# design 1

### Clock routing, design 1

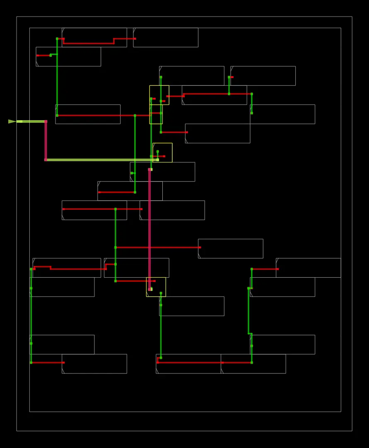

File: config.mk
export PLATFORM = sky130hd
export DESIGN_NAME = iod_rx_lane_pause_ctrl
export DESIGN_NICKNAME = d
export VERILOG_FILES = /design/src/rtl/iod_rx_lane_pause_pkg.sv /design/src/rtl/iod_lane_pause_timer.sv /design/src/rtl/iod_rx_lane_pause_ctrl.sv
export SDC_FILE = /design/constraint.sdc
export NUM_CORES = 1
export LEC_CHECK = 0
export CAP_MARGIN = 30
export CORE_ASPECT_RATIO = 1.25
export CORE_MARGIN = 1.5
export CORE_UTILIZATION = 48
export CTS_CLUSTER_SIZE = 40
export DETAILED_ROUTE_END_ITERATION = 12
export PLACE_DENSITY = 0.78
export SKIP_CTS_REPAIR_TIMING = 1
export SLEW_MARGIN = 20
export SYNTH_ARGS = -nofsm -noshare
export SYNTH_HDL_FRONTEND = slang
export SYNTH_SLANG_ARGS = --single-unit
export TNS_END_PERCENT = 30
File: constraint.sdc
create_clock -name FAB_CLK -period 2.7 [get_ports FAB_CLK]
set_clock_uncertainty 0.05 [all_clocks]
set_input_delay 0.54 -clock FAB_CLK [delete_from_list [all_inputs] [get_ports FAB_CLK]]
set_output_delay 0.54 -clock FAB_CLK [all_outputs]
set_load 0.01 [all_outputs]
File: src/rtl/iod_rx_lane_pause_pkg.sv
// Shared types and default timing for the RX lane pause controller.
package iod_rx_lane_pause_pkg;

  localparam int EYE_W                  = 3;
  localparam int DEF_PAUSE_SETUP_CYCLES = 4;
  localparam int DEF_PAUSE_HOLD_CYCLES  = 4;
  localparam int DEF_SETTLE_CYCLES      = 16;
  localparam int DEF_CNT_W              = 8;

  typedef enum logic [2:0] {
    ST_INIT        = 3'd0,
    ST_IDLE        = 3'd1,
    ST_PAUSE_SETUP = 3'd2,
    ST_APPLY       = 3'd3,
    ST_PAUSE_HOLD  = 3'd4,
    ST_SETTLE      = 3'd5,
    ST_CHECK       = 3'd6
  } state_t;

endpackage

File: src/rtl/iod_lane_pause_timer.sv
// Loadable down-counter shared by the timed states. It holds at zero and never wraps.
module iod_lane_pause_timer #(
  parameter int CNT_W = 8
) (
  input  logic             i_clk,
  input  logic             i_rst,
  input  logic             i_load,
  input  logic [CNT_W-1:0] i_load_val,
  output logic [CNT_W-1:0] o_value,
  output logic             o_zero
);

  logic [CNT_W-1:0] r_cnt;

  // Load on state entry, otherwise count down and stop at zero.
  always_ff @(posedge i_clk or posedge i_rst) begin
    if (i_rst) begin
      r_cnt <= '0;
    end else if (i_load) begin
      r_cnt <= i_load_val;
    end else if (r_cnt != '0) begin
      r_cnt <= r_cnt - CNT_W'(1);
    end
  end

  assign o_value = r_cnt;
  assign o_zero  = (r_cnt == '0);

endmodule

File: src/rtl/iod_rx_lane_pause_ctrl.sv
// Sequences eye-monitor width changes and bit-slips inside a guarded
// HS_IO_CLK_PAUSE window, reads the width back and handshakes completion.
// Handshake: REQ is a level held until the one-cycle ACK pulse; a request is
// accepted only in IDLE once REQ has been seen low since the previous accept.
module iod_rx_lane_pause_ctrl
  import iod_rx_lane_pause_pkg::*;
#(
  parameter int               PAUSE_SETUP_CYCLES = DEF_PAUSE_SETUP_CYCLES,
  parameter int               PAUSE_HOLD_CYCLES  = DEF_PAUSE_HOLD_CYCLES,
  parameter int               SETTLE_CYCLES      = DEF_SETTLE_CYCLES,
  parameter logic [EYE_W-1:0] INIT_WIDTH         = 3'b000,
  parameter int               CNT_W              = DEF_CNT_W
) (
  input  logic             FAB_CLK,
  input  logic             RESET,
  input  logic             REQ,
  input  logic [EYE_W-1:0] REQ_WIDTH,
  input  logic             REQ_SLIP,
  output logic             ACK,
  output logic             BUSY,
  output logic             LANE_READY,
  output logic             WIDTH_ERR,
  output logic             HS_IO_CLK_PAUSE,
  output logic [EYE_W-1:0] EYE_MONITOR_WIDTH_IN,
  output logic             RX_BIT_SLIP,
  input  logic [EYE_W-1:0] EYE_MONITOR_WIDTH_OUT,
  output logic [2:0]       o_dbg_state,
  output logic [CNT_W-1:0] o_dbg_timer
);

  localparam logic [CNT_W-1:0] LD_SETUP  = CNT_W'(PAUSE_SETUP_CYCLES - 1);
  localparam logic [CNT_W-1:0] LD_HOLD   = CNT_W'(PAUSE_HOLD_CYCLES - 1);
  localparam logic [CNT_W-1:0] LD_SETTLE = CNT_W'(SETTLE_CYCLES - 1);

  state_t           r_state;
  state_t           w_next_state;
  logic             w_accept;
  logic             w_tmr_load;
  logic [CNT_W-1:0] w_tmr_val;
  logic             w_tmr_zero;
  logic             w_pause_nxt;

  logic             r_rearm;
  logic [EYE_W-1:0] r_pend_width;
  logic             r_pend_slip;

  iod_lane_pause_timer #(.CNT_W(CNT_W)) u_timer (
    .i_clk      (FAB_CLK),
    .i_rst      (RESET),
    .i_load     (w_tmr_load),
    .i_load_val (w_tmr_val),
    .o_value    (o_dbg_timer),
    .o_zero     (w_tmr_zero)
  );

  // State register.
  always_ff @(posedge FAB_CLK or posedge RESET) begin
    if (RESET) r_state <= ST_INIT;
    else       r_state <= w_next_state;
  end

  // Next-state decode and request acceptance.
  always_comb begin
    w_next_state = r_state;
    w_accept     = 1'b0;
    case (r_state)
      ST_INIT:        w_next_state = ST_PAUSE_SETUP;
      ST_IDLE: begin
        if (REQ && LANE_READY && r_rearm) begin
          w_accept     = 1'b1;
          w_next_state = ST_PAUSE_SETUP;
        end
      end
      ST_PAUSE_SETUP: if (w_tmr_zero) w_next_state = ST_APPLY;
      ST_APPLY:       w_next_state = ST_PAUSE_HOLD;
      ST_PAUSE_HOLD:  if (w_tmr_zero) w_next_state = ST_SETTLE;
      ST_SETTLE:      if (w_tmr_zero) w_next_state = ST_CHECK;
      ST_CHECK:       w_next_state = ST_IDLE;
      default:        w_next_state = ST_INIT;
    endcase
  end

  // Timer is reloaded with N-1 on entry into each timed state.
  always_comb begin
    w_tmr_load = 1'b0;
    w_tmr_val  = '0;
    if (w_next_state != r_state) begin
      case (w_next_state)
        ST_PAUSE_SETUP: begin w_tmr_load = 1'b1; w_tmr_val = LD_SETUP;  end
        ST_PAUSE_HOLD:  begin w_tmr_load = 1'b1; w_tmr_val = LD_HOLD;   end
        ST_SETTLE:      begin w_tmr_load = 1'b1; w_tmr_val = LD_SETTLE; end
        default:        begin w_tmr_load = 1'b0; w_tmr_val = '0;        end
      endcase
    end
  end

  // The pause window covers setup, the apply cycle and hold.
  always_comb begin
    w_pause_nxt = 1'b0;
    if (w_next_state == ST_PAUSE_SETUP || w_next_state == ST_APPLY ||
        w_next_state == ST_PAUSE_HOLD) begin
      w_pause_nxt = 1'b1;
    end
  end

  // Outputs are registered from the next state, so each is visible in the
  // same cycle as the state it belongs to.
  always_ff @(posedge FAB_CLK or posedge RESET) begin
    if (RESET) begin
      HS_IO_CLK_PAUSE      <= 1'b0;
      EYE_MONITOR_WIDTH_IN <= INIT_WIDTH;
      RX_BIT_SLIP          <= 1'b0;
      ACK                  <= 1'b0;
      BUSY                 <= 1'b0;
      LANE_READY           <= 1'b0;
      WIDTH_ERR            <= 1'b0;
      r_rearm              <= 1'b1;
      r_pend_width         <= INIT_WIDTH;
      r_pend_slip          <= 1'b0;
    end else begin
      HS_IO_CLK_PAUSE <= w_pause_nxt;
      RX_BIT_SLIP     <= (w_next_state == ST_APPLY) && r_pend_slip;
      BUSY            <= (w_next_state != ST_IDLE);
      // The init sequence runs while LANE_READY is still low and is not acked.
      ACK             <= (w_next_state == ST_CHECK) && LANE_READY;
      if (w_next_state == ST_APPLY) EYE_MONITOR_WIDTH_IN <= r_pend_width;
      if (w_next_state == ST_CHECK) begin
        LANE_READY <= 1'b1;
        if (EYE_MONITOR_WIDTH_OUT != EYE_MONITOR_WIDTH_IN) WIDTH_ERR <= 1'b1;
      end
      if (r_state == ST_INIT) begin
        r_pend_width <= INIT_WIDTH;
        r_pend_slip  <= 1'b0;
      end
      if (w_accept) begin
        r_pend_width <= REQ_WIDTH;
        r_pend_slip  <= REQ_SLIP;
        WIDTH_ERR    <= 1'b0;
        r_rearm      <= 1'b0;
      end else if (r_state == ST_IDLE && !REQ) begin
        r_rearm <= 1'b1;
      end
    end
  end

  assign o_dbg_state = r_state;

endmodule

# design 2

### src/rtl/hazard_controller.sv
// Pipeline hazard controller: load-use stalls, branch flushes, debug single-step
// and HALT drain sequencing, plus a saturating count of PC-frozen cycles.
module hazard_controller #(
  parameter int SIZE_REG_DIR = 5,
  parameter int DRAIN_CYCLES = 3,
  parameter int CNT_W        = 16
) (
  input  logic                    clk,
  input  logic                    rst,
  input  logic [SIZE_REG_DIR-1:0] i_rs_id,
  input  logic [SIZE_REG_DIR-1:0] i_rt_id,
  input  logic                    i_uses_rt,
  input  logic [SIZE_REG_DIR-1:0] i_rt_id_ex,
  input  logic                    i_mem_read_id_ex,
  input  logic                    i_branch_taken,
  input  logic                    i_halt,
  input  logic                    i_step_mode,
  input  logic                    i_step,
  output logic                    o_pc_write,
  output logic                    o_if_id_write,
  output logic                    o_if_id_flush,
  output logic                    o_id_ex_bubble,
  output logic                    o_halted,
  output logic [2:0]              o_state,
  output logic [CNT_W-1:0]        o_stall_count
);

  typedef enum logic [2:0] {
    RUN       = 3'd0,
    STEP_IDLE = 3'd1,
    STEP_ADV  = 3'd2,
    DRAIN     = 3'd3,
    HALTED    = 3'd4
  } state_t;

  localparam int DCW = (DRAIN_CYCLES > 1) ? $clog2(DRAIN_CYCLES) : 1;
  localparam logic [DCW-1:0] DRAIN_LAST = DCW'(DRAIN_CYCLES - 1);

  state_t           state;
  state_t           state_nxt;
  logic [DCW-1:0]   drain_cnt;
  logic [CNT_W-1:0] stall_cnt;
  logic             load_use;
  logic             pc_write;
  logic             if_id_write;
  logic             if_id_flush;
  logic             id_ex_bubble;

  function automatic logic [CNT_W-1:0] sat_inc(input logic [CNT_W-1:0] v);
    return (&v) ? v : v + CNT_W'(1);
  endfunction

  assign load_use = i_mem_read_id_ex && (i_rt_id_ex != '0) &&
                    ((i_rt_id_ex == i_rs_id) || (i_uses_rt && (i_rt_id_ex == i_rt_id)));

  always_comb begin
    state_nxt    = state;
    pc_write     = 1'b1;
    if_id_write  = 1'b1;
    if_id_flush  = 1'b0;
    id_ex_bubble = 1'b0;
    case (state)
      RUN, STEP_ADV: begin
        // A HALT sitting in ID is held there (stall) while the pipe drains.
        if (i_branch_taken) begin
          if_id_flush  = 1'b1;
          id_ex_bubble = 1'b1;
        end else if (load_use || (state == RUN && i_halt)) begin
          pc_write     = 1'b0;
          if_id_write  = 1'b0;
          id_ex_bubble = 1'b1;
        end
        if (i_halt && !i_branch_taken)
          state_nxt = DRAIN;
        else if (state == STEP_ADV)
          state_nxt = STEP_IDLE;
        else if (i_step_mode)
          state_nxt = STEP_IDLE;
      end
      STEP_IDLE: begin
        pc_write    = 1'b0;
        if_id_write = 1'b0;
        if (i_step)
          state_nxt = STEP_ADV;
        else if (!i_step_mode)
          state_nxt = RUN;
      end
      DRAIN: begin
        pc_write     = 1'b0;
        if_id_write  = 1'b0;
        id_ex_bubble = 1'b1;
        if (drain_cnt == DRAIN_LAST)
          state_nxt = HALTED;
      end
      HALTED: begin
        pc_write     = 1'b0;
        if_id_write  = 1'b0;
        id_ex_bubble = 1'b1;
      end
      default: state_nxt = RUN;
    endcase
    // Hold the pipeline in plain run behaviour while reset is asserted.
    if (!rst) begin
      pc_write     = 1'b1;
      if_id_write  = 1'b1;
      if_id_flush  = 1'b0;
      id_ex_bubble = 1'b0;
    end
  end

  always_ff @(posedge clk or negedge rst) begin
    if (!rst) begin
      state     <= RUN;
      drain_cnt <= '0;
      stall_cnt <= '0;
    end else begin
      state     <= state_nxt;
      drain_cnt <= (state == DRAIN) ? drain_cnt + DCW'(1) : '0;
      if (!pc_write)
        stall_cnt <= sat_inc(stall_cnt);
    end
  end

  assign o_pc_write     = pc_write;
  assign o_if_id_write  = if_id_write;
  assign o_if_id_flush  = if_id_flush;
  assign o_id_ex_bubble = id_ex_bubble;
  assign o_halted       = (state == HALTED);
  assign o_state        = state;
  assign o_stall_count  = stall_cnt;

endmodule

### config.mk
export PLATFORM = sky130hd
export DESIGN_NAME = hazard_controller
export DESIGN_NICKNAME = d
export VERILOG_FILES = /design/src/rtl/hazard_controller.sv
export SDC_FILE = /design/constraint.sdc
export NUM_CORES = 1
export LEC_CHECK = 0
export CAP_MARGIN = 40
export CORE_UTILIZATION = 45
export CTS_BUF_LIST = sky130_fd_sc_hd__clkbuf_4 sky130_fd_sc_hd__clkbuf_8
export DETAILED_ROUTE_END_ITERATION = 6
export GPL_TIMING_DRIVEN = 0
export MAX_ROUTING_LAYER = met4
export PLACE_DENSITY = 0.88
export RECOVER_POWER = 100
export SYNTH_ARGS = -nofsm -noshare
export SYNTH_HDL_FRONTEND = slang
export SYNTH_SLANG_ARGS = --single-unit
### constraint.sdc
create_clock -name clk -period 2.35 [get_ports clk]
set_input_delay 0.235 -clock clk [delete_from_list [all_inputs] [get_ports clk]]
set_output_delay 0.235 -clock clk [all_outputs]
set_load 0.01 [all_outputs]
# design 3

--- config.mk ---
export PLATFORM = sky130hd
export DESIGN_NAME = lsu_mem_initiator
export DESIGN_NICKNAME = d
export VERILOG_FILES = /design/src/rtl/lsu_pkg.sv /design/src/rtl/lsu_lane_align.sv /design/src/rtl/lsu_mem_initiator.sv
export SDC_FILE = /design/constraint.sdc
export NUM_CORES = 1
export LEC_CHECK = 0
export CAP_MARGIN = 20
export CORE_AREA = 2 2 121 123
export DETAILED_ROUTE_END_ITERATION = 10
export DIE_AREA = 0 0 123 125
export PLACE_DENSITY = 0.83
export SLEW_MARGIN = 40
export SYNTH_ARGS = -nofsm -noshare
export SYNTH_HDL_FRONTEND = slang
export SYNTH_HIERARCHICAL = 1
export SYNTH_SLANG_ARGS = --single-unit
--- constraint.sdc ---
create_clock -name clk -period 2.3 [get_ports clk]
set_clock_uncertainty 0.2 [all_clocks]
set_input_delay 0.345 -clock clk [delete_from_list [all_inputs] [get_ports clk]]
set_output_delay 0.345 -clock clk [all_outputs]
set_load 0.01 [all_outputs]
--- src/rtl/lsu_pkg.sv ---
// Shared definitions for the MEM-stage load/store initiator and its lane aligner.
//   - lsu_size_e  : access size codes as carried on mem_size
//   - lsu_state_e : initiator FSM states
//   - TIMEOUT_CYCLES_DEF : default WAIT-cycle budget before a request is abandoned
//   - access_legal() : alignment / size legality check
package lsu_pkg;

  typedef enum logic [1:0] {
    SZ_BYTE = 2'b00,
    SZ_HALF = 2'b01,
    SZ_WORD = 2'b10,
    SZ_RSVD = 2'b11
  } lsu_size_e;

  typedef enum logic [1:0] {
    IDLE = 2'b00,
    WAIT = 2'b01,
    DONE = 2'b10
  } lsu_state_e;

  localparam int TIMEOUT_CYCLES_DEF = 255;

  // Half accesses need an even address, words need a 4-byte aligned address,
  // and the reserved size code is never legal.
  function automatic logic access_legal(input lsu_size_e size, input logic [1:0] off);
    logic ok;
    case (size)
      SZ_BYTE: ok = 1'b1;
      SZ_HALF: ok = ~off[0];
      SZ_WORD: ok = (off == 2'b00);
      default: ok = 1'b0;
    endcase
    return ok;
  endfunction

endpackage

--- src/rtl/lsu_lane_align.sv ---
// Combinational byte-lane steering between a 32-bit word bus and sub-word accesses.
// Store side: byte enables and lane replication of right-justified store data.
// Load side : lane extraction from a read word plus sign/zero extension.
// Ports:
//   st_size, st_off, st_data -> st_be, st_lanes   (store/request side)
//   ld_size, ld_off, ld_unsigned, ld_rdata -> ld_value (load return side)
module lsu_lane_align
  import lsu_pkg::*;
(
  input  lsu_size_e   st_size,
  input  logic [1:0]  st_off,
  input  logic [31:0] st_data,
  output logic [3:0]  st_be,
  output logic [31:0] st_lanes,
  input  lsu_size_e   ld_size,
  input  logic [1:0]  ld_off,
  input  logic        ld_unsigned,
  input  logic [31:0] ld_rdata,
  output logic [31:0] ld_value
);

  logic [7:0]  ld_byte;
  logic [15:0] ld_half;

  always_comb begin
    st_be    = 4'b1111;
    st_lanes = st_data;
    case (st_size)
      SZ_BYTE: begin
        st_be    = 4'b0001 << st_off;
        st_lanes = {4{st_data[7:0]}};
      end
      SZ_HALF: begin
        st_be    = st_off[1] ? 4'b1100 : 4'b0011;
        st_lanes = {2{st_data[15:0]}};
      end
      default: ;
    endcase
  end

  always_comb begin
    case (ld_off)
      2'd0:    ld_byte = ld_rdata[7:0];
      2'd1:    ld_byte = ld_rdata[15:8];
      2'd2:    ld_byte = ld_rdata[23:16];
      default: ld_byte = ld_rdata[31:24];
    endcase
    ld_half  = ld_off[1] ? ld_rdata[31:16] : ld_rdata[15:0];
    ld_value = ld_rdata;
    case (ld_size)
      SZ_BYTE: ld_value = ld_unsigned ? {24'b0, ld_byte} : {{24{ld_byte[7]}}, ld_byte};
      SZ_HALF: ld_value = ld_unsigned ? {16'b0, ld_half} : {{16{ld_half[15]}}, ld_half};
      default: ;
    endcase
  end

endmodule

--- src/rtl/lsu_mem_initiator.sv ---
// MEM-stage load/store initiator: turns lb/lbu/lh/lhu/lw/sb/sh/sw into word-aligned
// data-memory requests with byte enables, stalls the pipeline while the request is
// outstanding, and returns the extended load result.
// Ports:
//   clk, rst_n                       clock, async active-low reset
//   MemRead, MemWrite, mem_size,     access request from the MEM stage
//   mem_unsigned, MEM_ALU, MEM_WriteData
//   dm_req/dm_we/dm_be/dm_addr/dm_wdata  registered request to memory
//   dm_rdata, dm_ready               memory response
//   stall                            combinational pipeline hold
//   load_data                        extended load result (held)
//   done, misalign_exc, bus_err      one-cycle status pulses
// Handshake: dm_req rises the cycle after a legal access is accepted and every dm_*
// output stays stable while dm_req is high; a cycle in WAIT with dm_ready=1 completes
// the transfer and dm_req drops on the following edge. dm_ready is ignored elsewhere.
// The FSM state is the internal signal `state` (lsu_state_e).
module lsu_mem_initiator
  import lsu_pkg::*;
#(
  parameter int TIMEOUT_CYCLES = TIMEOUT_CYCLES_DEF,
  parameter int CNT_W          = 8
) (
  input  logic        clk,
  input  logic        rst_n,
  input  logic        MemRead,
  input  logic        MemWrite,
  input  logic [1:0]  mem_size,
  input  logic        mem_unsigned,
  input  logic [31:0] MEM_ALU,
  input  logic [31:0] MEM_WriteData,
  output logic        dm_req,
  output logic        dm_we,
  output logic [3:0]  dm_be,
  output logic [31:0] dm_addr,
  output logic [31:0] dm_wdata,
  input  logic [31:0] dm_rdata,
  input  logic        dm_ready,
  output logic        stall,
  output logic [31:0] load_data,
  output logic        done,
  output logic        misalign_exc,
  output logic        bus_err
);

  localparam logic [CNT_W-1:0] CNT_LAST = CNT_W'(TIMEOUT_CYCLES - 1);

  lsu_state_e       state, state_next;
  logic [CNT_W-1:0] cnt;

  // Attributes of the outstanding access needed when the data returns.
  logic [1:0]       lat_off;
  lsu_size_e        lat_size;
  logic             lat_unsigned;

  lsu_size_e        req_size;
  logic             start, legal;
  logic             issue, misalign, complete, timeout;
  logic [3:0]       be_new;
  logic [31:0]      lanes_new, ld_value;

  assign req_size = lsu_size_e'(mem_size);
  assign start    = MemRead | MemWrite;
  assign legal    = access_legal(req_size, MEM_ALU[1:0]);

  lsu_lane_align u_lane_align (
    .st_size     (req_size),
    .st_off      (MEM_ALU[1:0]),
    .st_data     (MEM_WriteData),
    .st_be       (be_new),
    .st_lanes    (lanes_new),
    .ld_size     (lat_size),
    .ld_off      (lat_off),
    .ld_unsigned (lat_unsigned),
    .ld_rdata    (dm_rdata),
    .ld_value    (ld_value)
  );

  always_ff @(posedge clk or negedge rst_n) begin
    if (!rst_n) state <= IDLE;
    else        state <= state_next;
  end

  always_comb begin
    state_next = state;
    stall      = 1'b0;
    issue      = 1'b0;
    misalign   = 1'b0;
    complete   = 1'b0;
    timeout    = 1'b0;
    case (state)
      IDLE: begin
        if (start) begin
          if (legal) begin
            stall      = 1'b1;
            issue      = 1'b1;
            state_next = WAIT;
          end else begin
            misalign = 1'b1;
          end
        end
      end
      WAIT: begin
        stall = 1'b1;
        // A response on the last budgeted cycle still counts as success.
        if (dm_ready) begin
          complete   = 1'b1;
          state_next = DONE;
        end else if (cnt == CNT_LAST) begin
          timeout    = 1'b1;
          state_next = DONE;
        end
      end
      // The pipeline advances on this edge; the still-visible old instruction
      // must not be issued a second time, so inputs are ignored here.
      DONE:    state_next = IDLE;
      default: state_next = IDLE;
    endcase
  end

  always_ff @(posedge clk or negedge rst_n) begin
    if (!rst_n) begin
      dm_req       <= 1'b0;
      dm_we        <= 1'b0;
      dm_be        <= 4'b0;
      dm_addr      <= 32'b0;
      dm_wdata     <= 32'b0;
      load_data    <= 32'b0;
      done         <= 1'b0;
      misalign_exc <= 1'b0;
      bus_err      <= 1'b0;
      cnt          <= '0;
      lat_off      <= 2'b0;
      lat_size     <= SZ_BYTE;
      lat_unsigned <= 1'b0;
    end else begin
      done         <= 1'b0;
      misalign_exc <= misalign;
      bus_err      <= 1'b0;

      if (issue) begin
        dm_req       <= 1'b1;
        dm_we        <= MemWrite;  // store wins when both requests are high
        dm_be        <= be_new;
        dm_addr      <= {MEM_ALU[31:2], 2'b00};
        dm_wdata     <= lanes_new;
        lat_off      <= MEM_ALU[1:0];
        lat_size     <= req_size;
        lat_unsigned <= mem_unsigned;
      end

      if (complete) begin
        dm_req <= 1'b0;
        done   <= 1'b1;
        if (!dm_we) load_data <= ld_value;
      end

      if (timeout) begin
        dm_req  <= 1'b0;
        done    <= 1'b1;
        bus_err <= 1'b1;
        if (!dm_we) load_data <= 32'b0;
      end

      if (state == WAIT)      cnt <= cnt + 1'b1;
      else if (state == DONE) cnt <= '0;
    end
  end

endmodule

# design 4

<file path="config.mk">
export PLATFORM = sky130hd
export DESIGN_NAME = pc_ctrl_unit
export DESIGN_NICKNAME = d
export VERILOG_FILES = /design/src/rtl/pc_ctrl_unit.sv
export SDC_FILE = /design/constraint.sdc
export NUM_CORES = 1
export LEC_CHECK = 0
export CAP_MARGIN = 20
export CORE_UTILIZATION = 39
export DETAILED_ROUTE_END_ITERATION = 16
export PLACE_DENSITY_LB_ADDON = 0.08
export SETUP_SLACK_MARGIN = 0.2
export SLEW_MARGIN = 20
export SYNTH_ARGS = -nofsm -noshare
export SYNTH_HDL_FRONTEND = slang
export SYNTH_SLANG_ARGS = --single-unit
</file>
<file path="constraint.sdc">
create_clock -name i_clock -period 3.71 [get_ports i_clock]
set_clock_uncertainty 0.2 [all_clocks]
set_input_delay 0.742 -clock i_clock [delete_from_list [all_inputs] [get_ports i_clock]]
set_output_delay 0.742 -clock i_clock [all_outputs]
set_load 0.1 [all_outputs]
</file>
<file path="src/rtl/pc_ctrl_unit.sv">
// ---------------------------------------------------------------------------
// pc_ctrl_unit
//   Program-counter control: a BOOT/RUN/HALT sequencer that selects the next
//   fetch address from register-indirect, conditional and unconditional
//   PC-relative branches, or a sequential step.
//   Optional return-address stack: define PC_CTRL_UNIT_RAS_EN to enable it.
//
// Parameters
//   PC_W        program-counter / target width in bits
//   INSTR_BYTES instruction size in bytes (power of two); scales offsets
//   RESET_VEC   pc value loaded on reset
//   RAS_DEPTH   return-address-stack entries (power of two, >= 2)
//
// Ports
//   i_clock        sole clock, rising edge
//   i_reset        synchronous active-high reset
//   o_pc           current fetch address
//   o_pc_valid     o_pc is a valid fetch address (RUN only)
//   o_link_addr    o_pc + INSTR_BYTES (combinational), BL link value
//   o_state        00 BOOT, 01 RUN, 10 HALT
//   i_signext      sign-extended branch offset in instructions
//   i_branch       conditional branch, taken when i_alu_zero=1
//   i_alu_zero     ALU zero flag
//   i_uncondbranch unconditional PC-relative branch
//   i_link         qualifies i_uncondbranch as a call
//   i_brreg        register-indirect branch
//   i_ret          qualifies i_brreg as a return
//   i_regtarget    register-supplied target for i_brreg
//   i_stall        hold pc and all state
//   i_halt         request HALT
//   i_resume       leave HALT
// ---------------------------------------------------------------------------
module pc_ctrl_unit #(
    parameter int              PC_W        = 16,
    parameter int              INSTR_BYTES = 2,
    parameter logic [PC_W-1:0] RESET_VEC   = '0,
    parameter int              RAS_DEPTH   = 4
) (
    input  logic            i_clock,
    input  logic            i_reset,
    output logic [PC_W-1:0] o_pc,
    output logic            o_pc_valid,
    output logic [PC_W-1:0] o_link_addr,
    output logic [1:0]      o_state,
    input  logic [PC_W-1:0] i_signext,
    input  logic            i_branch,
    input  logic            i_alu_zero,
    input  logic            i_uncondbranch,
    input  logic            i_link,
    input  logic            i_brreg,
    input  logic            i_ret,
    input  logic [PC_W-1:0] i_regtarget,
    input  logic            i_stall,
    input  logic            i_halt,
    input  logic            i_resume
);

    typedef enum logic [1:0] {
        ST_BOOT = 2'b00,
        ST_RUN  = 2'b01,
        ST_HALT = 2'b10
    } state_t;

    localparam int              SHIFT      = $clog2(INSTR_BYTES);
    localparam logic [PC_W-1:0] STEP       = PC_W'(INSTR_BYTES);
    localparam logic [PC_W-1:0] ALIGN_MASK = ~(PC_W'(INSTR_BYTES - 1));

    state_t          r_state;
    logic [PC_W-1:0] r_pc;
    logic            r_pc_valid;

    logic [PC_W-1:0] w_link_addr;
    logic [PC_W-1:0] w_rel_target;
    logic [PC_W-1:0] w_reg_target;
    logic [PC_W-1:0] w_brreg_target;
    logic [PC_W-1:0] w_next_pc;

    assign w_link_addr  = r_pc + STEP;
    // Shift stays at PC_W width, so offset bits beyond the PC are dropped.
    assign w_rel_target = r_pc + (i_signext << SHIFT);
    assign w_reg_target = i_regtarget & ALIGN_MASK;

`ifdef PC_CTRL_UNIT_RAS_EN
    localparam int             PTR_W    = $clog2(RAS_DEPTH);
    localparam logic [PTR_W:0] RAS_FULL = (PTR_W + 1)'(RAS_DEPTH);

    logic [PC_W-1:0]  r_ras [RAS_DEPTH];
    logic [PTR_W-1:0] r_ras_ptr;   // next write slot; top is r_ras_ptr-1
    logic [PTR_W:0]   r_ras_cnt;
    logic [PTR_W-1:0] w_top_idx;
    logic             w_pop;
    logic             w_push;

    assign w_top_idx = r_ras_ptr - PTR_W'(1);
    assign w_pop     = i_brreg && i_ret && (r_ras_cnt != '0);
    // brreg wins the pc priority, so a coincident call is not accepted.
    assign w_push    = !i_brreg && i_uncondbranch && i_link;
    assign w_brreg_target = w_pop ? r_ras[w_top_idx] : w_reg_target;
`else
    logic w_unused;
    assign w_unused       = ^{i_ret, i_link, 1'(RAS_DEPTH)};
    assign w_brreg_target = w_reg_target;
`endif

    always_comb begin
        w_next_pc = w_link_addr;
        if (i_brreg)
            w_next_pc = w_brreg_target;
        else if ((i_branch && i_alu_zero) || i_uncondbranch)
            w_next_pc = w_rel_target;
    end

    always_ff @(posedge i_clock) begin
        if (i_reset) begin
            r_pc       <= RESET_VEC;
            r_state    <= ST_BOOT;
            r_pc_valid <= 1'b0;
`ifdef PC_CTRL_UNIT_RAS_EN
            r_ras_ptr  <= '0;
            r_ras_cnt  <= '0;
`endif
        end else begin
            case (r_state)
                ST_BOOT: begin
                    r_state    <= ST_RUN;
                    r_pc_valid <= 1'b1;
                end
                ST_RUN: begin
                    if (!i_stall) begin
                        r_pc <= w_next_pc;
                        if (i_halt) begin
                            r_state    <= ST_HALT;
                            r_pc_valid <= 1'b0;
                        end
`ifdef PC_CTRL_UNIT_RAS_EN
                        if (w_pop) begin
                            r_ras_ptr <= w_top_idx;
                            r_ras_cnt <= r_ras_cnt - (PTR_W + 1)'(1);
                        end else if (w_push) begin
                            // Circular: when full this overwrites the oldest entry.
                            r_ras[r_ras_ptr] <= w_link_addr;
                            r_ras_ptr        <= r_ras_ptr + PTR_W'(1);
                            if (r_ras_cnt != RAS_FULL)
                                r_ras_cnt <= r_ras_cnt + (PTR_W + 1)'(1);
                        end
`endif
                    end
                end
                ST_HALT: begin
                    if (i_resume) begin
                        r_state    <= ST_RUN;
                        r_pc_valid <= 1'b1;
                    end
                end
                default: begin
                    r_state    <= ST_BOOT;
                    r_pc_valid <= 1'b0;
                end
            endcase
        end
    end

    assign o_pc        = r_pc;
    assign o_pc_valid  = r_pc_valid;
    assign o_link_addr = w_link_addr;
    assign o_state     = r_state;

endmodule

</file>

==> notes/layouts.md <==
Pictures saved along the way, in no particular order.

Clock routing.
panel A
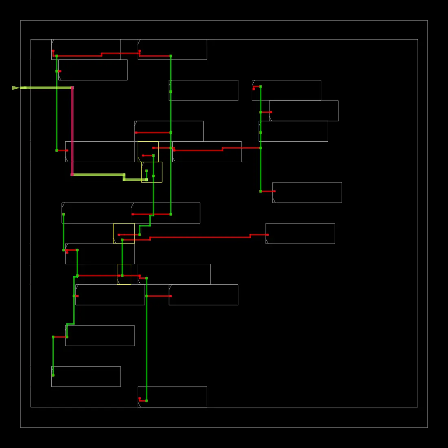
panel B
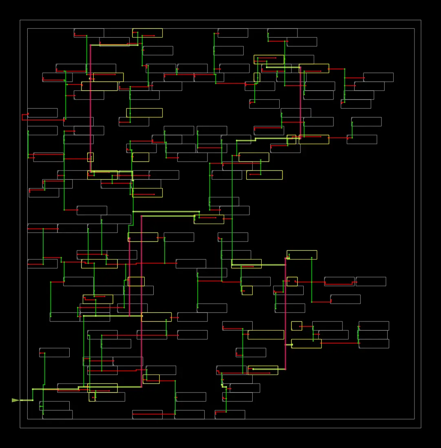
panel C
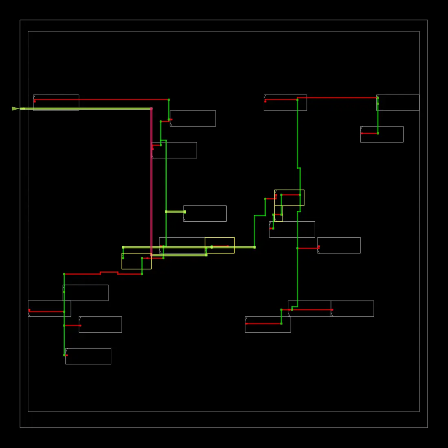
Of these, most sequential cells: panel B
Of these, most clock buffers: panel B
| from | picture |
|---|---|
| design 4 | panel C |
| design 2 | panel A |
| design 3 | panel B |

### Where the registers sit, design 2

(8 px per um) Other cells in grey.
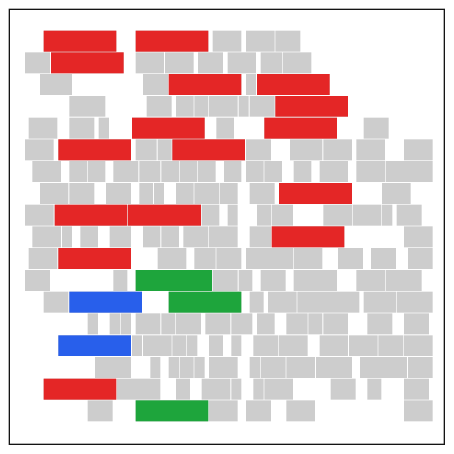
Key: o_stall_count = red [sequential cells 16]; drain_cnt = blue [sequential cells 2]; o_state = green [sequential cells 3]

==> run notes, design 2 <==
impl run done, here's what came out: status complete, no violations, P&R area growth vs syn 48.1%, Crit path buffers/inverters 3, Comb pwr share 44.1%, metal3 WL 207 um, Mapped Area 1230 sq um, ant diodes 0, synthesized netlist cell count 120, Ports 47, Die Ht 54.2 um, Comb area 698 sq um, fin worst setup slack 80.3 ps, nonclk buf count 52, Power Clock 171 uW, crit share post-route 96.6%, WS Path Type in -> out, H-tree depth 1, met3 Usage GRT 3.67%, Syn Area/Cell 10.2 sq um, highest-power group combinational cells, Worst Skew 5.96 ps, crit path cell chain clkdlybuf4s50_1 > xor2_1 > nor4_2 > a32oi_2 > o21ai_4 > inv_1 > clkdlybuf4s50_1, post-route insts no fill 203, chip area 2940 sq um, final instance area 1820 sq um, num rows 18, R2R cell count 5, yosys stat cell total 120, Peak VDD IR 708 uV, Synthesis Warnings 0, Adder-Cell Fraction of Synth Area 2.04%, clock-cell share of area 1.52%, Flop pwr share 42.7%, Die Wd 54.2 um, starting DRC count in detailed routing 9, Nets 199, R2R Path Start o_state[2], Synth cell types 38, Lkg Pwr 0.000813 uW, DR WL/cell 13.8 um, clk_buf instances 3, crit path launch type primary input, Largest register FFs 16, sequential cell area 527 sq um, Top cell excl fill/tap dlygate4sd3_1, fill cell count 199, routed wl met2 1400 um
## design 2: synth_stat cells (2+ instances only)
cell / instances
nand2_1: 8
nor2_1: 7
dfrtp_1: 21
and3_1: 4
xnor2_1: 14
o21ai_0: 3
nand2b_1: 2
nand3_1: 4
and2_1: 4
nor3_1: 2
ha_1: 2
o21bai_1: 2
a21oi_1: 3
inv_1: 4
xor2_1: 10
nand4_1: 8
## design 2: per-stage QoR
step                power [uW]  utilization (%)
floorplan                  860                -
global placement          1140             68.4
detailed placement        1160             68.9
CTS                       1340             71.5
global route              1390             72.0
finish                    1290             72.0
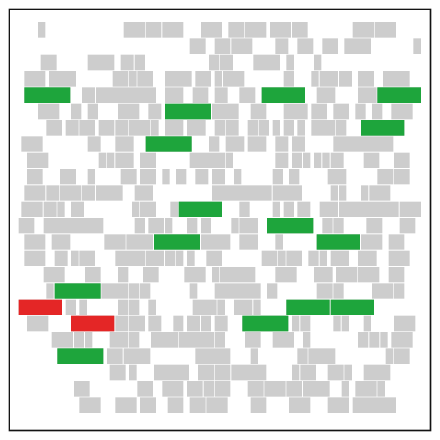
*Where the registers sit, design 4*
(6 px per um) Other cells in grey.
Key: o_pc = green [sequential cells 15]; o_state = red [sequential cells 2]

==> run notes, design 4 <==
impl run done, here's what came out: Post-CTS Setup Repair Bufs 0, CP max-delay cell clkdlybuf4s50_1, Internal 416 uW, ratio of cells with drive above 1 in the final layout 21.2%, yosys stat cell total 237, OpenROAD warning count 31, TritonCTS Sinks 17, worst setup path end o_pc[9], YS chip area 1800 sq um, clock-cell share of area 1.69%, Min-Delay Path Class reg -> reg, Crit path buffers/inverters 3, CP startpoint i_signext[0], Worst EP required 3670 ps, Die Wd 69.9 um, sequential cell area share 13.2%, MUX area fraction 0.556%, initial antenna violation count 0, Nets 367, area share of buffers outside the clock network 25.1%, Synth cell types 53, crit path launch type primary input, critical path's largest stage delay 450 ps, DR WL/cell 16.1 um, CTS tree yes, Mapped Area 1800 sq um, global-route wire length before repair 9380 um, Top cell area share 18.9%, Syn Area/Cell 7.60 sq um, CTS buffer count 3, Fin. Hold Viols 0, status complete, no violations, count leader, synth nand2_1, Top cell excl fill/tap clkdlybuf4s50_1, Slew headroom 35.6%, Synthesis Warnings 0, Tap Count 52, FF+latch count 17
[design 4: metrics by stage]
step	total power, uW	cell area (sq um)	setup TNS (ps)
3_3_place_gp	674	2620	0
3_5_place_dp	678	2620	0
6_report	822	2660	0
2_1_floorplan	562	1950	-56.0
5_1_grt	859	2660	0
4_1_cts	824	2660	0
[design 4: state kept, by name, summed over array words and instances (netlist names)]
signal   cells
o_pc        15
o_state      2
[design 4: metal layers]
metal	wire, um	part of all wire, %	vias up	track usage [%]
li1	-	-	1018	-
met1	2610	45	985	33.7
met2	2620	46	89	37.5
met3	508	8.8	2	5.19
met4	25	0.43	0	3.56
met5	0	0	-	0
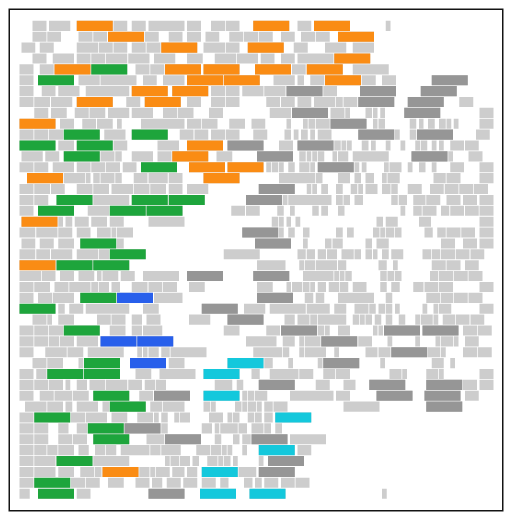
*Where the registers sit, design 3*
(4 px per um) Other sequential cells in the stronger grey, the rest of the logic in the fainter grey.
Key: dm_addr = orange [sequential cells 30]; cnt = cyan [sequential cells 8, where south]; dm_wdata = green [sequential cells 32, where a column on the left]; dm_be = blue [sequential cells 4]
Seq group: 3640 uW
sequential cell area share: 32.1%
sequential cell area: 2950 sq um

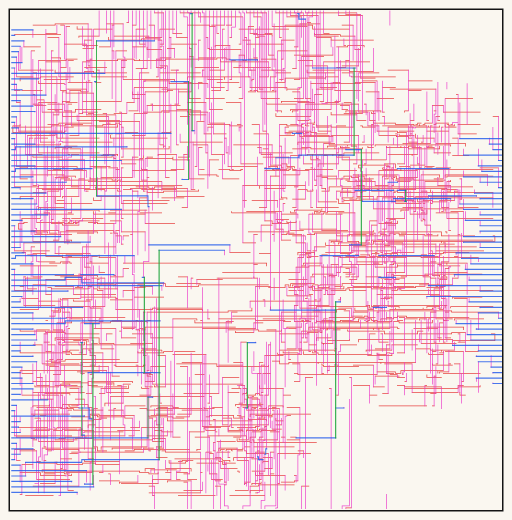
*Routed metal, one colour a layer, design 3*
(4 px per um)
Key: met2 = magenta [wire length 8590 um]; met3 = blue [wire length 1440 um]; met1 = red [wire length 7220 um]; met4 = green [wire length 341 um]
DR WL/cell: 18.3 um
total track usage: 23.6%

==> run notes, design 3 <==
impl run done, here's what came out: Power Total 12500 uW, CP Max Fanout 2, fin worst setup slack 47.6 ps, synth top area cells dfrtp_1, mux2_4, mux2_2, nand2_1, a21oi_1, Slew Viols, Final 0, count leader, synth dfrtp_1, synthesized netlist cell count 554, P_sw 4100 uW, Top cell area share 46.9%, total grt overflow 0, TritonCTS Sinks 118, status complete, no violations, DRT antenna net count 0, CP arrival 1710 ps, CP startpoint mem_size[1], final instance area 9210 sq um, ratio of cells with drive above 1 in the final layout 24.0%, OpenROAD warning count 29, Async SR Flop Fraction 100%, Top cell excl fill/tap clkdlybuf4s50_1, starting DRC count in detailed routing 330, ant diodes 0, core footprint 14200 sq um, clk_buf instances 20, vias 5049, hold_buf cts 1, chip area 15400 sq um, Power Clock 2960 uW, clock root cell clkbuf_16, yosys stat cell total 554, PostCTS Resize Cnt 9, WS Path Type in -> out, FF+latch count 118, Peak Freq 444 MHz, largest class multi-input combinational cells, placed cells 926, cell area after placement 8510 sq um, R2R Path Start state[0], simple share 10.1%
design 3: worst paths after layout:
check                         endpoint  slack, ps  depth (start not counted)
max                              stall         50                          6
min                        dm_wdata[6]        230                          2
max reg2reg                 dm_addr[8]        230                          7
min reg2reg                dm_addr[31]        300                          1
max in group asynchronous  dm_addr[22]       1030                          3
min in group clk           dm_addr[31]        300                          1
design 3: layer usage:
metal	routed length, um	track usage, %
met1	7220	28.9
met2	8590	38.3
met3	1440	7.76
met4	340	9.43
met5	0	0
design 3: worst max-delay path, delay by kind of cell:
family	cells	cell delay (ps)
buf+inv	2	640
simple gates	2	440
compound gates	2	280
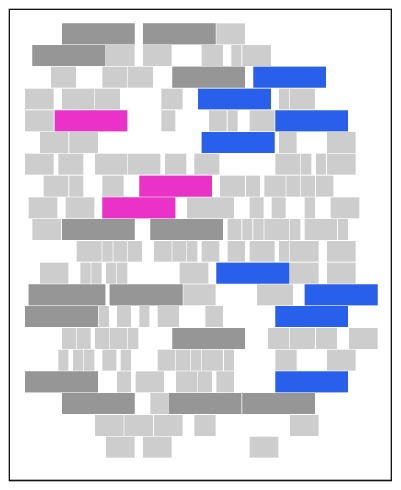
*Where the registers sit, design 1*
(8 px per um) Other sequential cells in the stronger grey, the rest of the logic in the fainter grey.
Key: EYE_MONITOR_WIDTH_IN = magenta [sequential cells 3]; u_timer.o_value = blue [sequential cells 8]
Another 14 sequential cells are not coloured.

Notes on 'Clock routing' of design 1 above:
clk_buf instances: 3
TritonCTS Sinks: 25
FF+latch count: 25
Power Clock: 160 uW
later-pin clock latency in the skew report: 310 ps

==> run notes, design 1 <==
impl run done, here's what came out: R2R setup slack 320 ps, routed wl met2 1250 um, count leader, synth dfrtp_1, met2 Track Usage GR 31.1%, met3 Usage GRT 1.84%, sequential cell area share 40.5%, Inverters 5, status complete, no violations, fill cell count 218, global-route wire length before repair 3860 um, DRT antenna net count 0, Top cell excl fill/tap clkdlybuf4s50_1, Core Util, Final 64.4%, max layer used met4, Syn Nets 126, Final Critical Period 2380 ps, Comb pwr share 45.8%, ys flop type dfrtp_1, Hold Path Depth 2, Nets 158, crit share post-route 88.1%, Fin. Hold Viols 0, met1 GRT Util 26.5%, yosys stat cell total 115, Clk pwr share 11.2%, CP Depth 6, setup tns final 0 ps, core footprint 2400 sq um, synth top area cells dfrtp_1, mux2_2, nor2_1, o21ai_0, xnor2_1, metal3 WL 66 um, R2R Path End EYE_MONITOR_WIDTH_IN[1], chip area 2790 sq um, DR WL/cell 13.2 um
## design 1: logic make-up (layout without fill, tap and decap cells)
| kind of cell | Yosys count | count (layout) | share of synthesized area (%) |
|---|---|---|---|
| buffers and inverters | 8 | 39 | 2.62 |
| adders and majority gates | 2 | 2 | 1.89 |
| muxes | 5 | 5 | 4.72 |
| DFF | 25 | 25 | 52.6 |
| AOI/OAI and AO/OA | 25 | 25 | 13.6 |
| and+or+nand+nor | 42 | 42 | 18.7 |
| xor gates and xnor gates | 8 | 8 | 5.88 |

# design 5

### src/rtl/eco_equiv_driver.sv
// Sweeps every A/B operand pair into two netlists, compares their responses and
// compacts the revised netlist's response into a 16-bit MISR signature.
module eco_equiv_driver #(
  parameter int unsigned LAST_IDX  = 1023,
  parameter logic [15:0] MISR_POLY = 16'hB400,
  parameter logic [15:0] MISR_SEED = 16'hFFFF
) (
  input  logic        clk,
  input  logic        rst_n,
  input  logic        start,
  output logic [4:0]  A,
  output logic [4:0]  B,
  input  logic [2:0]  Y_gold,
  input  logic [2:0]  Y_rev,
  output logic        busy,
  output logic        done,
  output logic        pass,
  output logic [10:0] mismatch_cnt,
  output logic [9:0]  first_fail_idx,
  output logic        first_fail_vld,
  output logic [15:0] signature
);

  typedef enum logic [1:0] {
    IDLE   = 2'd0,
    DRIVE  = 2'd1,
    SAMPLE = 2'd2,
    DONE   = 2'd3
  } state_t;

  localparam logic [9:0] LAST_IDX_C = 10'(LAST_IDX);

  state_t      state_r;
  logic [9:0]  idx_r;
  logic        busy_r;
  logic        done_r;
  logic        pass_r;
  logic [10:0] cnt_r;
  logic [9:0]  ffi_r;
  logic        ffv_r;
  logic [15:0] sig_r;

  logic        mismatch_s;
  logic        last_s;
  logic [10:0] cnt_next_s;
  logic [15:0] sig_next_s;

  function automatic logic [15:0] misr_step(input logic [15:0] sig, input logic [2:0] y);
    logic [15:0] fb;
    if (sig[15]) begin
      fb = MISR_POLY;
    end else begin
      fb = 16'h0000;
    end
    return ({sig[14:0], 1'b0} ^ fb) ^ {13'd0, y};
  endfunction

  // Compare result and next-state values for the pattern currently being sampled.
  always_comb begin
    mismatch_s = 1'b0;
    if (Y_gold != Y_rev) begin
      mismatch_s = 1'b1;
    end else begin
      mismatch_s = 1'b0;
    end
    last_s     = (idx_r == LAST_IDX_C);
    cnt_next_s = cnt_r + {10'd0, mismatch_s};
    sig_next_s = misr_step(sig_r, Y_rev);
  end

  // Sequencer: DRIVE gives the netlists one settling cycle, SAMPLE compares on exit.
  always_ff @(posedge clk) begin
    if (!rst_n) begin
      state_r <= IDLE;
      idx_r   <= 10'd0;
      busy_r  <= 1'b0;
      done_r  <= 1'b0;
      pass_r  <= 1'b0;
      cnt_r   <= 11'd0;
      ffi_r   <= 10'd0;
      ffv_r   <= 1'b0;
      sig_r   <= MISR_SEED;
    end else begin
      case (state_r)
        IDLE, DONE: begin
          if (start) begin
            state_r <= DRIVE;
            idx_r   <= 10'd0;
            busy_r  <= 1'b1;
            done_r  <= 1'b0;
            pass_r  <= 1'b0;
            cnt_r   <= 11'd0;
            ffi_r   <= 10'd0;
            ffv_r   <= 1'b0;
            sig_r   <= MISR_SEED;
          end else begin
            state_r <= state_r;
          end
        end
        DRIVE: begin
          state_r <= SAMPLE;
        end
        SAMPLE: begin
          cnt_r <= cnt_next_s;
          sig_r <= sig_next_s;
          if (mismatch_s && !ffv_r) begin
            ffi_r <= idx_r;
            ffv_r <= 1'b1;
          end else begin
            ffv_r <= ffv_r;
          end
          if (last_s) begin
            state_r <= DONE;
            busy_r  <= 1'b0;
            done_r  <= 1'b1;
            pass_r  <= (cnt_next_s == 11'd0);
          end else begin
            state_r <= DRIVE;
            idx_r   <= idx_r + 10'd1;
          end
        end
        default: begin
          state_r <= IDLE;
        end
      endcase
    end
  end

  assign A              = idx_r[4:0];
  assign B              = idx_r[9:5];
  assign busy           = busy_r;
  assign done           = done_r;
  assign pass           = pass_r;
  assign mismatch_cnt   = cnt_r;
  assign first_fail_idx = ffi_r;
  assign first_fail_vld = ffv_r;
  assign signature      = sig_r;

endmodule

### config.mk
export PLATFORM = sky130hd
export DESIGN_NAME = eco_equiv_driver
export DESIGN_NICKNAME = d
export VERILOG_FILES = /design/src/rtl/eco_equiv_driver.sv
export SDC_FILE = /design/constraint.sdc
export NUM_CORES = 1
export LEC_CHECK = 0
export CORE_MARGIN = 1.5
export CORE_UTILIZATION = 35
export CTS_CLUSTER_DIAMETER = 80
export DETAILED_ROUTE_END_ITERATION = 16
export HOLD_SLACK_MARGIN = 0.03
export PLACE_DENSITY = 0.7
export SLEW_MARGIN = 40
export SYNTH_ARGS = -nofsm -noshare
export SYNTH_HDL_FRONTEND = slang
export SYNTH_SLANG_ARGS = --single-unit
### constraint.sdc
create_clock -name clk -period 2.8 [get_ports clk]
set_input_delay 0.84 -clock clk [delete_from_list [all_inputs] [get_ports clk]]
set_output_delay 0.84 -clock clk [all_outputs]
set_load 0.05 [all_outputs]
# design 6

==> config.mk <==
export PLATFORM = sky130hd
export DESIGN_NAME = inst_fetch_queue
export DESIGN_NICKNAME = d
export VERILOG_FILES = /design/src/rtl/inst_fetch_queue.sv
export SDC_FILE = /design/constraint.sdc
export NUM_CORES = 1
export LEC_CHECK = 0
export CAP_MARGIN = 20
export CORE_MARGIN = 4
export CORE_UTILIZATION = 57
export CTS_BUF_LIST = sky130_fd_sc_hd__clkbuf_4
export DETAILED_ROUTE_END_ITERATION = 7
export MAX_ROUTING_LAYER = met4
export PLACE_DENSITY_LB_ADDON = 0.1
export SETUP_SLACK_MARGIN = 0.05
export SLEW_MARGIN = 20
export SYNTH_ARGS = -nofsm -noshare
export SYNTH_HDL_FRONTEND = slang
export SYNTH_SLANG_ARGS = --single-unit
export TNS_END_PERCENT = 30
==> constraint.sdc <==
create_clock -name clk -period 2.4 [get_ports clk]
set_input_delay 0.36 -clock clk [delete_from_list [all_inputs] [get_ports clk]]
set_output_delay 0.36 -clock clk [all_outputs]
set_load 0.005 [all_outputs]
==> src/rtl/inst_fetch_queue.sv <==
// Instruction-fetch queue: issues synchronous ROM reads for each enabled pc,
// captures the returned word with its address and buffers up to DEPTH fetched
// instructions for decode behind a valid/ready handshake. A conservative stall
// back to the PC stage guarantees no returning word ever finds the queue full.
module inst_fetch_queue #(
    parameter int unsigned ADDR_W = 6,
    parameter int unsigned DATA_W = 32,
    parameter int unsigned DEPTH  = 4
) (
    input  logic              clk,
    input  logic              rst,
    // PC stage
    input  logic [ADDR_W-1:0] pc,
    input  logic              ce,
    output logic              fetch_stall,
    // Instruction ROM, read data valid one cycle after rom_ce
    output logic              rom_ce,
    output logic [ADDR_W-1:0] rom_addr,
    input  logic [DATA_W-1:0] rom_data,
    // Pipeline control
    input  logic              flush,
    // Decode stage
    output logic              id_valid,
    input  logic              id_ready,
    output logic [ADDR_W-1:0] id_pc,
    output logic [DATA_W-1:0] id_inst
);

    localparam int unsigned PTR_W = $clog2(DEPTH);
    localparam int unsigned CNT_W = $clog2(DEPTH + 1);
    localparam int unsigned OCC_W = CNT_W + 1;

    // Entry storage, not reset: the head outputs are masked while the queue is empty.
    logic [ADDR_W-1:0] mem_pc_q   [DEPTH];
    logic [DATA_W-1:0] mem_inst_q [DEPTH];

    logic [PTR_W-1:0]  wr_ptr_q, wr_ptr_d;
    logic [PTR_W-1:0]  rd_ptr_q, rd_ptr_d;
    logic [CNT_W-1:0]  count_q, count_d;
    logic              inflight_q, inflight_d;
    logic [ADDR_W-1:0] inflight_pc_q, inflight_pc_d;

    logic [OCC_W-1:0]  occupancy;
    logic              issue;
    logic              push;
    logic              pop;

    // Stall and issue decisions: occupancy uses registered state only, so a pop this
    // cycle never relieves the stall and id_ready has no path to fetch_stall.
    always_comb begin
        occupancy   = OCC_W'(count_q) + OCC_W'(inflight_q);
        fetch_stall = (occupancy >= OCC_W'(DEPTH));
        issue       = ce & ~fetch_stall & ~flush;
        rom_ce      = issue;
        rom_addr    = pc;
    end

    // Head outputs and queue events; flush overrides both push and pop.
    always_comb begin
        id_valid = (count_q != '0);
        id_pc    = '0;
        id_inst  = '0;
        if (id_valid) begin
            id_pc   = mem_pc_q[rd_ptr_q];
            id_inst = mem_inst_q[rd_ptr_q];
        end
        push = inflight_q & ~flush;
        pop  = id_valid & id_ready & ~flush;
    end

    // Next-state for pointers, occupancy count and the in-flight tracker.
    always_comb begin
        wr_ptr_d      = wr_ptr_q;
        rd_ptr_d      = rd_ptr_q;
        count_d       = count_q;
        inflight_d    = issue;
        inflight_pc_d = inflight_pc_q;

        if (issue) begin
            inflight_pc_d = pc;
        end

        if (flush) begin
            wr_ptr_d   = '0;
            rd_ptr_d   = '0;
            count_d    = '0;
            inflight_d = 1'b0;
        end else begin
            if (push) begin
                wr_ptr_d = wr_ptr_q + PTR_W'(1);
            end
            if (pop) begin
                rd_ptr_d = rd_ptr_q + PTR_W'(1);
            end
            unique case ({push, pop})
                2'b10:   count_d = count_q + CNT_W'(1);
                2'b01:   count_d = count_q - CNT_W'(1);
                default: count_d = count_q;
            endcase
        end
    end

    // Control state register; reset wins over flush, push and pop.
    always_ff @(posedge clk) begin
        if (rst) begin
            wr_ptr_q      <= '0;
            rd_ptr_q      <= '0;
            count_q       <= '0;
            inflight_q    <= 1'b0;
            inflight_pc_q <= '0;
        end else begin
            wr_ptr_q      <= wr_ptr_d;
            rd_ptr_q      <= rd_ptr_d;
            count_q       <= count_d;
            inflight_q    <= inflight_d;
            inflight_pc_q <= inflight_pc_d;
        end
    end

    // Capture the returning ROM word with the address it was fetched from.
    always_ff @(posedge clk) begin
        if (!rst && push) begin
            mem_pc_q[wr_ptr_q]   <= inflight_pc_q;
            mem_inst_q[wr_ptr_q] <= rom_data;
        end
    end

endmodule


==> gallery <==
Routed metal, one colour a layer.
Plate I
(4 px per um)
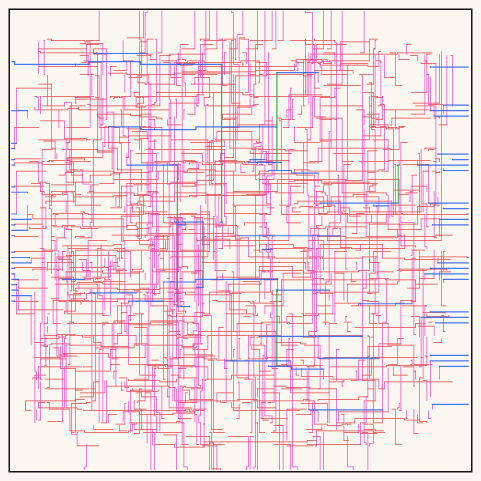
Plate II
(6 px per um)
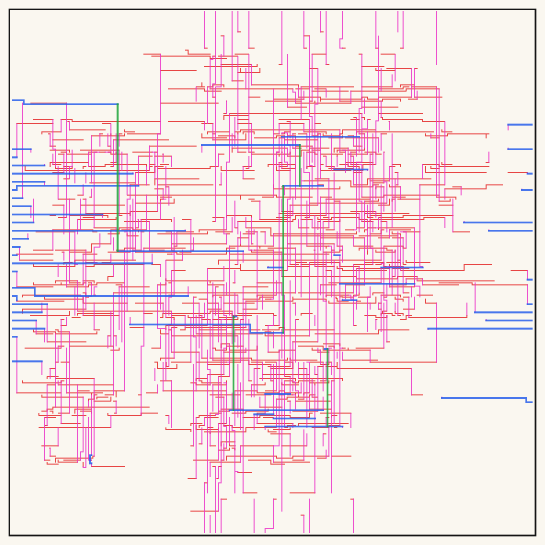
For design 6, see Plate I.
For design 5, see Plate II.

Key to Plate I:
Key: met4 = green [wire length 144 um]; met2 = magenta [wire length 6360 um]; met3 = blue [wire length 635 um]; met1 = red [wire length 5010 um]

### M4 wires, design 6

(4 px per um) Supply wires on this layer in grey. Cells faint in the background.
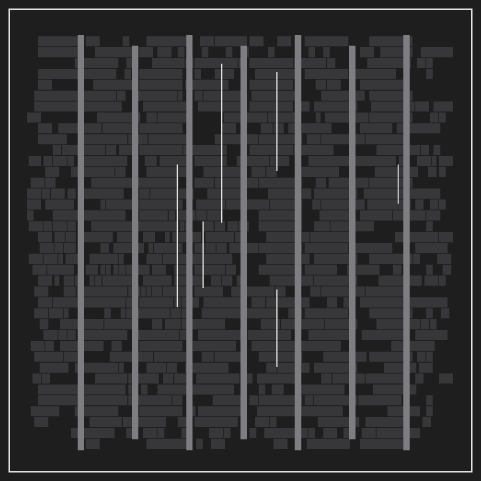
The wires run mostly vertical. 5 nets have wire on it. The longest straight run is 39.4 um. The layer holds 1.2% of the routed length. The layer carries 144 um of wire.
final WL: 12200 um
vias: 3304

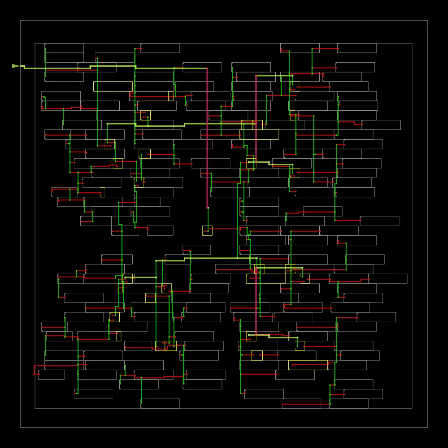
*Clock routing, design 6*
Power Clock: 1740 uW
FF+latch count: 168

==> run notes, design 6 <==
impl run done, here's what came out: yosys aoi share 0.630%, Max-Cap Viols 0, Peak Freq 416 MHz, Top logic family multiplexers, clock-cell share of area 3.88%, fin worst setup slack -5.51 ps, Syn Nets 378, Setup Viol. Count Final 8, total track usage 20.6%, first drt pass iteration count 5, status complete, but fails checks, Slew Viols, Final 0, placed cells 553, worst setup path end id_inst[30], Top cell excl fill/tap edfxtp_1, ys flop type edfxtp_1, sequential cell area 4900 sq um, Yosys top cell by area edfxtp_1, Top cell area share 69.6%, xor/xnor share 0.534%, synth top area cells edfxtp_1, mux4_2, dfxtp_1, nor2b_1, nand2b_1, Die Wd 115 um, critical path's largest stage delay 480 ps, Clock Path Buffers 2, CTS tree yes, YS chip area 6560 sq um, setup slack at placement 23.7 ps, Vias/cell 5.52, count leader, synth edfxtp_1, violated checks setup timing, top cells by count edfxtp_1, mux4_2, nor2b_1, dfxtp_1, nand2b_1, Core Util, Final 73.9%, Post-route DRC 0, cell area after placement 7700 sq um, RSZ-0062 raised after global routing yes, fill cell count 689, Slew @ Worst Pin 357 ps, DR WL/cell 20.3 um, combinational share of cell area 19.6%, CTS buffer count 17, yosys stat cell total 329, num rows 38, clk_buf instances 18, Synthesis Warnings 0, CP Capture Type primary output, Synth Seq Share 74.5%, Nets 495, pin count of the biggest net entering global routing 42, Adder-Cell Fraction of Synth Area 1.26%, Flop pwr share 62.4%
design 6: sequential cells by signal, summed over array words and instances (netlist names), named ones only:
name	flops
inflight_pc_q	6
wr_ptr_q	2
mem_inst_q	128
rd_ptr_q	2
count_q	3
mem_pc_q	24
inflight_q	1
design 6: routing by layer:
| layer | up-vias | share of wire, % | track usage, % |
|---|---|---|---|
| met5 | - | 0 | - |
| met3 | 14 | 5.2 | 5.00 |
| met2 | 98 | 52 | 33.7 |
| met4 | 0 | 1.2 | 6.42 |
| met1 | 1669 | 41 | 25.7 |
| li1 | 1523 | - | - |
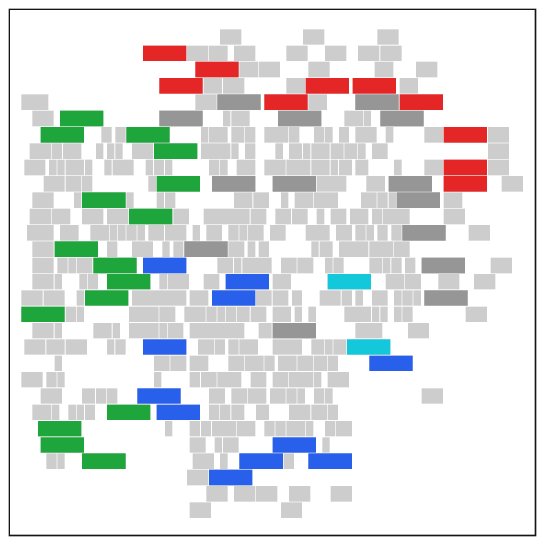
*Where the registers sit, design 5*
(6 px per um) Other sequential cells in the stronger grey, the rest of the logic in the fainter grey.
Key: first_fail_idx = red [sequential cells 10]; signature = green [sequential cells 16]; state_r = cyan [sequential cells 2]; mismatch_cnt = blue [sequential cells 11]
Another 14 sequential cells are not coloured.

==> run notes, design 5 <==
impl run done, here's what came out: Synthesis Warnings 0, OpenROAD warning count 27, sequential cell area 1060 sq um, most used cell, CP xor2_1, MI comb cells 216, Async SR Flop Fraction 0%, xor/xnor share 6.32%, Top logic family simple AND/OR/NAND/NOR gates, status complete, no violations, Vias/cell 5.10, FP Core Util 36.5%, synth top area cells dfxtp_1, nor2_1, xor2_1, nand2_1, a22o_1, Power Total 2810 uW, setup tns final 0 ps, CP Depth 11, max layer used met4, Syn Nets 302, ys flop type dfxtp_1, Mapped Area 2500 sq um, Setup Viol. Count Final 0, R2R Path Start state_r[0], hold_buf cts 0, starting DRC count in detailed routing 116, Peak VDD IR 694 uV, crit path launch type primary input, Slew Viols, Final 0, Top cell area share 42.5%, MUX area fraction 1.70%, crit path cell chain clkdlybuf4s50_1 > xor2_1 > nor3_2 > inv_1 > ha_4 > buf_4 > and3_2 > and3_4 > xor2_1 > nor3_1 > a31o_2, area share of buffers outside the clock network 23.0%, hold path endpoint first_fail_idx[2], Slew @ Worst Pin 610 ps, synthesized netlist cell count 288, GPL Wtd Cong 0.836, vias in the first global route 2145, Top Usage Layer GRT met2, Largest register FFs 16, Ports 60, combinational share of cell area 39.5%, fill cell count 658
design 5: power breakdown:
group | switching (uW) | leakage [uW] | internal (uW) | total [uW]
registers | 106 | 0.000431 | 867 | 973
logic | 897 | 0.000884 | 486 | 1380
clock network | 252 | 0.0000512 | 201 | 453
design 5: synthesized netlist by cell type (3+ instances only):
library cell  instances
dfxtp_1              53
nand2_1              32
nand3_1              16
xnor2_1               3
ha_1                  5
xor2_1               15
and3_1                6
o21ai_0              17
inv_1                 6
nor2_1               37
a22oi_1               8
a22o_1               10
nor3_1                8
a21oi_1              16
buf_6                 4
nand4_1               4
clkbuf_1              5

# design 7

### Clock routing, design 7

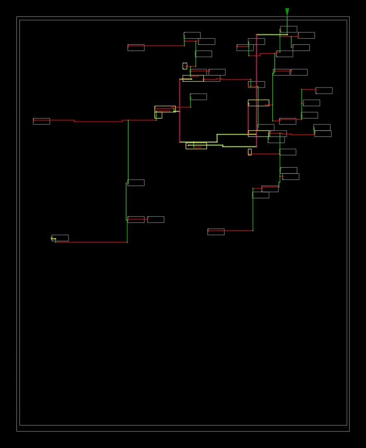

<file path="src/rtl/div_seq_pkg.sv">
// rtl/div_seq_pkg.sv - shared widths, constants and state enum for div_seq
package div_pkg;

    localparam int QW   = 10;                 // quotient / divisor / remainder width
    localparam int RW   = 20;                 // step numerator width
    localparam int BASE = 1000;               // one fractional group = three decimal digits

    localparam logic [QW-1:0] ERR_Q = 10'h3FF; // group value reported on divide-by-zero

    typedef enum logic {
        IDLE,
        OUT
    } state_t;

endpackage

</file>
<file path="src/rtl/div_seq_if.sv">
// rtl/div_seq_if.sv - request and group stream handshake bundle for div_seq
//
// Request side : in_valid, in_ready, in_n, in_d
// Group side   : out_valid, out_ready, out_q, out_idx, out_last, out_err
// slave  modport : the divider
// master modport : whoever issues requests and consumes groups
interface div_seq_if #(
    parameter int IDXW = 2
);
    import div_pkg::*;

    logic            in_valid;
    logic            in_ready;
    logic [QW-1:0]   in_n;
    logic [QW-1:0]   in_d;
    logic            out_valid;
    logic            out_ready;
    logic [QW-1:0]   out_q;
    logic [IDXW-1:0] out_idx;
    logic            out_last;
    logic            out_err;

    modport slave (
        input  in_valid, in_n, in_d, out_ready,
        output in_ready, out_valid, out_q, out_idx, out_last, out_err
    );

    modport master (
        output in_valid, in_n, in_d, out_ready,
        input  in_ready, out_valid, out_q, out_idx, out_last, out_err
    );

endinterface

</file>
<file path="src/rtl/div_step.sv">
// rtl/div_step.sv - combinational 10-quotient-bit restoring division step
//
// num : 20-bit dividend, caller guarantees num < d * 1024
// d   : 10-bit divisor
// q   : 10-bit quotient
// r   : 10-bit remainder
module div_step
    import div_pkg::*;
(
    input  logic [RW-1:0] num,
    input  logic [QW-1:0] d,
    output logic [QW-1:0] q,
    output logic [QW-1:0] r
);

    logic [QW:0] acc;

    always_comb begin
        // The upper half is already below d, so only QW quotient bits remain
        // and the partial remainder never needs more than QW+1 bits.
        acc = {1'b0, num[RW-1:QW]};
        q   = '0;
        for (int i = QW - 1; i >= 0; i--) begin
            acc = {acc[QW-1:0], num[i]};
            if (acc >= {1'b0, d}) begin
                acc  = acc - {1'b0, d};
                q[i] = 1'b1;
            end
        end
        r = acc[QW-1:0];
    end

endmodule

</file>
<file path="src/rtl/div_seq.sv">
// rtl/div_seq.sv - decimal long-division sequencer, one base-1000 group per cycle
//
// Ports: clk, rst (synchronous, active high), bus (div_seq_if.slave):
//   in_valid/in_ready/in_n/in_d    : division request
//   out_valid/out_ready/out_q      : group stream, integer group first
//   out_idx/out_last/out_err       : group index, final beat, divide-by-zero beat
// Build option: DIV_SEQ_ZERO_SKIP_EN ends the stream on the first group whose
// remainder is zero.
module div_seq
    import div_pkg::*;
#(
    parameter int GROUPS = 2,
    parameter int IDXW   = $clog2(GROUPS + 1)
) (
    input  logic         clk,
    input  logic         rst,
    div_seq_if.slave     bus
);

`ifdef DIV_SEQ_ZERO_SKIP_EN
    localparam bit ZERO_SKIP = 1'b1;
`else
    localparam bit ZERO_SKIP = 1'b0;
`endif

    state_t          state;
    logic [QW-1:0]   d_reg;
    logic [QW-1:0]   rem;
    logic            in_ready_r;
    logic            out_valid_r;
    logic [QW-1:0]   out_q_r;
    logic [IDXW-1:0] idx;
    logic            out_last_r;
    logic            out_err_r;

    logic [RW-1:0]   step_num;
    logic [QW-1:0]   step_d;
    logic [QW-1:0]   step_q;
    logic [QW-1:0]   step_r;
    logic [RW-1:0]   rem_x_base;
    logic [IDXW-1:0] idx_inc;
    logic            skip_hit;

    // rem < d, so rem*1000 < d*1000 < d*1024 keeps the step in range.
    assign rem_x_base = RW'(rem) * RW'(BASE);
    assign idx_inc    = idx + IDXW'(1);
    assign skip_hit   = ZERO_SKIP && (step_r == '0);

    // The single step is shared: IDLE divides the fresh numerator, OUT
    // divides the scaled remainder of the previous group.
    always_comb begin
        step_num = rem_x_base;
        step_d   = d_reg;
        if (state == IDLE) begin
            step_num = {{(RW-QW){1'b0}}, bus.in_n};
            step_d   = bus.in_d;
        end
    end

    div_step u_step (
        .num (step_num),
        .d   (step_d),
        .q   (step_q),
        .r   (step_r)
    );

    always_ff @(posedge clk) begin
        if (rst) begin
            state       <= IDLE;
            d_reg       <= '0;
            rem         <= '0;
            in_ready_r  <= 1'b1;
            out_valid_r <= 1'b0;
            out_q_r     <= '0;
            idx         <= '0;
            out_last_r  <= 1'b0;
            out_err_r   <= 1'b0;
        end else begin
            case (state)
                IDLE: begin
                    if (bus.in_valid && in_ready_r) begin
                        d_reg       <= bus.in_d;
                        idx         <= '0;
                        in_ready_r  <= 1'b0;
                        out_valid_r <= 1'b1;
                        state       <= OUT;
                        if (bus.in_d == '0) begin
                            out_q_r    <= ERR_Q;
                            rem        <= '0;
                            out_err_r  <= 1'b1;
                            out_last_r <= 1'b1;
                        end else begin
                            out_q_r    <= step_q;
                            rem        <= step_r;
                            out_err_r  <= 1'b0;
                            out_last_r <= skip_hit;
                        end
                    end
                end
                OUT: begin
                    if (bus.out_ready) begin
                        if (out_last_r) begin
                            out_valid_r <= 1'b0;
                            out_last_r  <= 1'b0;
                            out_err_r   <= 1'b0;
                            in_ready_r  <= 1'b1;
                            state       <= IDLE;
                        end else begin
                            out_q_r    <= step_q;
                            rem        <= step_r;
                            idx        <= idx_inc;
                            out_last_r <= (idx_inc == IDXW'(GROUPS)) || skip_hit;
                        end
                    end
                end
                default: state <= IDLE;
            endcase
        end
    end

    assign bus.in_ready  = in_ready_r;
    assign bus.out_valid = out_valid_r;
    assign bus.out_q     = out_q_r;
    assign bus.out_idx   = idx;
    assign bus.out_last  = out_last_r;
    assign bus.out_err   = out_err_r;

endmodule

</file>
<file path="src/flat_wrapper.sv">
// flat-port wrapper written by rule: the top's interface ports become plain ports
module div_seq_flat import div_pkg::*;
#(
    parameter int GROUPS = 2,
    parameter int IDXW   = $clog2(GROUPS + 1)
)
  (clk, rst, bus_in_valid, bus_in_n, bus_in_d, bus_out_ready, bus_in_ready, bus_out_valid, bus_out_q, bus_out_idx, bus_out_last, bus_out_err);
  div_seq_if #(.IDXW(IDXW)) bus_i ();
  input  logic clk;
  input  logic rst;
  input wire logic [$bits(bus_i.in_valid)-1:0] bus_in_valid;
  input wire logic [$bits(bus_i.in_n)-1:0] bus_in_n;
  input wire logic [$bits(bus_i.in_d)-1:0] bus_in_d;
  input wire logic [$bits(bus_i.out_ready)-1:0] bus_out_ready;
  output wire logic [$bits(bus_i.in_ready)-1:0] bus_in_ready;
  output wire logic [$bits(bus_i.out_valid)-1:0] bus_out_valid;
  output wire logic [$bits(bus_i.out_q)-1:0] bus_out_q;
  output wire logic [$bits(bus_i.out_idx)-1:0] bus_out_idx;
  output wire logic [$bits(bus_i.out_last)-1:0] bus_out_last;
  output wire logic [$bits(bus_i.out_err)-1:0] bus_out_err;
  assign bus_i.in_valid = bus_in_valid;
  assign bus_i.in_n = bus_in_n;
  assign bus_i.in_d = bus_in_d;
  assign bus_i.out_ready = bus_out_ready;
  assign bus_in_ready = bus_i.in_ready;
  assign bus_out_valid = bus_i.out_valid;
  assign bus_out_q = bus_i.out_q;
  assign bus_out_idx = bus_i.out_idx;
  assign bus_out_last = bus_i.out_last;
  assign bus_out_err = bus_i.out_err;
  div_seq #(.GROUPS(GROUPS), .IDXW(IDXW)) u_core (.clk(clk), .rst(rst), .bus(bus_i));
endmodule
</file>
<file path="config.mk">
export PLATFORM = sky130hd
export DESIGN_NAME = div_seq_flat
export DESIGN_NICKNAME = d
export VERILOG_FILES = /design/src/rtl/div_seq_pkg.sv /design/src/rtl/div_seq_if.sv /design/src/rtl/div_step.sv /design/src/rtl/div_seq.sv /design/src/flat_wrapper.sv
export SDC_FILE = /design/constraint.sdc
export NUM_CORES = 1
export LEC_CHECK = 0
export ABC_AREA = 1
export CAP_MARGIN = 20
export CORE_ASPECT_RATIO = 1.25
export CORE_MARGIN = 1
export CORE_UTILIZATION = 35
export CTS_BUF_LIST = sky130_fd_sc_hd__clkbuf_16
export CTS_CLUSTER_DIAMETER = 120
export CTS_CLUSTER_SIZE = 24
export DETAILED_ROUTE_END_ITERATION = 12
export GPL_ROUTABILITY_DRIVEN = 0
export PLACE_DENSITY_LB_ADDON = 0.2
export SLEW_MARGIN = 30
export SYNTH_ARGS = -nofsm -noshare
export SYNTH_HDL_FRONTEND = slang
export SYNTH_SLANG_ARGS = --single-unit
</file>
<file path="constraint.sdc">
create_clock -name clk -period 38.7 [get_ports clk]
set_clock_uncertainty 0.1 [all_clocks]
set_input_delay 9.675 -clock clk [delete_from_list [all_inputs] [get_ports clk]]
set_output_delay 9.675 -clock clk [all_outputs]
set_load 0.01 [all_outputs]
</file>
# design 8

$ cat config.mk
export PLATFORM = sky130hd
export DESIGN_NAME = serial_mag_comparator
export DESIGN_NICKNAME = d
export VERILOG_FILES = /design/src/rtl/cmp_pkg.sv /design/src/rtl/serial_mag_comparator_cell.sv /design/src/rtl/serial_mag_comparator.sv
export SDC_FILE = /design/constraint.sdc
export NUM_CORES = 1
export LEC_CHECK = 0
export CAP_MARGIN = 30
export CORE_AREA = 2 2 51 53
export CTS_CLUSTER_DIAMETER = 150
export DETAILED_ROUTE_END_ITERATION = 12
export DIE_AREA = 0 0 53 55
export GPL_ROUTABILITY_DRIVEN = 0
export PLACE_DENSITY_LB_ADDON = 0.1
export SLEW_MARGIN = 15
export SYNTH_ARGS = -nofsm -noshare
export SYNTH_HDL_FRONTEND = slang
export SYNTH_HIERARCHICAL = 1
export SYNTH_SLANG_ARGS = --single-unit
export TNS_END_PERCENT = 20
$ cat constraint.sdc
create_clock -name clk -period 2.9 [get_ports clk]
set_input_delay 0.58 -clock clk [delete_from_list [all_inputs] [get_ports clk]]
set_output_delay 0.58 -clock clk [all_outputs]
set_load 0.005 [all_outputs]
$ cat src/rtl/cmp_pkg.sv
// Shared definitions for the serial magnitude comparator: FSM encoding and default width.
// Latency: none (types and constants only).
// Backpressure: not applicable.
package cmp_pkg;

  // Default operand width; legal range is 2..32.
  localparam int CMP_WIDTH_DEFAULT = 8;

  // Controller states; the encoding is fixed so it can be observed in a debugger.
  typedef enum logic [1:0] {
    IDLE    = 2'd0,
    COMPARE = 2'd1,
    DONE    = 2'd2
  } cmp_state_e;

  // Bits needed to hold a down-counter loaded with w-1 (at least one bit).
  function automatic int cnt_bits(input int w);
    return (w > 1) ? $clog2(w) : 1;
  endfunction

endpackage

$ cat src/rtl/serial_mag_comparator_cell.sv
// 1-bit equality cell: flags whether the current bit pair matches.
// Latency: purely combinational, zero cycles.
// Backpressure: none; the caller decides when the output is meaningful.
module serial_mag_comparator_cell (
  input  logic a_i,
  input  logic b_i,
  output logic a_eb_b_o
);

  assign a_eb_b_o = ~(a_i ^ b_i);

endmodule

$ cat src/rtl/serial_mag_comparator.sv
// Bit-serial unsigned magnitude comparator, MSB first, one bit pair per cycle.
// Latency: WIDTH compare cycles after the accept edge; with SERIAL_CMP_EARLY_EXIT_EN defined, stops at the first unequal bit.
// Backpressure: result held stable in DONE until out_ready; in_ready only in IDLE (one bubble per operation).
module serial_mag_comparator
  import cmp_pkg::*;
#(
  parameter int WIDTH = CMP_WIDTH_DEFAULT
) (
  input  logic             clk,
  input  logic             rst_n,
  input  logic             in_valid,
  output logic             in_ready,
  input  logic [WIDTH-1:0] a,
  input  logic [WIDTH-1:0] b,
  output logic             out_valid,
  input  logic             out_ready,
  output logic             a_gt_b,
  output logic             a_eq_b,
  output logic             a_lt_b,
  output logic             busy
);

  localparam int CW = cnt_bits(WIDTH);

  cmp_state_e       state_q, state_d;
  logic [WIDTH-1:0] a_sh_q, a_sh_d;
  logic [WIDTH-1:0] b_sh_q, b_sh_d;
  logic [CW-1:0]    cnt_q, cnt_d;
  logic             decided_q, decided_d;
  logic             gt_acc_q, gt_acc_d;

  logic             a_msb;
  logic             b_msb;
  logic             bit_eq;
  logic             first_diff;

  assign a_msb = a_sh_q[WIDTH-1];
  assign b_msb = b_sh_q[WIDTH-1];

  // The cell always looks at the current head of both shift registers.
  serial_mag_comparator_cell u_cell (
    .a_i      (a_msb),
    .b_i      (b_msb),
    .a_eb_b_o (bit_eq)
  );

  // Only the first mismatching bit decides; everything after it is ignored.
  assign first_diff = ~decided_q & ~bit_eq;

  // Next-state and datapath update: capture on accept, shift/decide in COMPARE, hold in DONE.
  always_comb begin
    state_d   = state_q;
    a_sh_d    = a_sh_q;
    b_sh_d    = b_sh_q;
    cnt_d     = cnt_q;
    decided_d = decided_q;
    gt_acc_d  = gt_acc_q;

    case (state_q)
      IDLE: begin
        if (in_valid) begin
          a_sh_d    = a;
          b_sh_d    = b;
          cnt_d     = CW'(WIDTH - 1);
          decided_d = 1'b0;
          gt_acc_d  = 1'b0;
          state_d   = COMPARE;
        end
      end

      COMPARE: begin
        a_sh_d = {a_sh_q[WIDTH-2:0], 1'b0};
        b_sh_d = {b_sh_q[WIDTH-2:0], 1'b0};
        cnt_d  = cnt_q - CW'(1);
        if (first_diff) begin
          decided_d = 1'b1;
          gt_acc_d  = a_msb & ~b_msb;
        end
`ifdef SERIAL_CMP_EARLY_EXIT_EN
        if ((cnt_q == '0) || first_diff) begin
          state_d = DONE;
        end
`else
        if (cnt_q == '0) begin
          state_d = DONE;
        end
`endif
      end

      DONE: begin
        if (out_ready) begin
          state_d = IDLE;
        end
      end

      default: begin
        state_d = IDLE;
      end
    endcase
  end

  // State and datapath registers; reset abandons any operation in flight.
  always_ff @(posedge clk or negedge rst_n) begin
    if (!rst_n) begin
      state_q   <= IDLE;
      a_sh_q    <= '0;
      b_sh_q    <= '0;
      cnt_q     <= '0;
      decided_q <= 1'b0;
      gt_acc_q  <= 1'b0;
    end else begin
      state_q   <= state_d;
      a_sh_q    <= a_sh_d;
      b_sh_q    <= b_sh_d;
      cnt_q     <= cnt_d;
      decided_q <= decided_d;
      gt_acc_q  <= gt_acc_d;
    end
  end

  // Outputs decode only registered state, so nothing flows combinationally from the inputs.
  assign in_ready  = (state_q == IDLE);
  assign busy      = (state_q == COMPARE);
  assign out_valid = (state_q == DONE);
  assign a_eq_b    = out_valid & ~decided_q;
  assign a_gt_b    = out_valid &  decided_q &  gt_acc_q;
  assign a_lt_b    = out_valid &  decided_q & ~gt_acc_q;

endmodule

# design 9

**config.mk**
```make
export PLATFORM = sky130hd
export DESIGN_NAME = vend_ctrl_param
export DESIGN_NICKNAME = d
export VERILOG_FILES = /design/src/rtl/vend_ctrl_param.sv
export SDC_FILE = /design/constraint.sdc
export NUM_CORES = 1
export LEC_CHECK = 0
export CORE_UTILIZATION = 47
export DETAILED_ROUTE_END_ITERATION = 16
export HOLD_SLACK_MARGIN = 0.12
export PLACE_DENSITY = 0.72
export RECOVER_POWER = 25
export SLEW_MARGIN = 20
export SYNTH_ARGS = -nofsm -noshare
export SYNTH_HDL_FRONTEND = slang
export SYNTH_SLANG_ARGS = --single-unit
```
**constraint.sdc**
```tcl
create_clock -name clk -period 2.6 [get_ports clk]
set_input_delay 0.52 -clock clk [delete_from_list [all_inputs] [get_ports clk]]
set_output_delay 0.52 -clock clk [all_outputs]
set_load 0.005 [all_outputs]
```
**src/rtl/vend_ctrl_param.sv**
```systemverilog
// vend_ctrl_param
// Parametrised vending-machine controller. Accumulates 5- and 10-unit coins
// up to PRICE, pulses dispense for one cycle, then pays back any excess
// credit as a train of 5-unit change pulses. A cancel in COLLECT refunds
// the held credit the same way. Deposits that would push credit above
// MAX_CREDIT are rejected whole, as is any coin offered while busy.
//
// Ports:
//   clk          system clock, all state changes on the rising edge
//   reset        synchronous active-high reset
//   coin_5       one 5-unit coin per cycle sampled high
//   coin_10      one 10-unit coin per cycle sampled high
//   cancel       refund request, honoured only in COLLECT
//   dispense     one-cycle product release pulse
//   change_5     one pulse per 5 units returned
//   coin_reject  coin(s) sampled on the previous edge were not accepted
//   busy         high while dispensing or returning change
//   credit       current credit held
module vend_ctrl_param #(
   parameter int PRICE      = 20,
   parameter int MAX_CREDIT = 40,
   parameter int CW         = 6
) (
   input  logic          clk,
   input  logic          reset,
   input  logic          coin_5,
   input  logic          coin_10,
   input  logic          cancel,
   output logic          dispense,
   output logic          change_5,
   output logic          coin_reject,
   output logic          busy,
   output logic [CW-1:0] credit
);

   localparam int CWX = CW + 1;

   // Extended-width constants keep the ceiling and price comparisons free
   // of wrap-around when a deposit lands near the top of the register.
   localparam logic [CW:0]   PriceExt = CWX'(PRICE);
   localparam logic [CW:0]   MaxExt   = CWX'(MAX_CREDIT);
   localparam logic [CW:0]   FiveExt  = CWX'(5);
   localparam logic [CW:0]   TenExt   = CWX'(10);
   localparam logic [CW-1:0] PriceW   = CW'(PRICE);
   localparam logic [CW-1:0] FiveW    = CW'(5);

   typedef enum logic [1:0] {
      COLLECT,
      DISPENSE,
      RETURN
   } state_t;

   state_t        state_q, state_d;
   logic [CW-1:0] credit_q, credit_d;
   logic          reject_q, reject_d;

   logic [CW:0]   deposit;
   logic [CW:0]   sum;
   logic [CW-1:0] remainder;
   logic          anyCoin;

   // Deposit for this cycle; both coins together form one 15-unit deposit
   // so the ceiling check accepts or rejects them as a unit.
   always_comb begin
      deposit = '0;
      if (coin_5) begin
         deposit = deposit + FiveExt;
      end
      if (coin_10) begin
         deposit = deposit + TenExt;
      end
   end

   assign anyCoin   = coin_5 | coin_10;
   assign sum       = {1'b0, credit_q} + deposit;
   assign remainder = credit_q - PriceW;

   // Next-state logic. In COLLECT, cancel outranks coins, so a coin offered
   // alongside cancel is always rejected even when there is nothing to
   // refund. In the busy states every offered coin is rejected.
   always_comb begin
      state_d  = state_q;
      credit_d = credit_q;
      reject_d = 1'b0;
      case (state_q)
         COLLECT: begin
            if (cancel) begin
               reject_d = anyCoin;
               if (credit_q != '0) begin
                  state_d = RETURN;
               end
            end else if (anyCoin) begin
               if (sum <= MaxExt) begin
                  credit_d = sum[CW-1:0];
                  if (sum >= PriceExt) begin
                     state_d = DISPENSE;
                  end
               end else begin
                  reject_d = 1'b1;
               end
            end
         end
         DISPENSE: begin
            reject_d = anyCoin;
            credit_d = remainder;
            state_d  = (remainder != '0) ? RETURN : COLLECT;
         end
         RETURN: begin
            reject_d = anyCoin;
            // Credit is always a multiple of 5 here; the <= guard just keeps
            // a corrupted value from underflowing into a long payout.
            if (credit_q <= FiveW) begin
               credit_d = '0;
               state_d  = COLLECT;
            end else begin
               credit_d = credit_q - FiveW;
            end
         end
         default: begin
            state_d  = COLLECT;
            credit_d = '0;
         end
      endcase
   end

   // State, credit and reject flag registers. Reset discards any held
   // credit without paying change.
   always_ff @(posedge clk) begin
      if (reset) begin
         state_q  <= COLLECT;
         credit_q <= '0;
         reject_q <= 1'b0;
      end else begin
         state_q  <= state_d;
         credit_q <= credit_d;
         reject_q <= reject_d;
      end
   end

   assign dispense    = (state_q == DISPENSE);
   assign change_5    = (state_q == RETURN);
   assign busy        = (state_q == DISPENSE) || (state_q == RETURN);
   assign coin_reject = reject_q;
   assign credit      = credit_q;

endmodule

```
### M4 wires, design 9

(12 px per um) Supply wires on this layer in grey. Cells faint in the background.
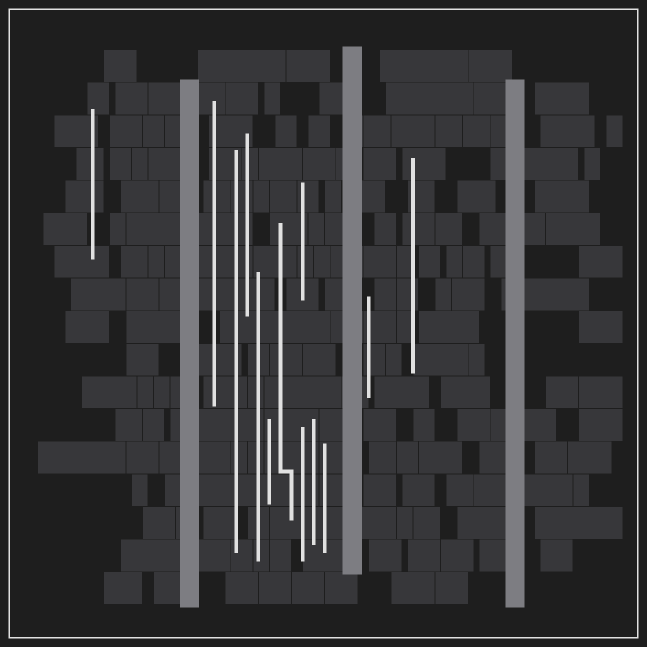
The layer carries 207 um of wire. The layer holds 5.4% of the routed length. The longest straight run is 33.3 um. 13 nets have wire on it. The wires run mostly vertical.
final WL: 3860 um
vias: 1375

==> run notes, design 9 <==
impl run done, here's what came out: status complete, no violations, Top logic family AND-OR/OR-AND gates, yosys aoi share 30.0%, Synthesis Warnings 0, Post-CTS Setup Repair Bufs 4, MUX area fraction 7.17%, placed cells 212, Peak Freq 400 MHz, synth top area cells dfxtp_1, ha_1, mux2i_1, nand2_1, inv_1, fin worst setup slack 99.2 ps, GPL Wtd Cong 0.978, hold path endpoint state_q[1], pin count of the biggest net entering global routing 13, first drt pass iteration count 4, ys flop type dfxtp_1, setup slack at placement -530 ps, TritonCTS Sinks 9, ratio of cells with drive above 1 in the final layout 27.8%, nonclk buf count 43, fill cell count 183, final instance area 1620 sq um, Core Util, Final 70.5%, simple share 21.9%, Final Critical Period 2500 ps, starting DRC count in detailed routing 47, DR WL/cell 17.4 um, CP top delay family AND-OR/OR-AND gates, PostCTS Resize Cnt 12, Crit path buffers/inverters 2, Comb area 976 sq um, Nets 214, Post-route DRC 0, CP Depth 10, sequential cell area share 11.2%, synthesized netlist cell count 153, YS chip area 1190 sq um, Synth Seq Share 15.2%, setup tns final 0 ps, number of synthesized flops with an enable pin 0, core footprint 2300 sq um, top cells by count nand2_1, inv_1, ha_1, a21oi_1, dfxtp_1, Final HPWL DP 2840 um, R2R Path Start credit[0], R2R cell count 9, DRT antenna net count 0, Adder-Cell Fraction of Synth Area 15.4%, CP Max Fanout 4, Top cell excl fill/tap buf_4, FP Core Util 51.7%, xor/xnor share 2.21%, R2R Path End credit[3], Clock Path Buffers 2, area share of buffers outside the clock network 21.5%, Die Wd 52.3 um, CP arrival 2670 ps, Buffers on Ports 14, Worst EP required 2770 ps, worst setup path end credit[3], R2R setup slack 110 ps, Async SR Flop Fraction 0%, crit path cell chain clkdlybuf4s15_1 > ha_2 > inv_1 > fa_2 > nor2b_4 > o31a_1 > mux2i_2 > o211ai_1 > a21oi_4 > mux2_4, yosys stat cell total 153, ys flops 9
[design 9: layer usage]
layer | share of wire [%] | vias to the layer above | global-route usage [%]
li1 | - | 640 | -
met1 | 42 | 637 | 39.4
met2 | 44 | 71 | 50.4
met3 | 8.2 | 27 | 7.25
met4 | 5.3 | 0 | 9.21
met5 | 0 | - | 0
[design 9: registers in the layout, summed over array words and instances, names as in the netlist]
| name | count |
|---|---|
| credit | 6 |
| coin_reject | 1 |
| state_q | 2 |
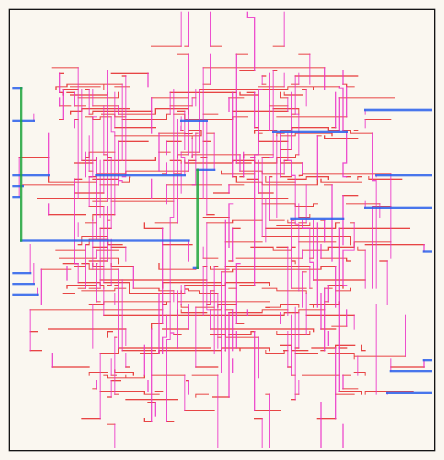
*Routed metal, one colour a layer, design 8*
(8 px per um)
Key: met4 = green [wire length 31.3 um]; met3 = blue [wire length 106 um]; met1 = red [wire length 1140 um]; met2 = magenta [wire length 1190 um]

==> run notes, design 8 <==
impl run done, here's what came out: Synth Seq Share 47.4%, crit share post-route 86.9%, setup tns final 0 ps, Async SR Flop Fraction 100%, fill cell count 215, vias in the first global route 956, combinational share of cell area 36.9%, largest class registers, final WL 2470 um, status complete, no violations, simple share 16.0%, Adder-Cell Fraction of Synth Area 2.06%, R2R cell count 5, WS Path Type reg -> out, DRT antenna net count 0, area share of buffers outside the clock network 19.1%, count leader, synth dfrtp_1, Comb area 554 sq um, total grt overflow 0, Syn Nets 154, H-tree depth 1, Setup Viol. Count Final 0, total track usage 20.4%, biggest regs a_sh_q: 8 flops, b_sh_q: 8 flops, cnt_q: 3 flops, core footprint 2360 sq um, number of synthesized flops with an enable pin 0, crit path launch type flop, Final Critical Period 2520 ps, Top logic family AND-OR/OR-AND gates
==> design 8: final timing paths <==
kind	startpoint	endpoint	slack, ps
min reg2reg	b_sh_q[0]	b_sh_q[0]	530
min	b_sh_q[0]	b_sh_q[0]	530
max in group asynchronous	rst_n	a_sh_q[6]	2050
min in group asynchronous	rst_n	state_q[1]	620
max reg2reg	state_q[1]	b_sh_q[2]	1410
max	state_q[1]	a_gt_b	380
==> design 8: critical path, cell delays in order, from the launching register on <==
cell and delay (ps):
dfrtp_1 520, buf_4 260, nand2b_1 110, inv_1 100, and3_1 150, clkdlybuf4s50_1 490
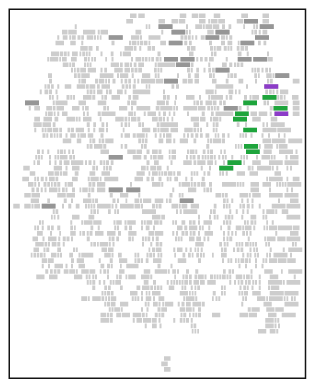
*Where the registers sit, design 7*
(2 px per um) Other sequential cells in the stronger grey, the rest of the logic in the fainter grey.
Key: u_core.rem = green [sequential cells 10]; u_core.bus.out_idx = purple [sequential cells 2]

Notes on 'Clock routing' of design 7 above:
clk_buf instances: 5
later-pin clock latency in the skew report: 290 ps
TritonCTS Sinks: 37

==> run notes, design 7 <==
impl run done, here's what came out: CP top delay family AND-OR/OR-AND gates, CP max-delay cell clkdlybuf4s50_1, Buffers on Ports 39, FF+latch count 37, Peak Freq 31.2 MHz, P&R area growth vs syn 10.0%, pin count of the biggest net entering global routing 29, HP Start u_core.bus.out_valid, CP arrival 32120 ps, CP Capture Type flop, placed cells 1789, Synthesis Warnings 0, vias in the first global route 8921, synth top area cells ha_1, nand2_1, inv_1, fa_1, dfxtp_1, setup slack at placement 6680 ps, area share of buffers outside the clock network 4.79%, Syn Area/Cell 6.52 sq um, Final HPWL DP 22500 um, Die Wd 147 um, status complete, no violations, OpenROAD warning count 30, Ports 40, CP Depth 150, FP Core Util 35.6%
design 7: layer usage:
metal,global-route usage (%),share of wire [%],up-vias
met3,1.41,3.1,59
met1,25.7,44,4142
met5,0,0,-
met2,37.9,49,209
met4,7.75,3.8,0
li1,-,-,4697
design 7: logic make-up after synthesis:
| logic type | after synthesis |
|---|---|
| AOI/OAI and AO/OA | 239 |
| xor gates and xnor gates | 77 |
| adders and majority gates | 181 |
| buffers and inverters | 256 |
| DFF | 37 |
| muxes | 3 |
| and+or+nand+nor | 625 |

# design 10

<file path="config.mk">
export PLATFORM = sky130hd
export DESIGN_NAME = oh_rseq
export DESIGN_NICKNAME = d
export VERILOG_FILES = /design/src/rtl/oh_rseq_pkg.sv /design/src/rtl/oh_dsync.sv /design/src/rtl/oh_rseq.sv
export SDC_FILE = /design/constraint.sdc
export NUM_CORES = 1
export LEC_CHECK = 0
export CAP_MARGIN = 10
export CELL_PAD_IN_SITES_DETAIL_PLACEMENT = 2
export CELL_PAD_IN_SITES_GLOBAL_PLACEMENT = 2
export CORE_MARGIN = 2
export CORE_UTILIZATION = 32
export CTS_BUF_LIST = sky130_fd_sc_hd__clkbuf_16
export CTS_CLUSTER_SIZE = 30
export DETAILED_ROUTE_END_ITERATION = 16
export HOLD_SLACK_MARGIN = 0.02
export PLACE_DENSITY = 0.79
export SLEW_MARGIN = 40
export SYNTH_ARGS = -nofsm -noshare
export SYNTH_HDL_FRONTEND = slang
export SYNTH_SLANG_ARGS = --single-unit
</file>
<file path="constraint.sdc">
create_clock -name clk -period 2.7 [get_ports clk]
set_input_delay 0.27 -clock clk [delete_from_list [all_inputs] [get_ports clk]]
set_output_delay 0.27 -clock clk [all_outputs]
set_load 0.02 [all_outputs]
</file>
<file path="src/rtl/oh_rseq_pkg.sv">
// Shared types and sizing helpers for the oh_rseq reset sequencer.
//   state_t    : sequencer state encoding (ASSERT, GAP, RUN)
//   cnt_width  : width of the min-width / gap counter
//   idx_width  : width of a channel index
package oh_rseq_pkg;

    typedef enum logic [1:0] {
        ASSERT = 2'd0,
        GAP    = 2'd1,
        RUN    = 2'd2
    } state_t;

    // Counter must hold values up to max(minw, hold).
    function automatic int unsigned cnt_width(input int unsigned minw,
                                              input int unsigned hold);
        int unsigned m;
        m = (minw > hold) ? minw : hold;
        return (m < 1) ? 1 : $clog2(m + 1);
    endfunction

    function automatic int unsigned idx_width(input int unsigned n);
        return (n > 1) ? $clog2(n) : 1;
    endfunction

endpackage

</file>
<file path="src/rtl/oh_dsync.sv">
// Multi-stage single-bit synchroniser with synchronous reset to RV.
//   clk : clock
//   rst : synchronous active-high reset, loads RV into every stage
//   d   : asynchronous input
//   q   : synchronised output, PS cycles after d
module oh_dsync #(
    parameter int unsigned PS = 2,
    parameter bit          RV = 1'b0
) (
    input  logic clk,
    input  logic rst,
    input  logic d,
    output logic q
);

    logic [PS-1:0] sr;

    always_ff @(posedge clk) begin
        if (rst) begin
            sr <= {PS{RV}};
        end else begin
            sr <= {sr[PS-2:0], d};
        end
    end

    assign q = sr[PS-1];

endmodule

</file>
<file path="src/rtl/oh_rseq.sv">
// Multi-domain reset sequencer. Synchronises N active-low reset requests and
// releases N active-low domain resets one at a time in index order, with a
// minimum assertion width and an inter-domain gap. A request on channel i
// resets domain i and every domain above it.
//   clk       : clock
//   rst       : synchronous active-high reset
//   nrst_req  : asynchronous active-low reset request per channel
//   sw_rst    : single-cycle software request, acts as a channel 0 request
//   clr_cause : clears the sticky cause register
//   nrst_out  : registered active-low domain resets
//   done      : high once every domain is released
//   cause     : sticky record of which channels requested a reset
module oh_rseq
    import oh_rseq_pkg::*;
#(
    parameter int unsigned N    = 4,
    parameter int unsigned PS   = 2,
    parameter int unsigned MINW = 8,
    parameter int unsigned HOLD = 16
) (
    input  logic         clk,
    input  logic         rst,
    input  logic [N-1:0] nrst_req,
    input  logic         sw_rst,
    input  logic         clr_cause,
    output logic [N-1:0] nrst_out,
    output logic         done,
    output logic [N-1:0] cause
);

    localparam int unsigned CW = cnt_width(MINW, HOLD);
    localparam int unsigned PW = idx_width(N);

    localparam logic [PW-1:0] LAST_IDX = PW'(N - 1);
    localparam logic [CW-1:0] MINW_END = CW'(MINW - 1);
    localparam logic [CW-1:0] HOLD_END = CW'(HOLD - 1);

    logic [N-1:0]  req_s;
    logic          sync_vld;
    state_t        state;
    logic [PW-1:0] ptr;
    logic [CW-1:0] cnt;

    logic          any_act;
    logic [PW-1:0] a_idx;
    logic [PW-1:0] new_ptr;
    logic [N-1:0]  keep;
    logic [N-1:0]  cause_set;
    logic          at_end;

    // Per-channel request synchronisers; reset value 0 reads as "active".
    for (genvar gi = 0; gi < N; gi++) begin : g_sync
        oh_dsync #(
            .PS (PS),
            .RV (1'b0)
        ) u_sync (
            .clk (clk),
            .rst (rst),
            .d   (nrst_req[gi]),
            .q   (req_s[gi])
        );
    end

    // Goes high when the request chains hold real input samples rather than
    // their reset value, so reset itself never shows up in cause.
    oh_dsync #(
        .PS (PS),
        .RV (1'b0)
    ) u_vld (
        .clk (clk),
        .rst (rst),
        .d   (1'b1),
        .q   (sync_vld)
    );

    // Lowest active request index; sw_rst behaves as a channel 0 request.
    always_comb begin
        any_act = sw_rst;
        a_idx   = '0;
        for (int i = int'(N) - 1; i >= 0; i--) begin
            if (!req_s[i]) begin
                any_act = 1'b1;
                a_idx   = PW'(i);
            end
        end
        if (sw_rst) begin
            a_idx = '0;
        end
    end

    // Channels below the requesting index keep their current value.
    always_comb begin
        keep = '0;
        for (int unsigned j = 0; j < N; j++) begin
            keep[j] = (PW'(j) < a_idx);
        end
    end

    assign new_ptr   = (a_idx < ptr) ? a_idx : ptr;
    assign cause_set = (sync_vld ? ~req_s : '0) | N'(sw_rst);
    assign at_end    = ((state == ASSERT) && (cnt == MINW_END)) ||
                       ((state == GAP)    && (cnt == HOLD_END));

    // Sequencer FSM with registered outputs; a request always wins over a
    // release landing in the same cycle.
    always_ff @(posedge clk) begin
        if (rst) begin
            state    <= ASSERT;
            ptr      <= '0;
            cnt      <= '0;
            nrst_out <= '0;
            done     <= 1'b0;
            cause    <= '0;
        end else begin
            // Set wins over a simultaneous clear.
            cause <= cause_set | (cause & {N{~clr_cause}});

            if (any_act) begin
                nrst_out <= nrst_out & keep;
                ptr      <= new_ptr;
                cnt      <= '0;
                state    <= ASSERT;
                done     <= 1'b0;
            end else begin
                case (state)
                    ASSERT, GAP: begin
                        if (at_end) begin
                            nrst_out[ptr] <= 1'b1;
                            cnt           <= '0;
                            if (ptr == LAST_IDX) begin
                                state <= RUN;
                                done  <= 1'b1;
                            end else begin
                                ptr   <= ptr + PW'(1);
                                state <= GAP;
                            end
                        end else begin
                            cnt <= cnt + CW'(1);
                        end
                    end
                    RUN: begin
                        done <= 1'b1;
                    end
                    default: begin
                        state    <= ASSERT;
                        ptr      <= '0;
                        cnt      <= '0;
                        nrst_out <= '0;
                        done     <= 1'b0;
                    end
                endcase
            end
        end
    end

endmodule

</file>
# design 11

### config.mk
export PLATFORM = sky130hd
export DESIGN_NAME = chorus_ctrl
export DESIGN_NICKNAME = d
export VERILOG_FILES = /design/src/rtl/chorus_ctrl.sv
export SDC_FILE = /design/constraint.sdc
export NUM_CORES = 1
export LEC_CHECK = 0
export CORE_MARGIN = 2
export CORE_UTILIZATION = 54
export DETAILED_ROUTE_END_ITERATION = 8
export PLACE_DENSITY = 0.81
export SYNTH_ARGS = -nofsm -noshare
export SYNTH_HDL_FRONTEND = slang
export SYNTH_SLANG_ARGS = --single-unit
export TNS_END_PERCENT = 30
### constraint.sdc
create_clock -name clk_i -period 7.5 [get_ports clk_i]
set_clock_uncertainty 0.2 [all_clocks]
set_input_delay 1.125 -clock clk_i [delete_from_list [all_inputs] [get_ports clk_i]]
set_output_delay 1.125 -clock clk_i [all_outputs]
set_load 0.01 [all_outputs]
### src/rtl/chorus_ctrl.sv
// chorus_ctrl: sequencer for a chorus effect built around an external delay
// buffer. Each input sample is written to the buffer, and a sample from an
// earlier position is read back. How far back it reads is set by a triangle
// LFO. The delay is AVG_DELAY plus an offset that the LFO modulates.
//
// Ports:
//   clk_i, rst_i            clock, synchronous active-high reset
//   sample_valid_i/sample_i new input sample (one-cycle pulse)
//   freqSetting_i           LFO phase increment per sample
//   scaleFactor_i           LFO depth (0 = no modulation)
//   wr_en_o/wr_addr_o/wr_data_o  delay-buffer write port
//   rd_en_o/rd_addr_o/rd_data_i  delay-buffer read port (data one cycle after rd_en_o)
//   sample_o/sample_valid_o delayed output sample and its qualifier pulse
//   error_o                 sticky overrun flag (sample arrived while busy)
module chorus_ctrl #(
  parameter int unsigned PKT_WIDTH = 16,
  parameter int unsigned BUF_DEPTH = 90,
  parameter int unsigned AVG_DELAY = 2,
  localparam int unsigned AW = $clog2(BUF_DEPTH)
) (
  input  logic                 clk_i,
  input  logic                 rst_i,
  input  logic                 sample_valid_i,
  input  logic [PKT_WIDTH-1:0] sample_i,
  input  logic [3:0]           freqSetting_i,
  input  logic [3:0]           scaleFactor_i,
  output logic                 wr_en_o,
  output logic [AW-1:0]        wr_addr_o,
  output logic [PKT_WIDTH-1:0] wr_data_o,
  output logic                 rd_en_o,
  output logic [AW-1:0]        rd_addr_o,
  input  logic [PKT_WIDTH-1:0] rd_data_i,
  output logic [PKT_WIDTH-1:0] sample_o,
  output logic                 sample_valid_o,
  output logic                 error_o
);

  localparam int unsigned FW = $clog2(BUF_DEPTH + 1);

  typedef enum logic [2:0] {
    ST_IDLE,
    ST_WRITE,
    ST_READ,
    ST_WAIT,
    ST_OUT
  } state_t;

  state_t               state_q;
  logic [AW-1:0]        wr_ptr_q;
  logic [FW-1:0]        fill_cnt_q;
  logic [11:0]          lfo_acc_q;
  logic [3:0]           freq_q;
  logic [3:0]           scale_q;
  logic                 error_q;
  logic                 wr_en_q;
  logic [AW-1:0]        wr_addr_q;
  logic [PKT_WIDTH-1:0] wr_data_q;
  logic                 rd_en_q;
  logic [AW-1:0]        rd_addr_q;
  logic [PKT_WIDTH-1:0] sample_q;
  logic                 sample_valid_q;

  // Delay derivation. It uses lfo_acc_q as it stands before the OUT update.
  logic [10:0]   tri_val;
  logic [14:0]   mod_prod;
  logic [3:0]    offset;
  logic [31:0]   delay_sum;
  logic [AW-1:0] delay_w;
  logic [AW-1:0] rd_addr_d;
  logic          gate_zero;

  always_comb begin
    tri_val   = lfo_acc_q[11] ? ~lfo_acc_q[10:0] : lfo_acc_q[10:0];
    mod_prod  = 15'(tri_val) * 15'(scale_q);
    offset    = mod_prod[14:11];
    delay_sum = AVG_DELAY + 32'(offset);
    delay_w   = (delay_sum > BUF_DEPTH - 1) ? AW'(BUF_DEPTH - 1) : AW'(delay_sum);
    if (wr_ptr_q < delay_w) begin
      rd_addr_d = AW'(32'(wr_ptr_q) + BUF_DEPTH - 32'(delay_w));
    end else begin
      rd_addr_d = wr_ptr_q - delay_w;
    end
    // Positions not yet written since reset read back as silence.
    gate_zero = 32'(delay_w) > 32'(fill_cnt_q);
  end

  always_ff @(posedge clk_i) begin
    if (rst_i) begin
      state_q        <= ST_IDLE;
      wr_ptr_q       <= '0;
      fill_cnt_q     <= '0;
      lfo_acc_q      <= '0;
      freq_q         <= '0;
      scale_q        <= '0;
      error_q        <= 1'b0;
      wr_en_q        <= 1'b0;
      wr_addr_q      <= '0;
      wr_data_q      <= '0;
      rd_en_q        <= 1'b0;
      rd_addr_q      <= '0;
      sample_q       <= '0;
      sample_valid_q <= 1'b0;
    end else begin
      wr_en_q        <= 1'b0;
      rd_en_q        <= 1'b0;
      sample_valid_q <= 1'b0;
      if (sample_valid_i && (state_q != ST_IDLE)) begin
        error_q <= 1'b1;
      end
      // Strobes are set on the edge that enters a state, so each one is
      // high for exactly that state's cycle.
      case (state_q)
        ST_IDLE: begin
          if (sample_valid_i) begin
            freq_q    <= freqSetting_i;
            scale_q   <= scaleFactor_i;
            wr_en_q   <= 1'b1;
            wr_addr_q <= wr_ptr_q;
            wr_data_q <= sample_i;
            state_q   <= ST_WRITE;
          end
        end
        ST_WRITE: begin
          rd_en_q   <= 1'b1;
          rd_addr_q <= rd_addr_d;
          state_q   <= ST_READ;
        end
        ST_READ: begin
          state_q <= ST_WAIT;
        end
        ST_WAIT: begin
          sample_q       <= gate_zero ? '0 : rd_data_i;
          sample_valid_q <= 1'b1;
          state_q        <= ST_OUT;
        end
        ST_OUT: begin
          wr_ptr_q <= (wr_ptr_q == AW'(BUF_DEPTH - 1)) ? '0 : wr_ptr_q + AW'(1);
          if (fill_cnt_q != FW'(BUF_DEPTH)) begin
            fill_cnt_q <= fill_cnt_q + FW'(1);
          end
          lfo_acc_q <= lfo_acc_q + 12'(freq_q);
          state_q   <= ST_IDLE;
        end
        default: state_q <= ST_IDLE;
      endcase
    end
  end

  assign wr_en_o        = wr_en_q;
  assign wr_addr_o      = wr_addr_q;
  assign wr_data_o      = wr_data_q;
  assign rd_en_o        = rd_en_q;
  assign rd_addr_o      = rd_addr_q;
  assign sample_o       = sample_q;
  assign sample_valid_o = sample_valid_q;
  assign error_o        = error_q;

endmodule

# design 12

File: src/rtl/sram_scan_ctrl.sv
// Scan-chain SRAM test controller: shifts in a command word, turns a global strobe into a
// one-cycle macro access, and reloads captured read data for scan-out. Option: SRAM_SCAN_ERR_EN.
module sram_scan_ctrl #(
    parameter int SEL_W      = 4,
    parameter int ADDR_W     = 16,
    parameter int DATA_W     = 32,
    parameter int NUM_MACROS = 12,
    parameter int CHAIN_W    = SEL_W + 2 * (ADDR_W + DATA_W + 6)
) (
    input  logic                         clk,
    input  logic                         rst,
    input  logic                         scan_en,
    input  logic                         scan_in,
    output logic                         scan_out,
    input  logic                         sram_load,
    input  logic                         global_csb,
    output logic [SEL_W-1:0]             sel_o,
    output logic [NUM_MACROS-1:0]        csb0_o,
    output logic [NUM_MACROS-1:0]        csb1_o,
    output logic                         web0_o,
    output logic                         web1_o,
    output logic [3:0]                   wmask0_o,
    output logic [3:0]                   wmask1_o,
    output logic [ADDR_W-1:0]            addr0_o,
    output logic [ADDR_W-1:0]            addr1_o,
    output logic [DATA_W-1:0]            din0_o,
    output logic [DATA_W-1:0]            din1_o,
    input  logic [NUM_MACROS*DATA_W-1:0] dout0_i,
    input  logic [NUM_MACROS*DATA_W-1:0] dout1_i,
    output logic                         err_o
);
    localparam int PORT_W     = ADDR_W + DATA_W + 6;
    localparam int WMASK1_LSB = 0;
    localparam int WEB1_POS   = 4;
    localparam int CSB1_POS   = 5;
    localparam int DIN1_LSB   = 6;
    localparam int ADDR1_LSB  = DIN1_LSB + DATA_W;
    localparam int WMASK0_LSB = PORT_W;
    localparam int WEB0_POS   = PORT_W + 4;
    localparam int CSB0_POS   = PORT_W + 5;
    localparam int DIN0_LSB   = PORT_W + 6;
    localparam int ADDR0_LSB  = DIN0_LSB + DATA_W;
    localparam int SEL_LSB    = 2 * PORT_W;

    typedef enum logic [1:0] {IDLE, ACCESS, CAPTURE} state_t;

    logic [CHAIN_W-1:0]    chain_q, chain_d;
    state_t                state_q, state_d;
    logic                  gcsb_q, gcsb_d;
    logic [NUM_MACROS-1:0] csb0_q, csb0_d, csb1_q, csb1_d;
    logic                  cap_rd0_q, cap_rd0_d, cap_rd1_q, cap_rd1_d;
    logic [SEL_W-1:0]      acc_sel_q, acc_sel_d;
    logic [DATA_W-1:0]     dout0_q, dout0_d, dout1_q, dout1_d;

    logic [SEL_W-1:0]  sel_f;
    logic              csb0_f, web0_f, csb1_f, web1_f;
    logic              sel_ok, strobe;
    logic [DATA_W-1:0] rd0, rd1;

    assign sel_f  = chain_q[SEL_LSB +: SEL_W];
    assign csb0_f = chain_q[CSB0_POS];
    assign web0_f = chain_q[WEB0_POS];
    assign csb1_f = chain_q[CSB1_POS];
    assign web1_f = chain_q[WEB1_POS];
    assign sel_ok = 32'(sel_f) < 32'(NUM_MACROS);

    // Falling edge of the strobe; a coincident shift or load wins and the edge is lost.
    assign strobe = !global_csb && gcsb_q && (state_q == IDLE) && !scan_en && !sram_load;

    // Select latched at the strobe so a shift during the access cannot move the capture.
    always_comb begin
        rd0 = '0;
        rd1 = '0;
        for (int k = 0; k < NUM_MACROS; k++) begin
            if (acc_sel_q == SEL_W'(k)) begin
                rd0 = dout0_i[k*DATA_W +: DATA_W];
                rd1 = dout1_i[k*DATA_W +: DATA_W];
            end
        end
    end

    always_comb begin
        chain_d   = chain_q;
        state_d   = state_q;
        gcsb_d    = global_csb;
        csb0_d    = csb0_q;
        csb1_d    = csb1_q;
        cap_rd0_d = cap_rd0_q;
        cap_rd1_d = cap_rd1_q;
        acc_sel_d = acc_sel_q;
        dout0_d   = dout0_q;
        dout1_d   = dout1_q;

        if (scan_en) begin
            chain_d = {chain_q[CHAIN_W-2:0], scan_in};
        end else if (sram_load && (state_q == IDLE)) begin
            if (cap_rd0_q) chain_d[DIN0_LSB +: DATA_W] = dout0_q;
            if (cap_rd1_q) chain_d[DIN1_LSB +: DATA_W] = dout1_q;
        end

        case (state_q)
            IDLE: begin
                if (strobe) begin
                    state_d   = ACCESS;
                    acc_sel_d = sel_f;
                    cap_rd0_d = sel_ok && !csb0_f && web0_f;
                    cap_rd1_d = sel_ok && !csb1_f && web1_f;
                    for (int k = 0; k < NUM_MACROS; k++) begin
                        csb0_d[k] = !(sel_ok && (sel_f == SEL_W'(k)) && !csb0_f);
                        csb1_d[k] = !(sel_ok && (sel_f == SEL_W'(k)) && !csb1_f);
                    end
                end
            end
            ACCESS: begin
                state_d = CAPTURE;
                csb0_d  = '1;
                csb1_d  = '1;
            end
            CAPTURE: begin
                state_d = IDLE;
                if (cap_rd0_q) dout0_d = rd0;
                if (cap_rd1_q) dout1_d = rd1;
            end
            default: state_d = IDLE;
        endcase
    end

    always_ff @(posedge clk or posedge rst) begin
        if (rst) begin
            chain_q   <= '0;
            state_q   <= IDLE;
            gcsb_q    <= 1'b1;
            csb0_q    <= '1;
            csb1_q    <= '1;
            cap_rd0_q <= 1'b0;
            cap_rd1_q <= 1'b0;
            acc_sel_q <= '0;
            dout0_q   <= '0;
            dout1_q   <= '0;
        end else begin
            chain_q   <= chain_d;
            state_q   <= state_d;
            gcsb_q    <= gcsb_d;
            csb0_q    <= csb0_d;
            csb1_q    <= csb1_d;
            cap_rd0_q <= cap_rd0_d;
            cap_rd1_q <= cap_rd1_d;
            acc_sel_q <= acc_sel_d;
            dout0_q   <= dout0_d;
            dout1_q   <= dout1_d;
        end
    end

`ifdef SRAM_SCAN_ERR_EN
    logic err_q, err_d;

    always_comb begin
        err_d = err_q | (strobe & ~sel_ok);
    end

    always_ff @(posedge clk or posedge rst) begin
        if (rst) err_q <= 1'b0;
        else     err_q <= err_d;
    end

    assign err_o = err_q;
`else
    assign err_o = 1'b0;
`endif

    assign scan_out = chain_q[CHAIN_W-1];
    assign sel_o    = sel_f;
    assign csb0_o   = csb0_q;
    assign csb1_o   = csb1_q;
    assign web0_o   = web0_f;
    assign web1_o   = web1_f;
    assign wmask0_o = chain_q[WMASK0_LSB +: 4];
    assign wmask1_o = chain_q[WMASK1_LSB +: 4];
    assign addr0_o  = chain_q[ADDR0_LSB +: ADDR_W];
    assign addr1_o  = chain_q[ADDR1_LSB +: ADDR_W];
    assign din0_o   = chain_q[DIN0_LSB +: DATA_W];
    assign din1_o   = chain_q[DIN1_LSB +: DATA_W];

endmodule

File: config.mk
export PLATFORM = sky130hd
export DESIGN_NAME = sram_scan_ctrl
export DESIGN_NICKNAME = d
export VERILOG_FILES = /design/src/rtl/sram_scan_ctrl.sv
export SDC_FILE = /design/constraint.sdc
export NUM_CORES = 1
export LEC_CHECK = 0
export ABC_AREA = 1
export CAP_MARGIN = 20
export CORE_AREA = 3 3 353 355
export DETAILED_ROUTE_END_ITERATION = 12
export DIE_AREA = 0 0 356 358
export HOLD_SLACK_MARGIN = 0.05
export PLACE_DENSITY = 0.39
export SYNTH_ARGS = -nofsm -noshare
export SYNTH_HDL_FRONTEND = slang
export SYNTH_SLANG_ARGS = --single-unit
File: constraint.sdc
create_clock -name clk -period 10.5 [get_ports clk]
set_clock_uncertainty 0.2 [all_clocks]
set_input_delay 2.1 -clock clk [delete_from_list [all_inputs] [get_ports clk]]
set_output_delay 2.1 -clock clk [all_outputs]
set_load 0.1 [all_outputs]

==> layout pictures side by side <==
Clock routing.
picture 1
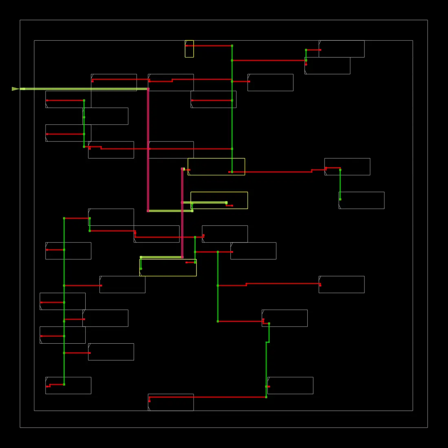
picture 2
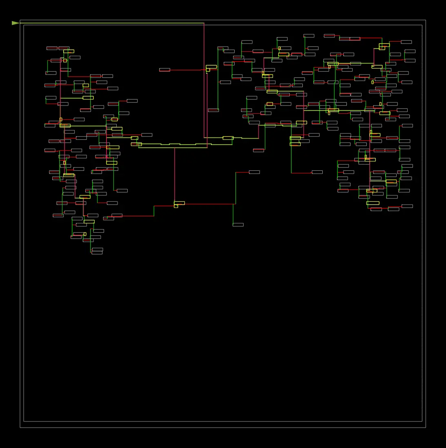
picture 3
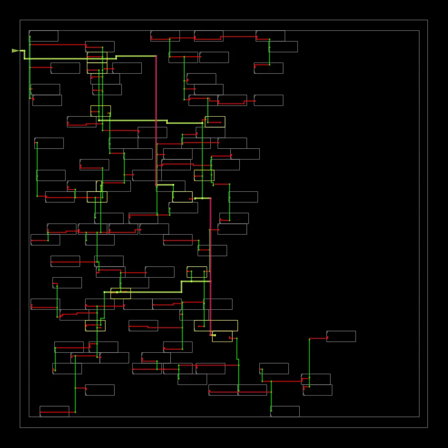
picture 2: design 12
picture 3: design 11
picture 1: design 10
- most sequential cells: picture 2
- most clock buffers: picture 2

### Power grid, design 11

(4 px per um) Pins as bars on the die edge. Tap cells in grey.
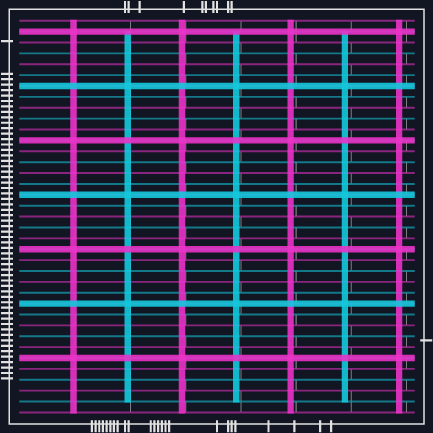
Key: VSS = magenta; VDD = cyan
The core has 36 rows. 93 signal pins sit on the boundary. 133 tap cells. 7 straps on met5.
Peak VDD IR: 139 uV
Die Wd: 103 um

==> run notes, design 11 <==
impl run done, here's what came out: status complete, no violations, initial antenna violation count 0, Lkg Pwr 0.00277 uW, met3 Usage GRT 6.99%, Syn Nets 753, DR WL/cell 13.7 um, count leader, synth nand2_1, synthesized netlist cell count 645, total grt overflow 0, Top logic family simple AND/OR/NAND/NOR gates, crit share post-route 90.0%, placed cells 843, Ports 93, starting DRC count in detailed routing 175, R2R setup slack 750 ps, Final Critical Period 6750 ps, Nets 829, xor/xnor share 8.06%, YS chip area 5330 sq um, global-route wire length before repair 19400 um, post-route insts no fill 856, CP arrival 6820 ps, Synth Seq Share 32.7%, Max-Cap Viols 0, crit path launch type flop, chip area 10700 sq um, most common logic cells in the final layout nand2_1, clkdlybuf4s50_1, dfxtp_1, WS Path Type reg -> reg, Comb pwr share 12.5%, pin count of the biggest net entering global routing 84, switch share 24.2%, later-pin clock latency in the skew report 340 ps, P_sw 225 uW, clock root cell clkbuf_8, Vias/cell 5.25, crit path cell chain xor2_1 > and2_1 > fa_1 > inv_1 > fa_1 > inv_1 > ha_1 > a21oi_1 > o21ai_1 > a221oi_1 > nand2_1 > a21oi_1 > xnor2_1 > ha_1 > xor2_1 > xor2_1 > ha_1 > o21a_1 > o21a_1 > o21ai_1 > nand3_1 > a21oi_1, met2 Track Usage GR 37.6%, Fin. Hold Viols 0, number of synthesized flops with an enable pin 0, total track usage 22.7%, CP top delay family AND-OR/OR-AND gates, ant diodes 0, Yosys top cell by area dfxtp_1, Top Usage Layer GRT met2, metal3 WL 815 um, DRT antenna net count 0, fin worst setup slack 751 ps, Top cell excl fill/tap nand2_1, GPL Wtd Cong 0.884, vias 4497, first drt pass iteration count 4, top cells by count nand2_1, dfxtp_1, a21oi_1, inv_1, ha_1, num rows 36, CP max-delay cell o21ai_1, Synthesis Warnings 0, max layer used met4, Syn Area/Cell 8.26 sq um, Mapped Area 5330 sq um, ys flops 87, TritonCTS Sinks 87, Setup Viol. Count Final 0, synth top area cells dfxtp_1, ha_1, fa_1, nand2_1, a21oi_1, Comb area 3250 sq um, PD cells 143 nW/um^2, Post-CTS Setup Repair Bufs 0, Async SR Flop Fraction 0%
## design 11: final cells by class
type / instances / area share (%)
flip-flops and latches: 87 / 26.8
clock buffers: 12 / 2.39
well taps: 133 / 2.56
inverters: 59 / 3.40
repair buffers: 95 / 14.4
clock inverters: 1 / 0.462
multi-input cells: 469 / 50.0
## design 11: worst paths after layout
path / start / endpoint / cells after the start
worst min register to register: sample_o[1] / sample_o[1] / 2
worst max-delay path: lfo_acc_q[11] / sample_o[2] / 22
worst max register to register: lfo_acc_q[11] / sample_o[2] / 22
worst min-delay path: sample_o[1] / sample_o[1] / 2
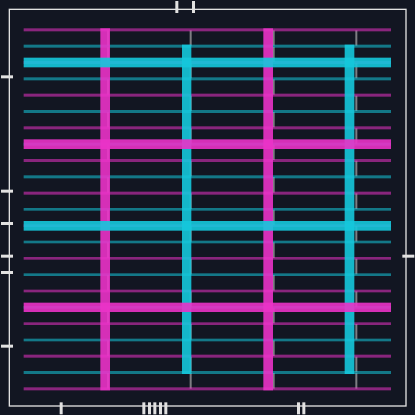
*Power grid, design 10*
(6 px per um) Pins as bars on the die edge. Tap cells in grey.
Key: VDD = cyan; VSS = magenta
4 straps on met5. 48 tap cells.
Peak VDD IR: 303 uV
core footprint: 3660 sq um

==> run notes, design 10 <==
impl run done, here's what came out: clock-cell share of area 5.18%, yosys stat cell total 135, Internal 646 uW, status complete, no violations, ratio of cells with drive above 1 in the final layout 8.44%, most used cell, CP ha_1, critical path's largest stage delay 360 ps, Post-route DRC 0, crit path launch type flop, Crit path buffers/inverters 0, Syn Area/Cell 9.07 sq um, Slew headroom 64.8%, first drt pass iteration count 3, hold path endpoint g_sync[2].u_sync.sr[1], global-route wire length before repair 5490 um, Worst Skew 2.86 ps, Seq group 430 uW, number of synthesized flops with an enable pin 0, synthesized netlist cell count 135, Ports 17, Hold Path Depth 1, WS Path Type reg -> reg, Power Combinational 43.5 uW, Slew @ Worst Pin 521 ps, clock root cell clkbuf_16, Synth Seq Share 45.8%, Core Util, Final 41.6%, switch share 21.1%, Top cell area share 45.8%, DRT met1 WL 1490 um, Setup Viol. Count Final 0, Power Total 818 uW, metal3 WL 59 um, CP Capture Type flop, setup tns final 0 ps, CTS tree yes, crit path cell chain ha_1 > and3_1 > ha_1 > nor2b_1 > o21ai_0 > nand3_1 > o21ai_1 > mux2_2, later-pin clock latency in the skew report 260 ps, area share of buffers outside the clock network 11.0%, chip area 4340 sq um, synth top area cells dfxtp_1, ha_1, nor2b_1, a21oi_1, inv_1, ant diodes 0, sequential cell area 561 sq um
[design 10: how the worst max path moves through the flow]
stage / from / endpoint / cells past startpoint
6_report: cnt[0] / ptr[0] / 8
5_1_grt: cnt[0] / ptr[0] / 8
4_1_cts: cnt[0] / ptr[0] / 8
3_5_place_dp: sw_rst / ptr[0] / 8
3_3_place_gp: sw_rst / ptr[0] / 8
2_1_floorplan: cnt[0] / ptr[0] / 8
[design 10: registers in the layout (all words and copies together), names as in the netlist]
name and count:
ptr 2, u_vld.sr 2, nrst_out 4, state 2, cnt 5, cause 4, done 1, g_sync.u_sync.sr 8
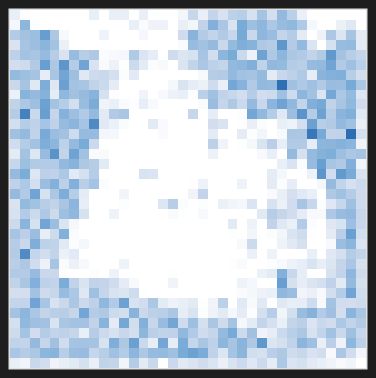
*Cell area per tile, design 12*
(1 px per um) The die is cut into 36 by 36 equal tiles; white is low, dark blue is high, 0 to 100% covered.
30% of the tiles are nearly empty. The emptiest ninth of the die: centre. 0.10% of the tiles are over 75% full.

==> run notes, design 12 <==
impl run done, here's what came out: status complete, no violations, Clock Path Buffers 3, PD cells 179 nW/um^2, cell area after placement 25300 sq um, Lkg Pwr 0.0114 uW, hold_ws 279 ps, starting DRC count in detailed routing 1173, RSZ-0062 raised after global routing no, CP max-delay cell clkdlybuf4s50_1, final WL 135000 um, PostCTS Resize Cnt 0, yosys stat cell total 2495, switch share 51.2%, Top reg by flops chain_q, crit share post-route 44.5%, MI comb cells 1809, Seq group 1220 uW, Power Clock 952 uW, Top logic family simple AND/OR/NAND/NOR gates, Max-Cap Viols 0, Syn Area/Cell 6.17 sq um, Nets 3989, Async SR Flop Fraction 100%, total grt overflow 0, yosys aoi share 8.53%, Worst-path clk slew 60 ps, later-pin clock latency in the skew report 570 ps, setup slack at placement 5930 ps, num rows 128, Largest register FFs 112
-- design 12: cells by family after synthesis --
logic type             after synthesis
buffers and inverters              477
flip-flops                         209
AND-OR/OR-AND                      234
other                                1
AND/OR/NAND/NOR                   1574
-- design 12: routing by layer --
| metal | vias to the layer above | part of all wire [%] | GRT usage, % |
|---|---|---|---|
| li1 | 9258 | - | - |
| met1 | 9188 | 39 | 23.2 |
| met2 | 876 | 51 | 37.2 |
| met3 | 191 | 7.3 | 5.54 |
| met4 | 44 | 3.0 | 5.68 |
| met5 | - | 0.23 | 0 |


==> screenshots <==
M4 wires.
shot_01.png
(3 px per um) Supply wires on this layer in grey. Cells faint in the background.
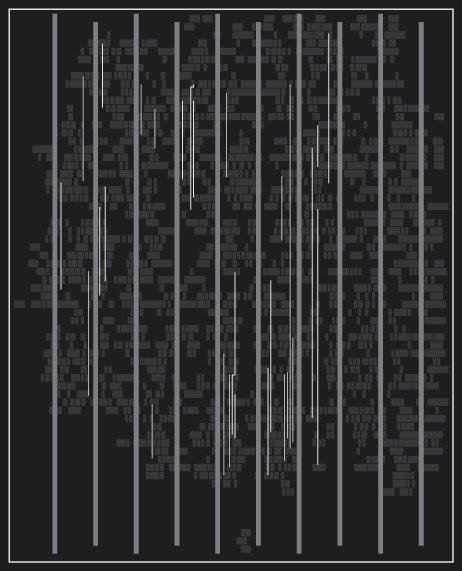
shot_02.png
(1.5 px per um) Supply wires on this layer in grey. Cells faint in the background.
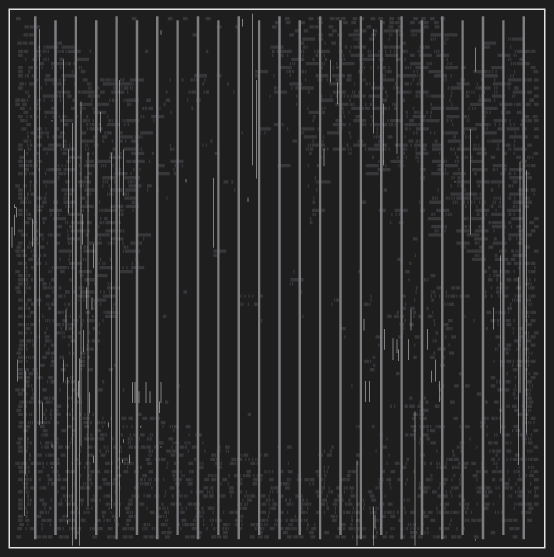
shot_03.png
(4 px per um) Supply wires on this layer in grey. Cells faint in the background.
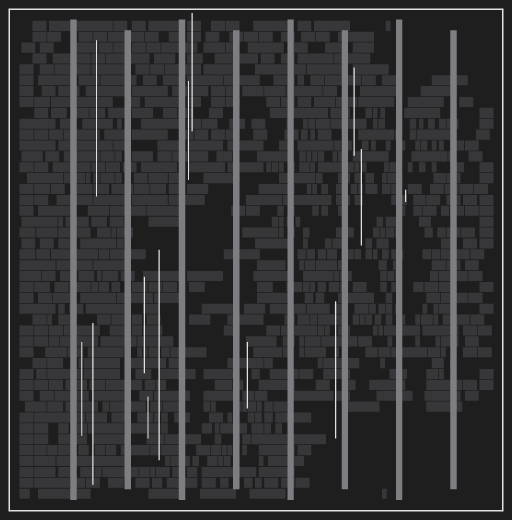
| from | picture |
|---|---|
| design 12 | shot_02.png |
| design 3 | shot_03.png |
| design 7 | shot_01.png |
Of these, smallest die: shot_03.png
Of these, largest die: shot_02.png


==> layout pictures side by side <==
Where the registers sit.
(a)
(4 px per um) Other sequential cells in the stronger grey, the rest of the logic in the fainter grey.
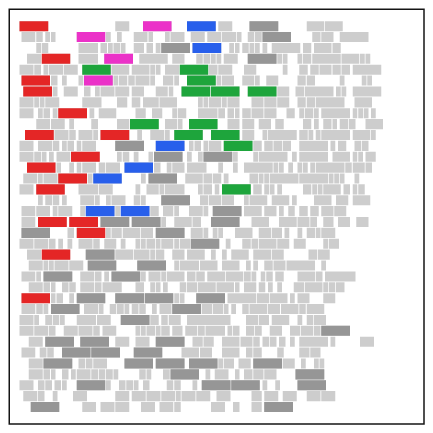
(b)
(4 px per um) Other sequential cells in the stronger grey, the rest of the logic in the fainter grey.
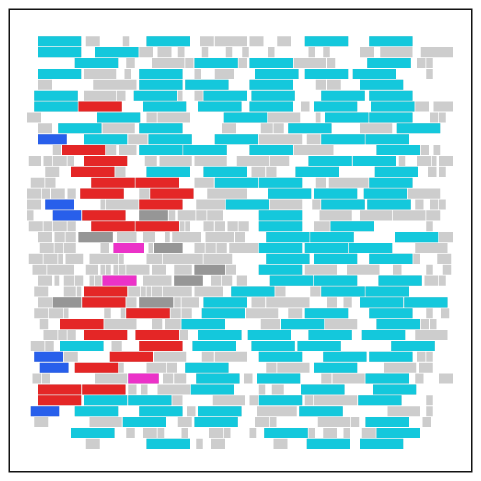
(c)
(8 px per um) Other sequential cells in the stronger grey, the rest of the logic in the fainter grey.
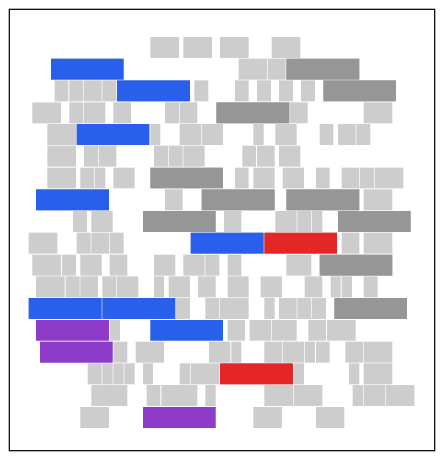
(d)
(10 px per um) Other sequential cells in the stronger grey, the rest of the logic in the fainter grey.
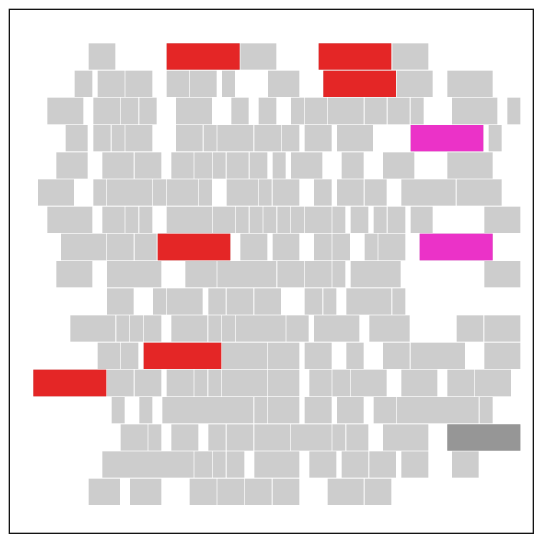
(e)
(1.5 px per um) Other sequential cells in the stronger grey, the rest of the logic in the fainter grey.
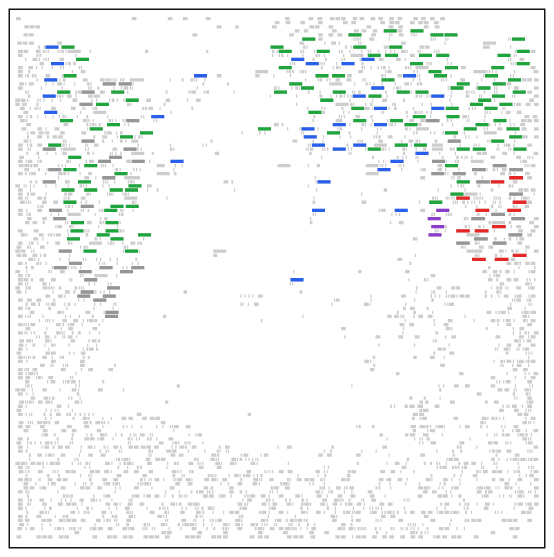
(f)
(8 px per um) Other sequential cells in the stronger grey, the rest of the logic in the fainter grey.
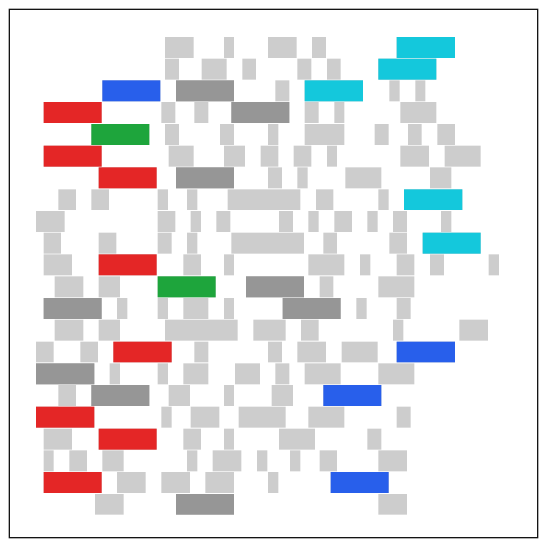
design 12 -> (e)
design 8 -> (c)
design 11 -> (a)
design 10 -> (f)
design 6 -> (b)
design 9 -> (d)
The one with the most sequential cells is (e).

Key to (c):
Key: a_sh_q = blue [sequential cells 8]; state_q = red [sequential cells 2]; cnt_q = purple [sequential cells 3]
Another 10 sequential cells are not coloured.

Power is estimated from default activity; no workload was simulated.
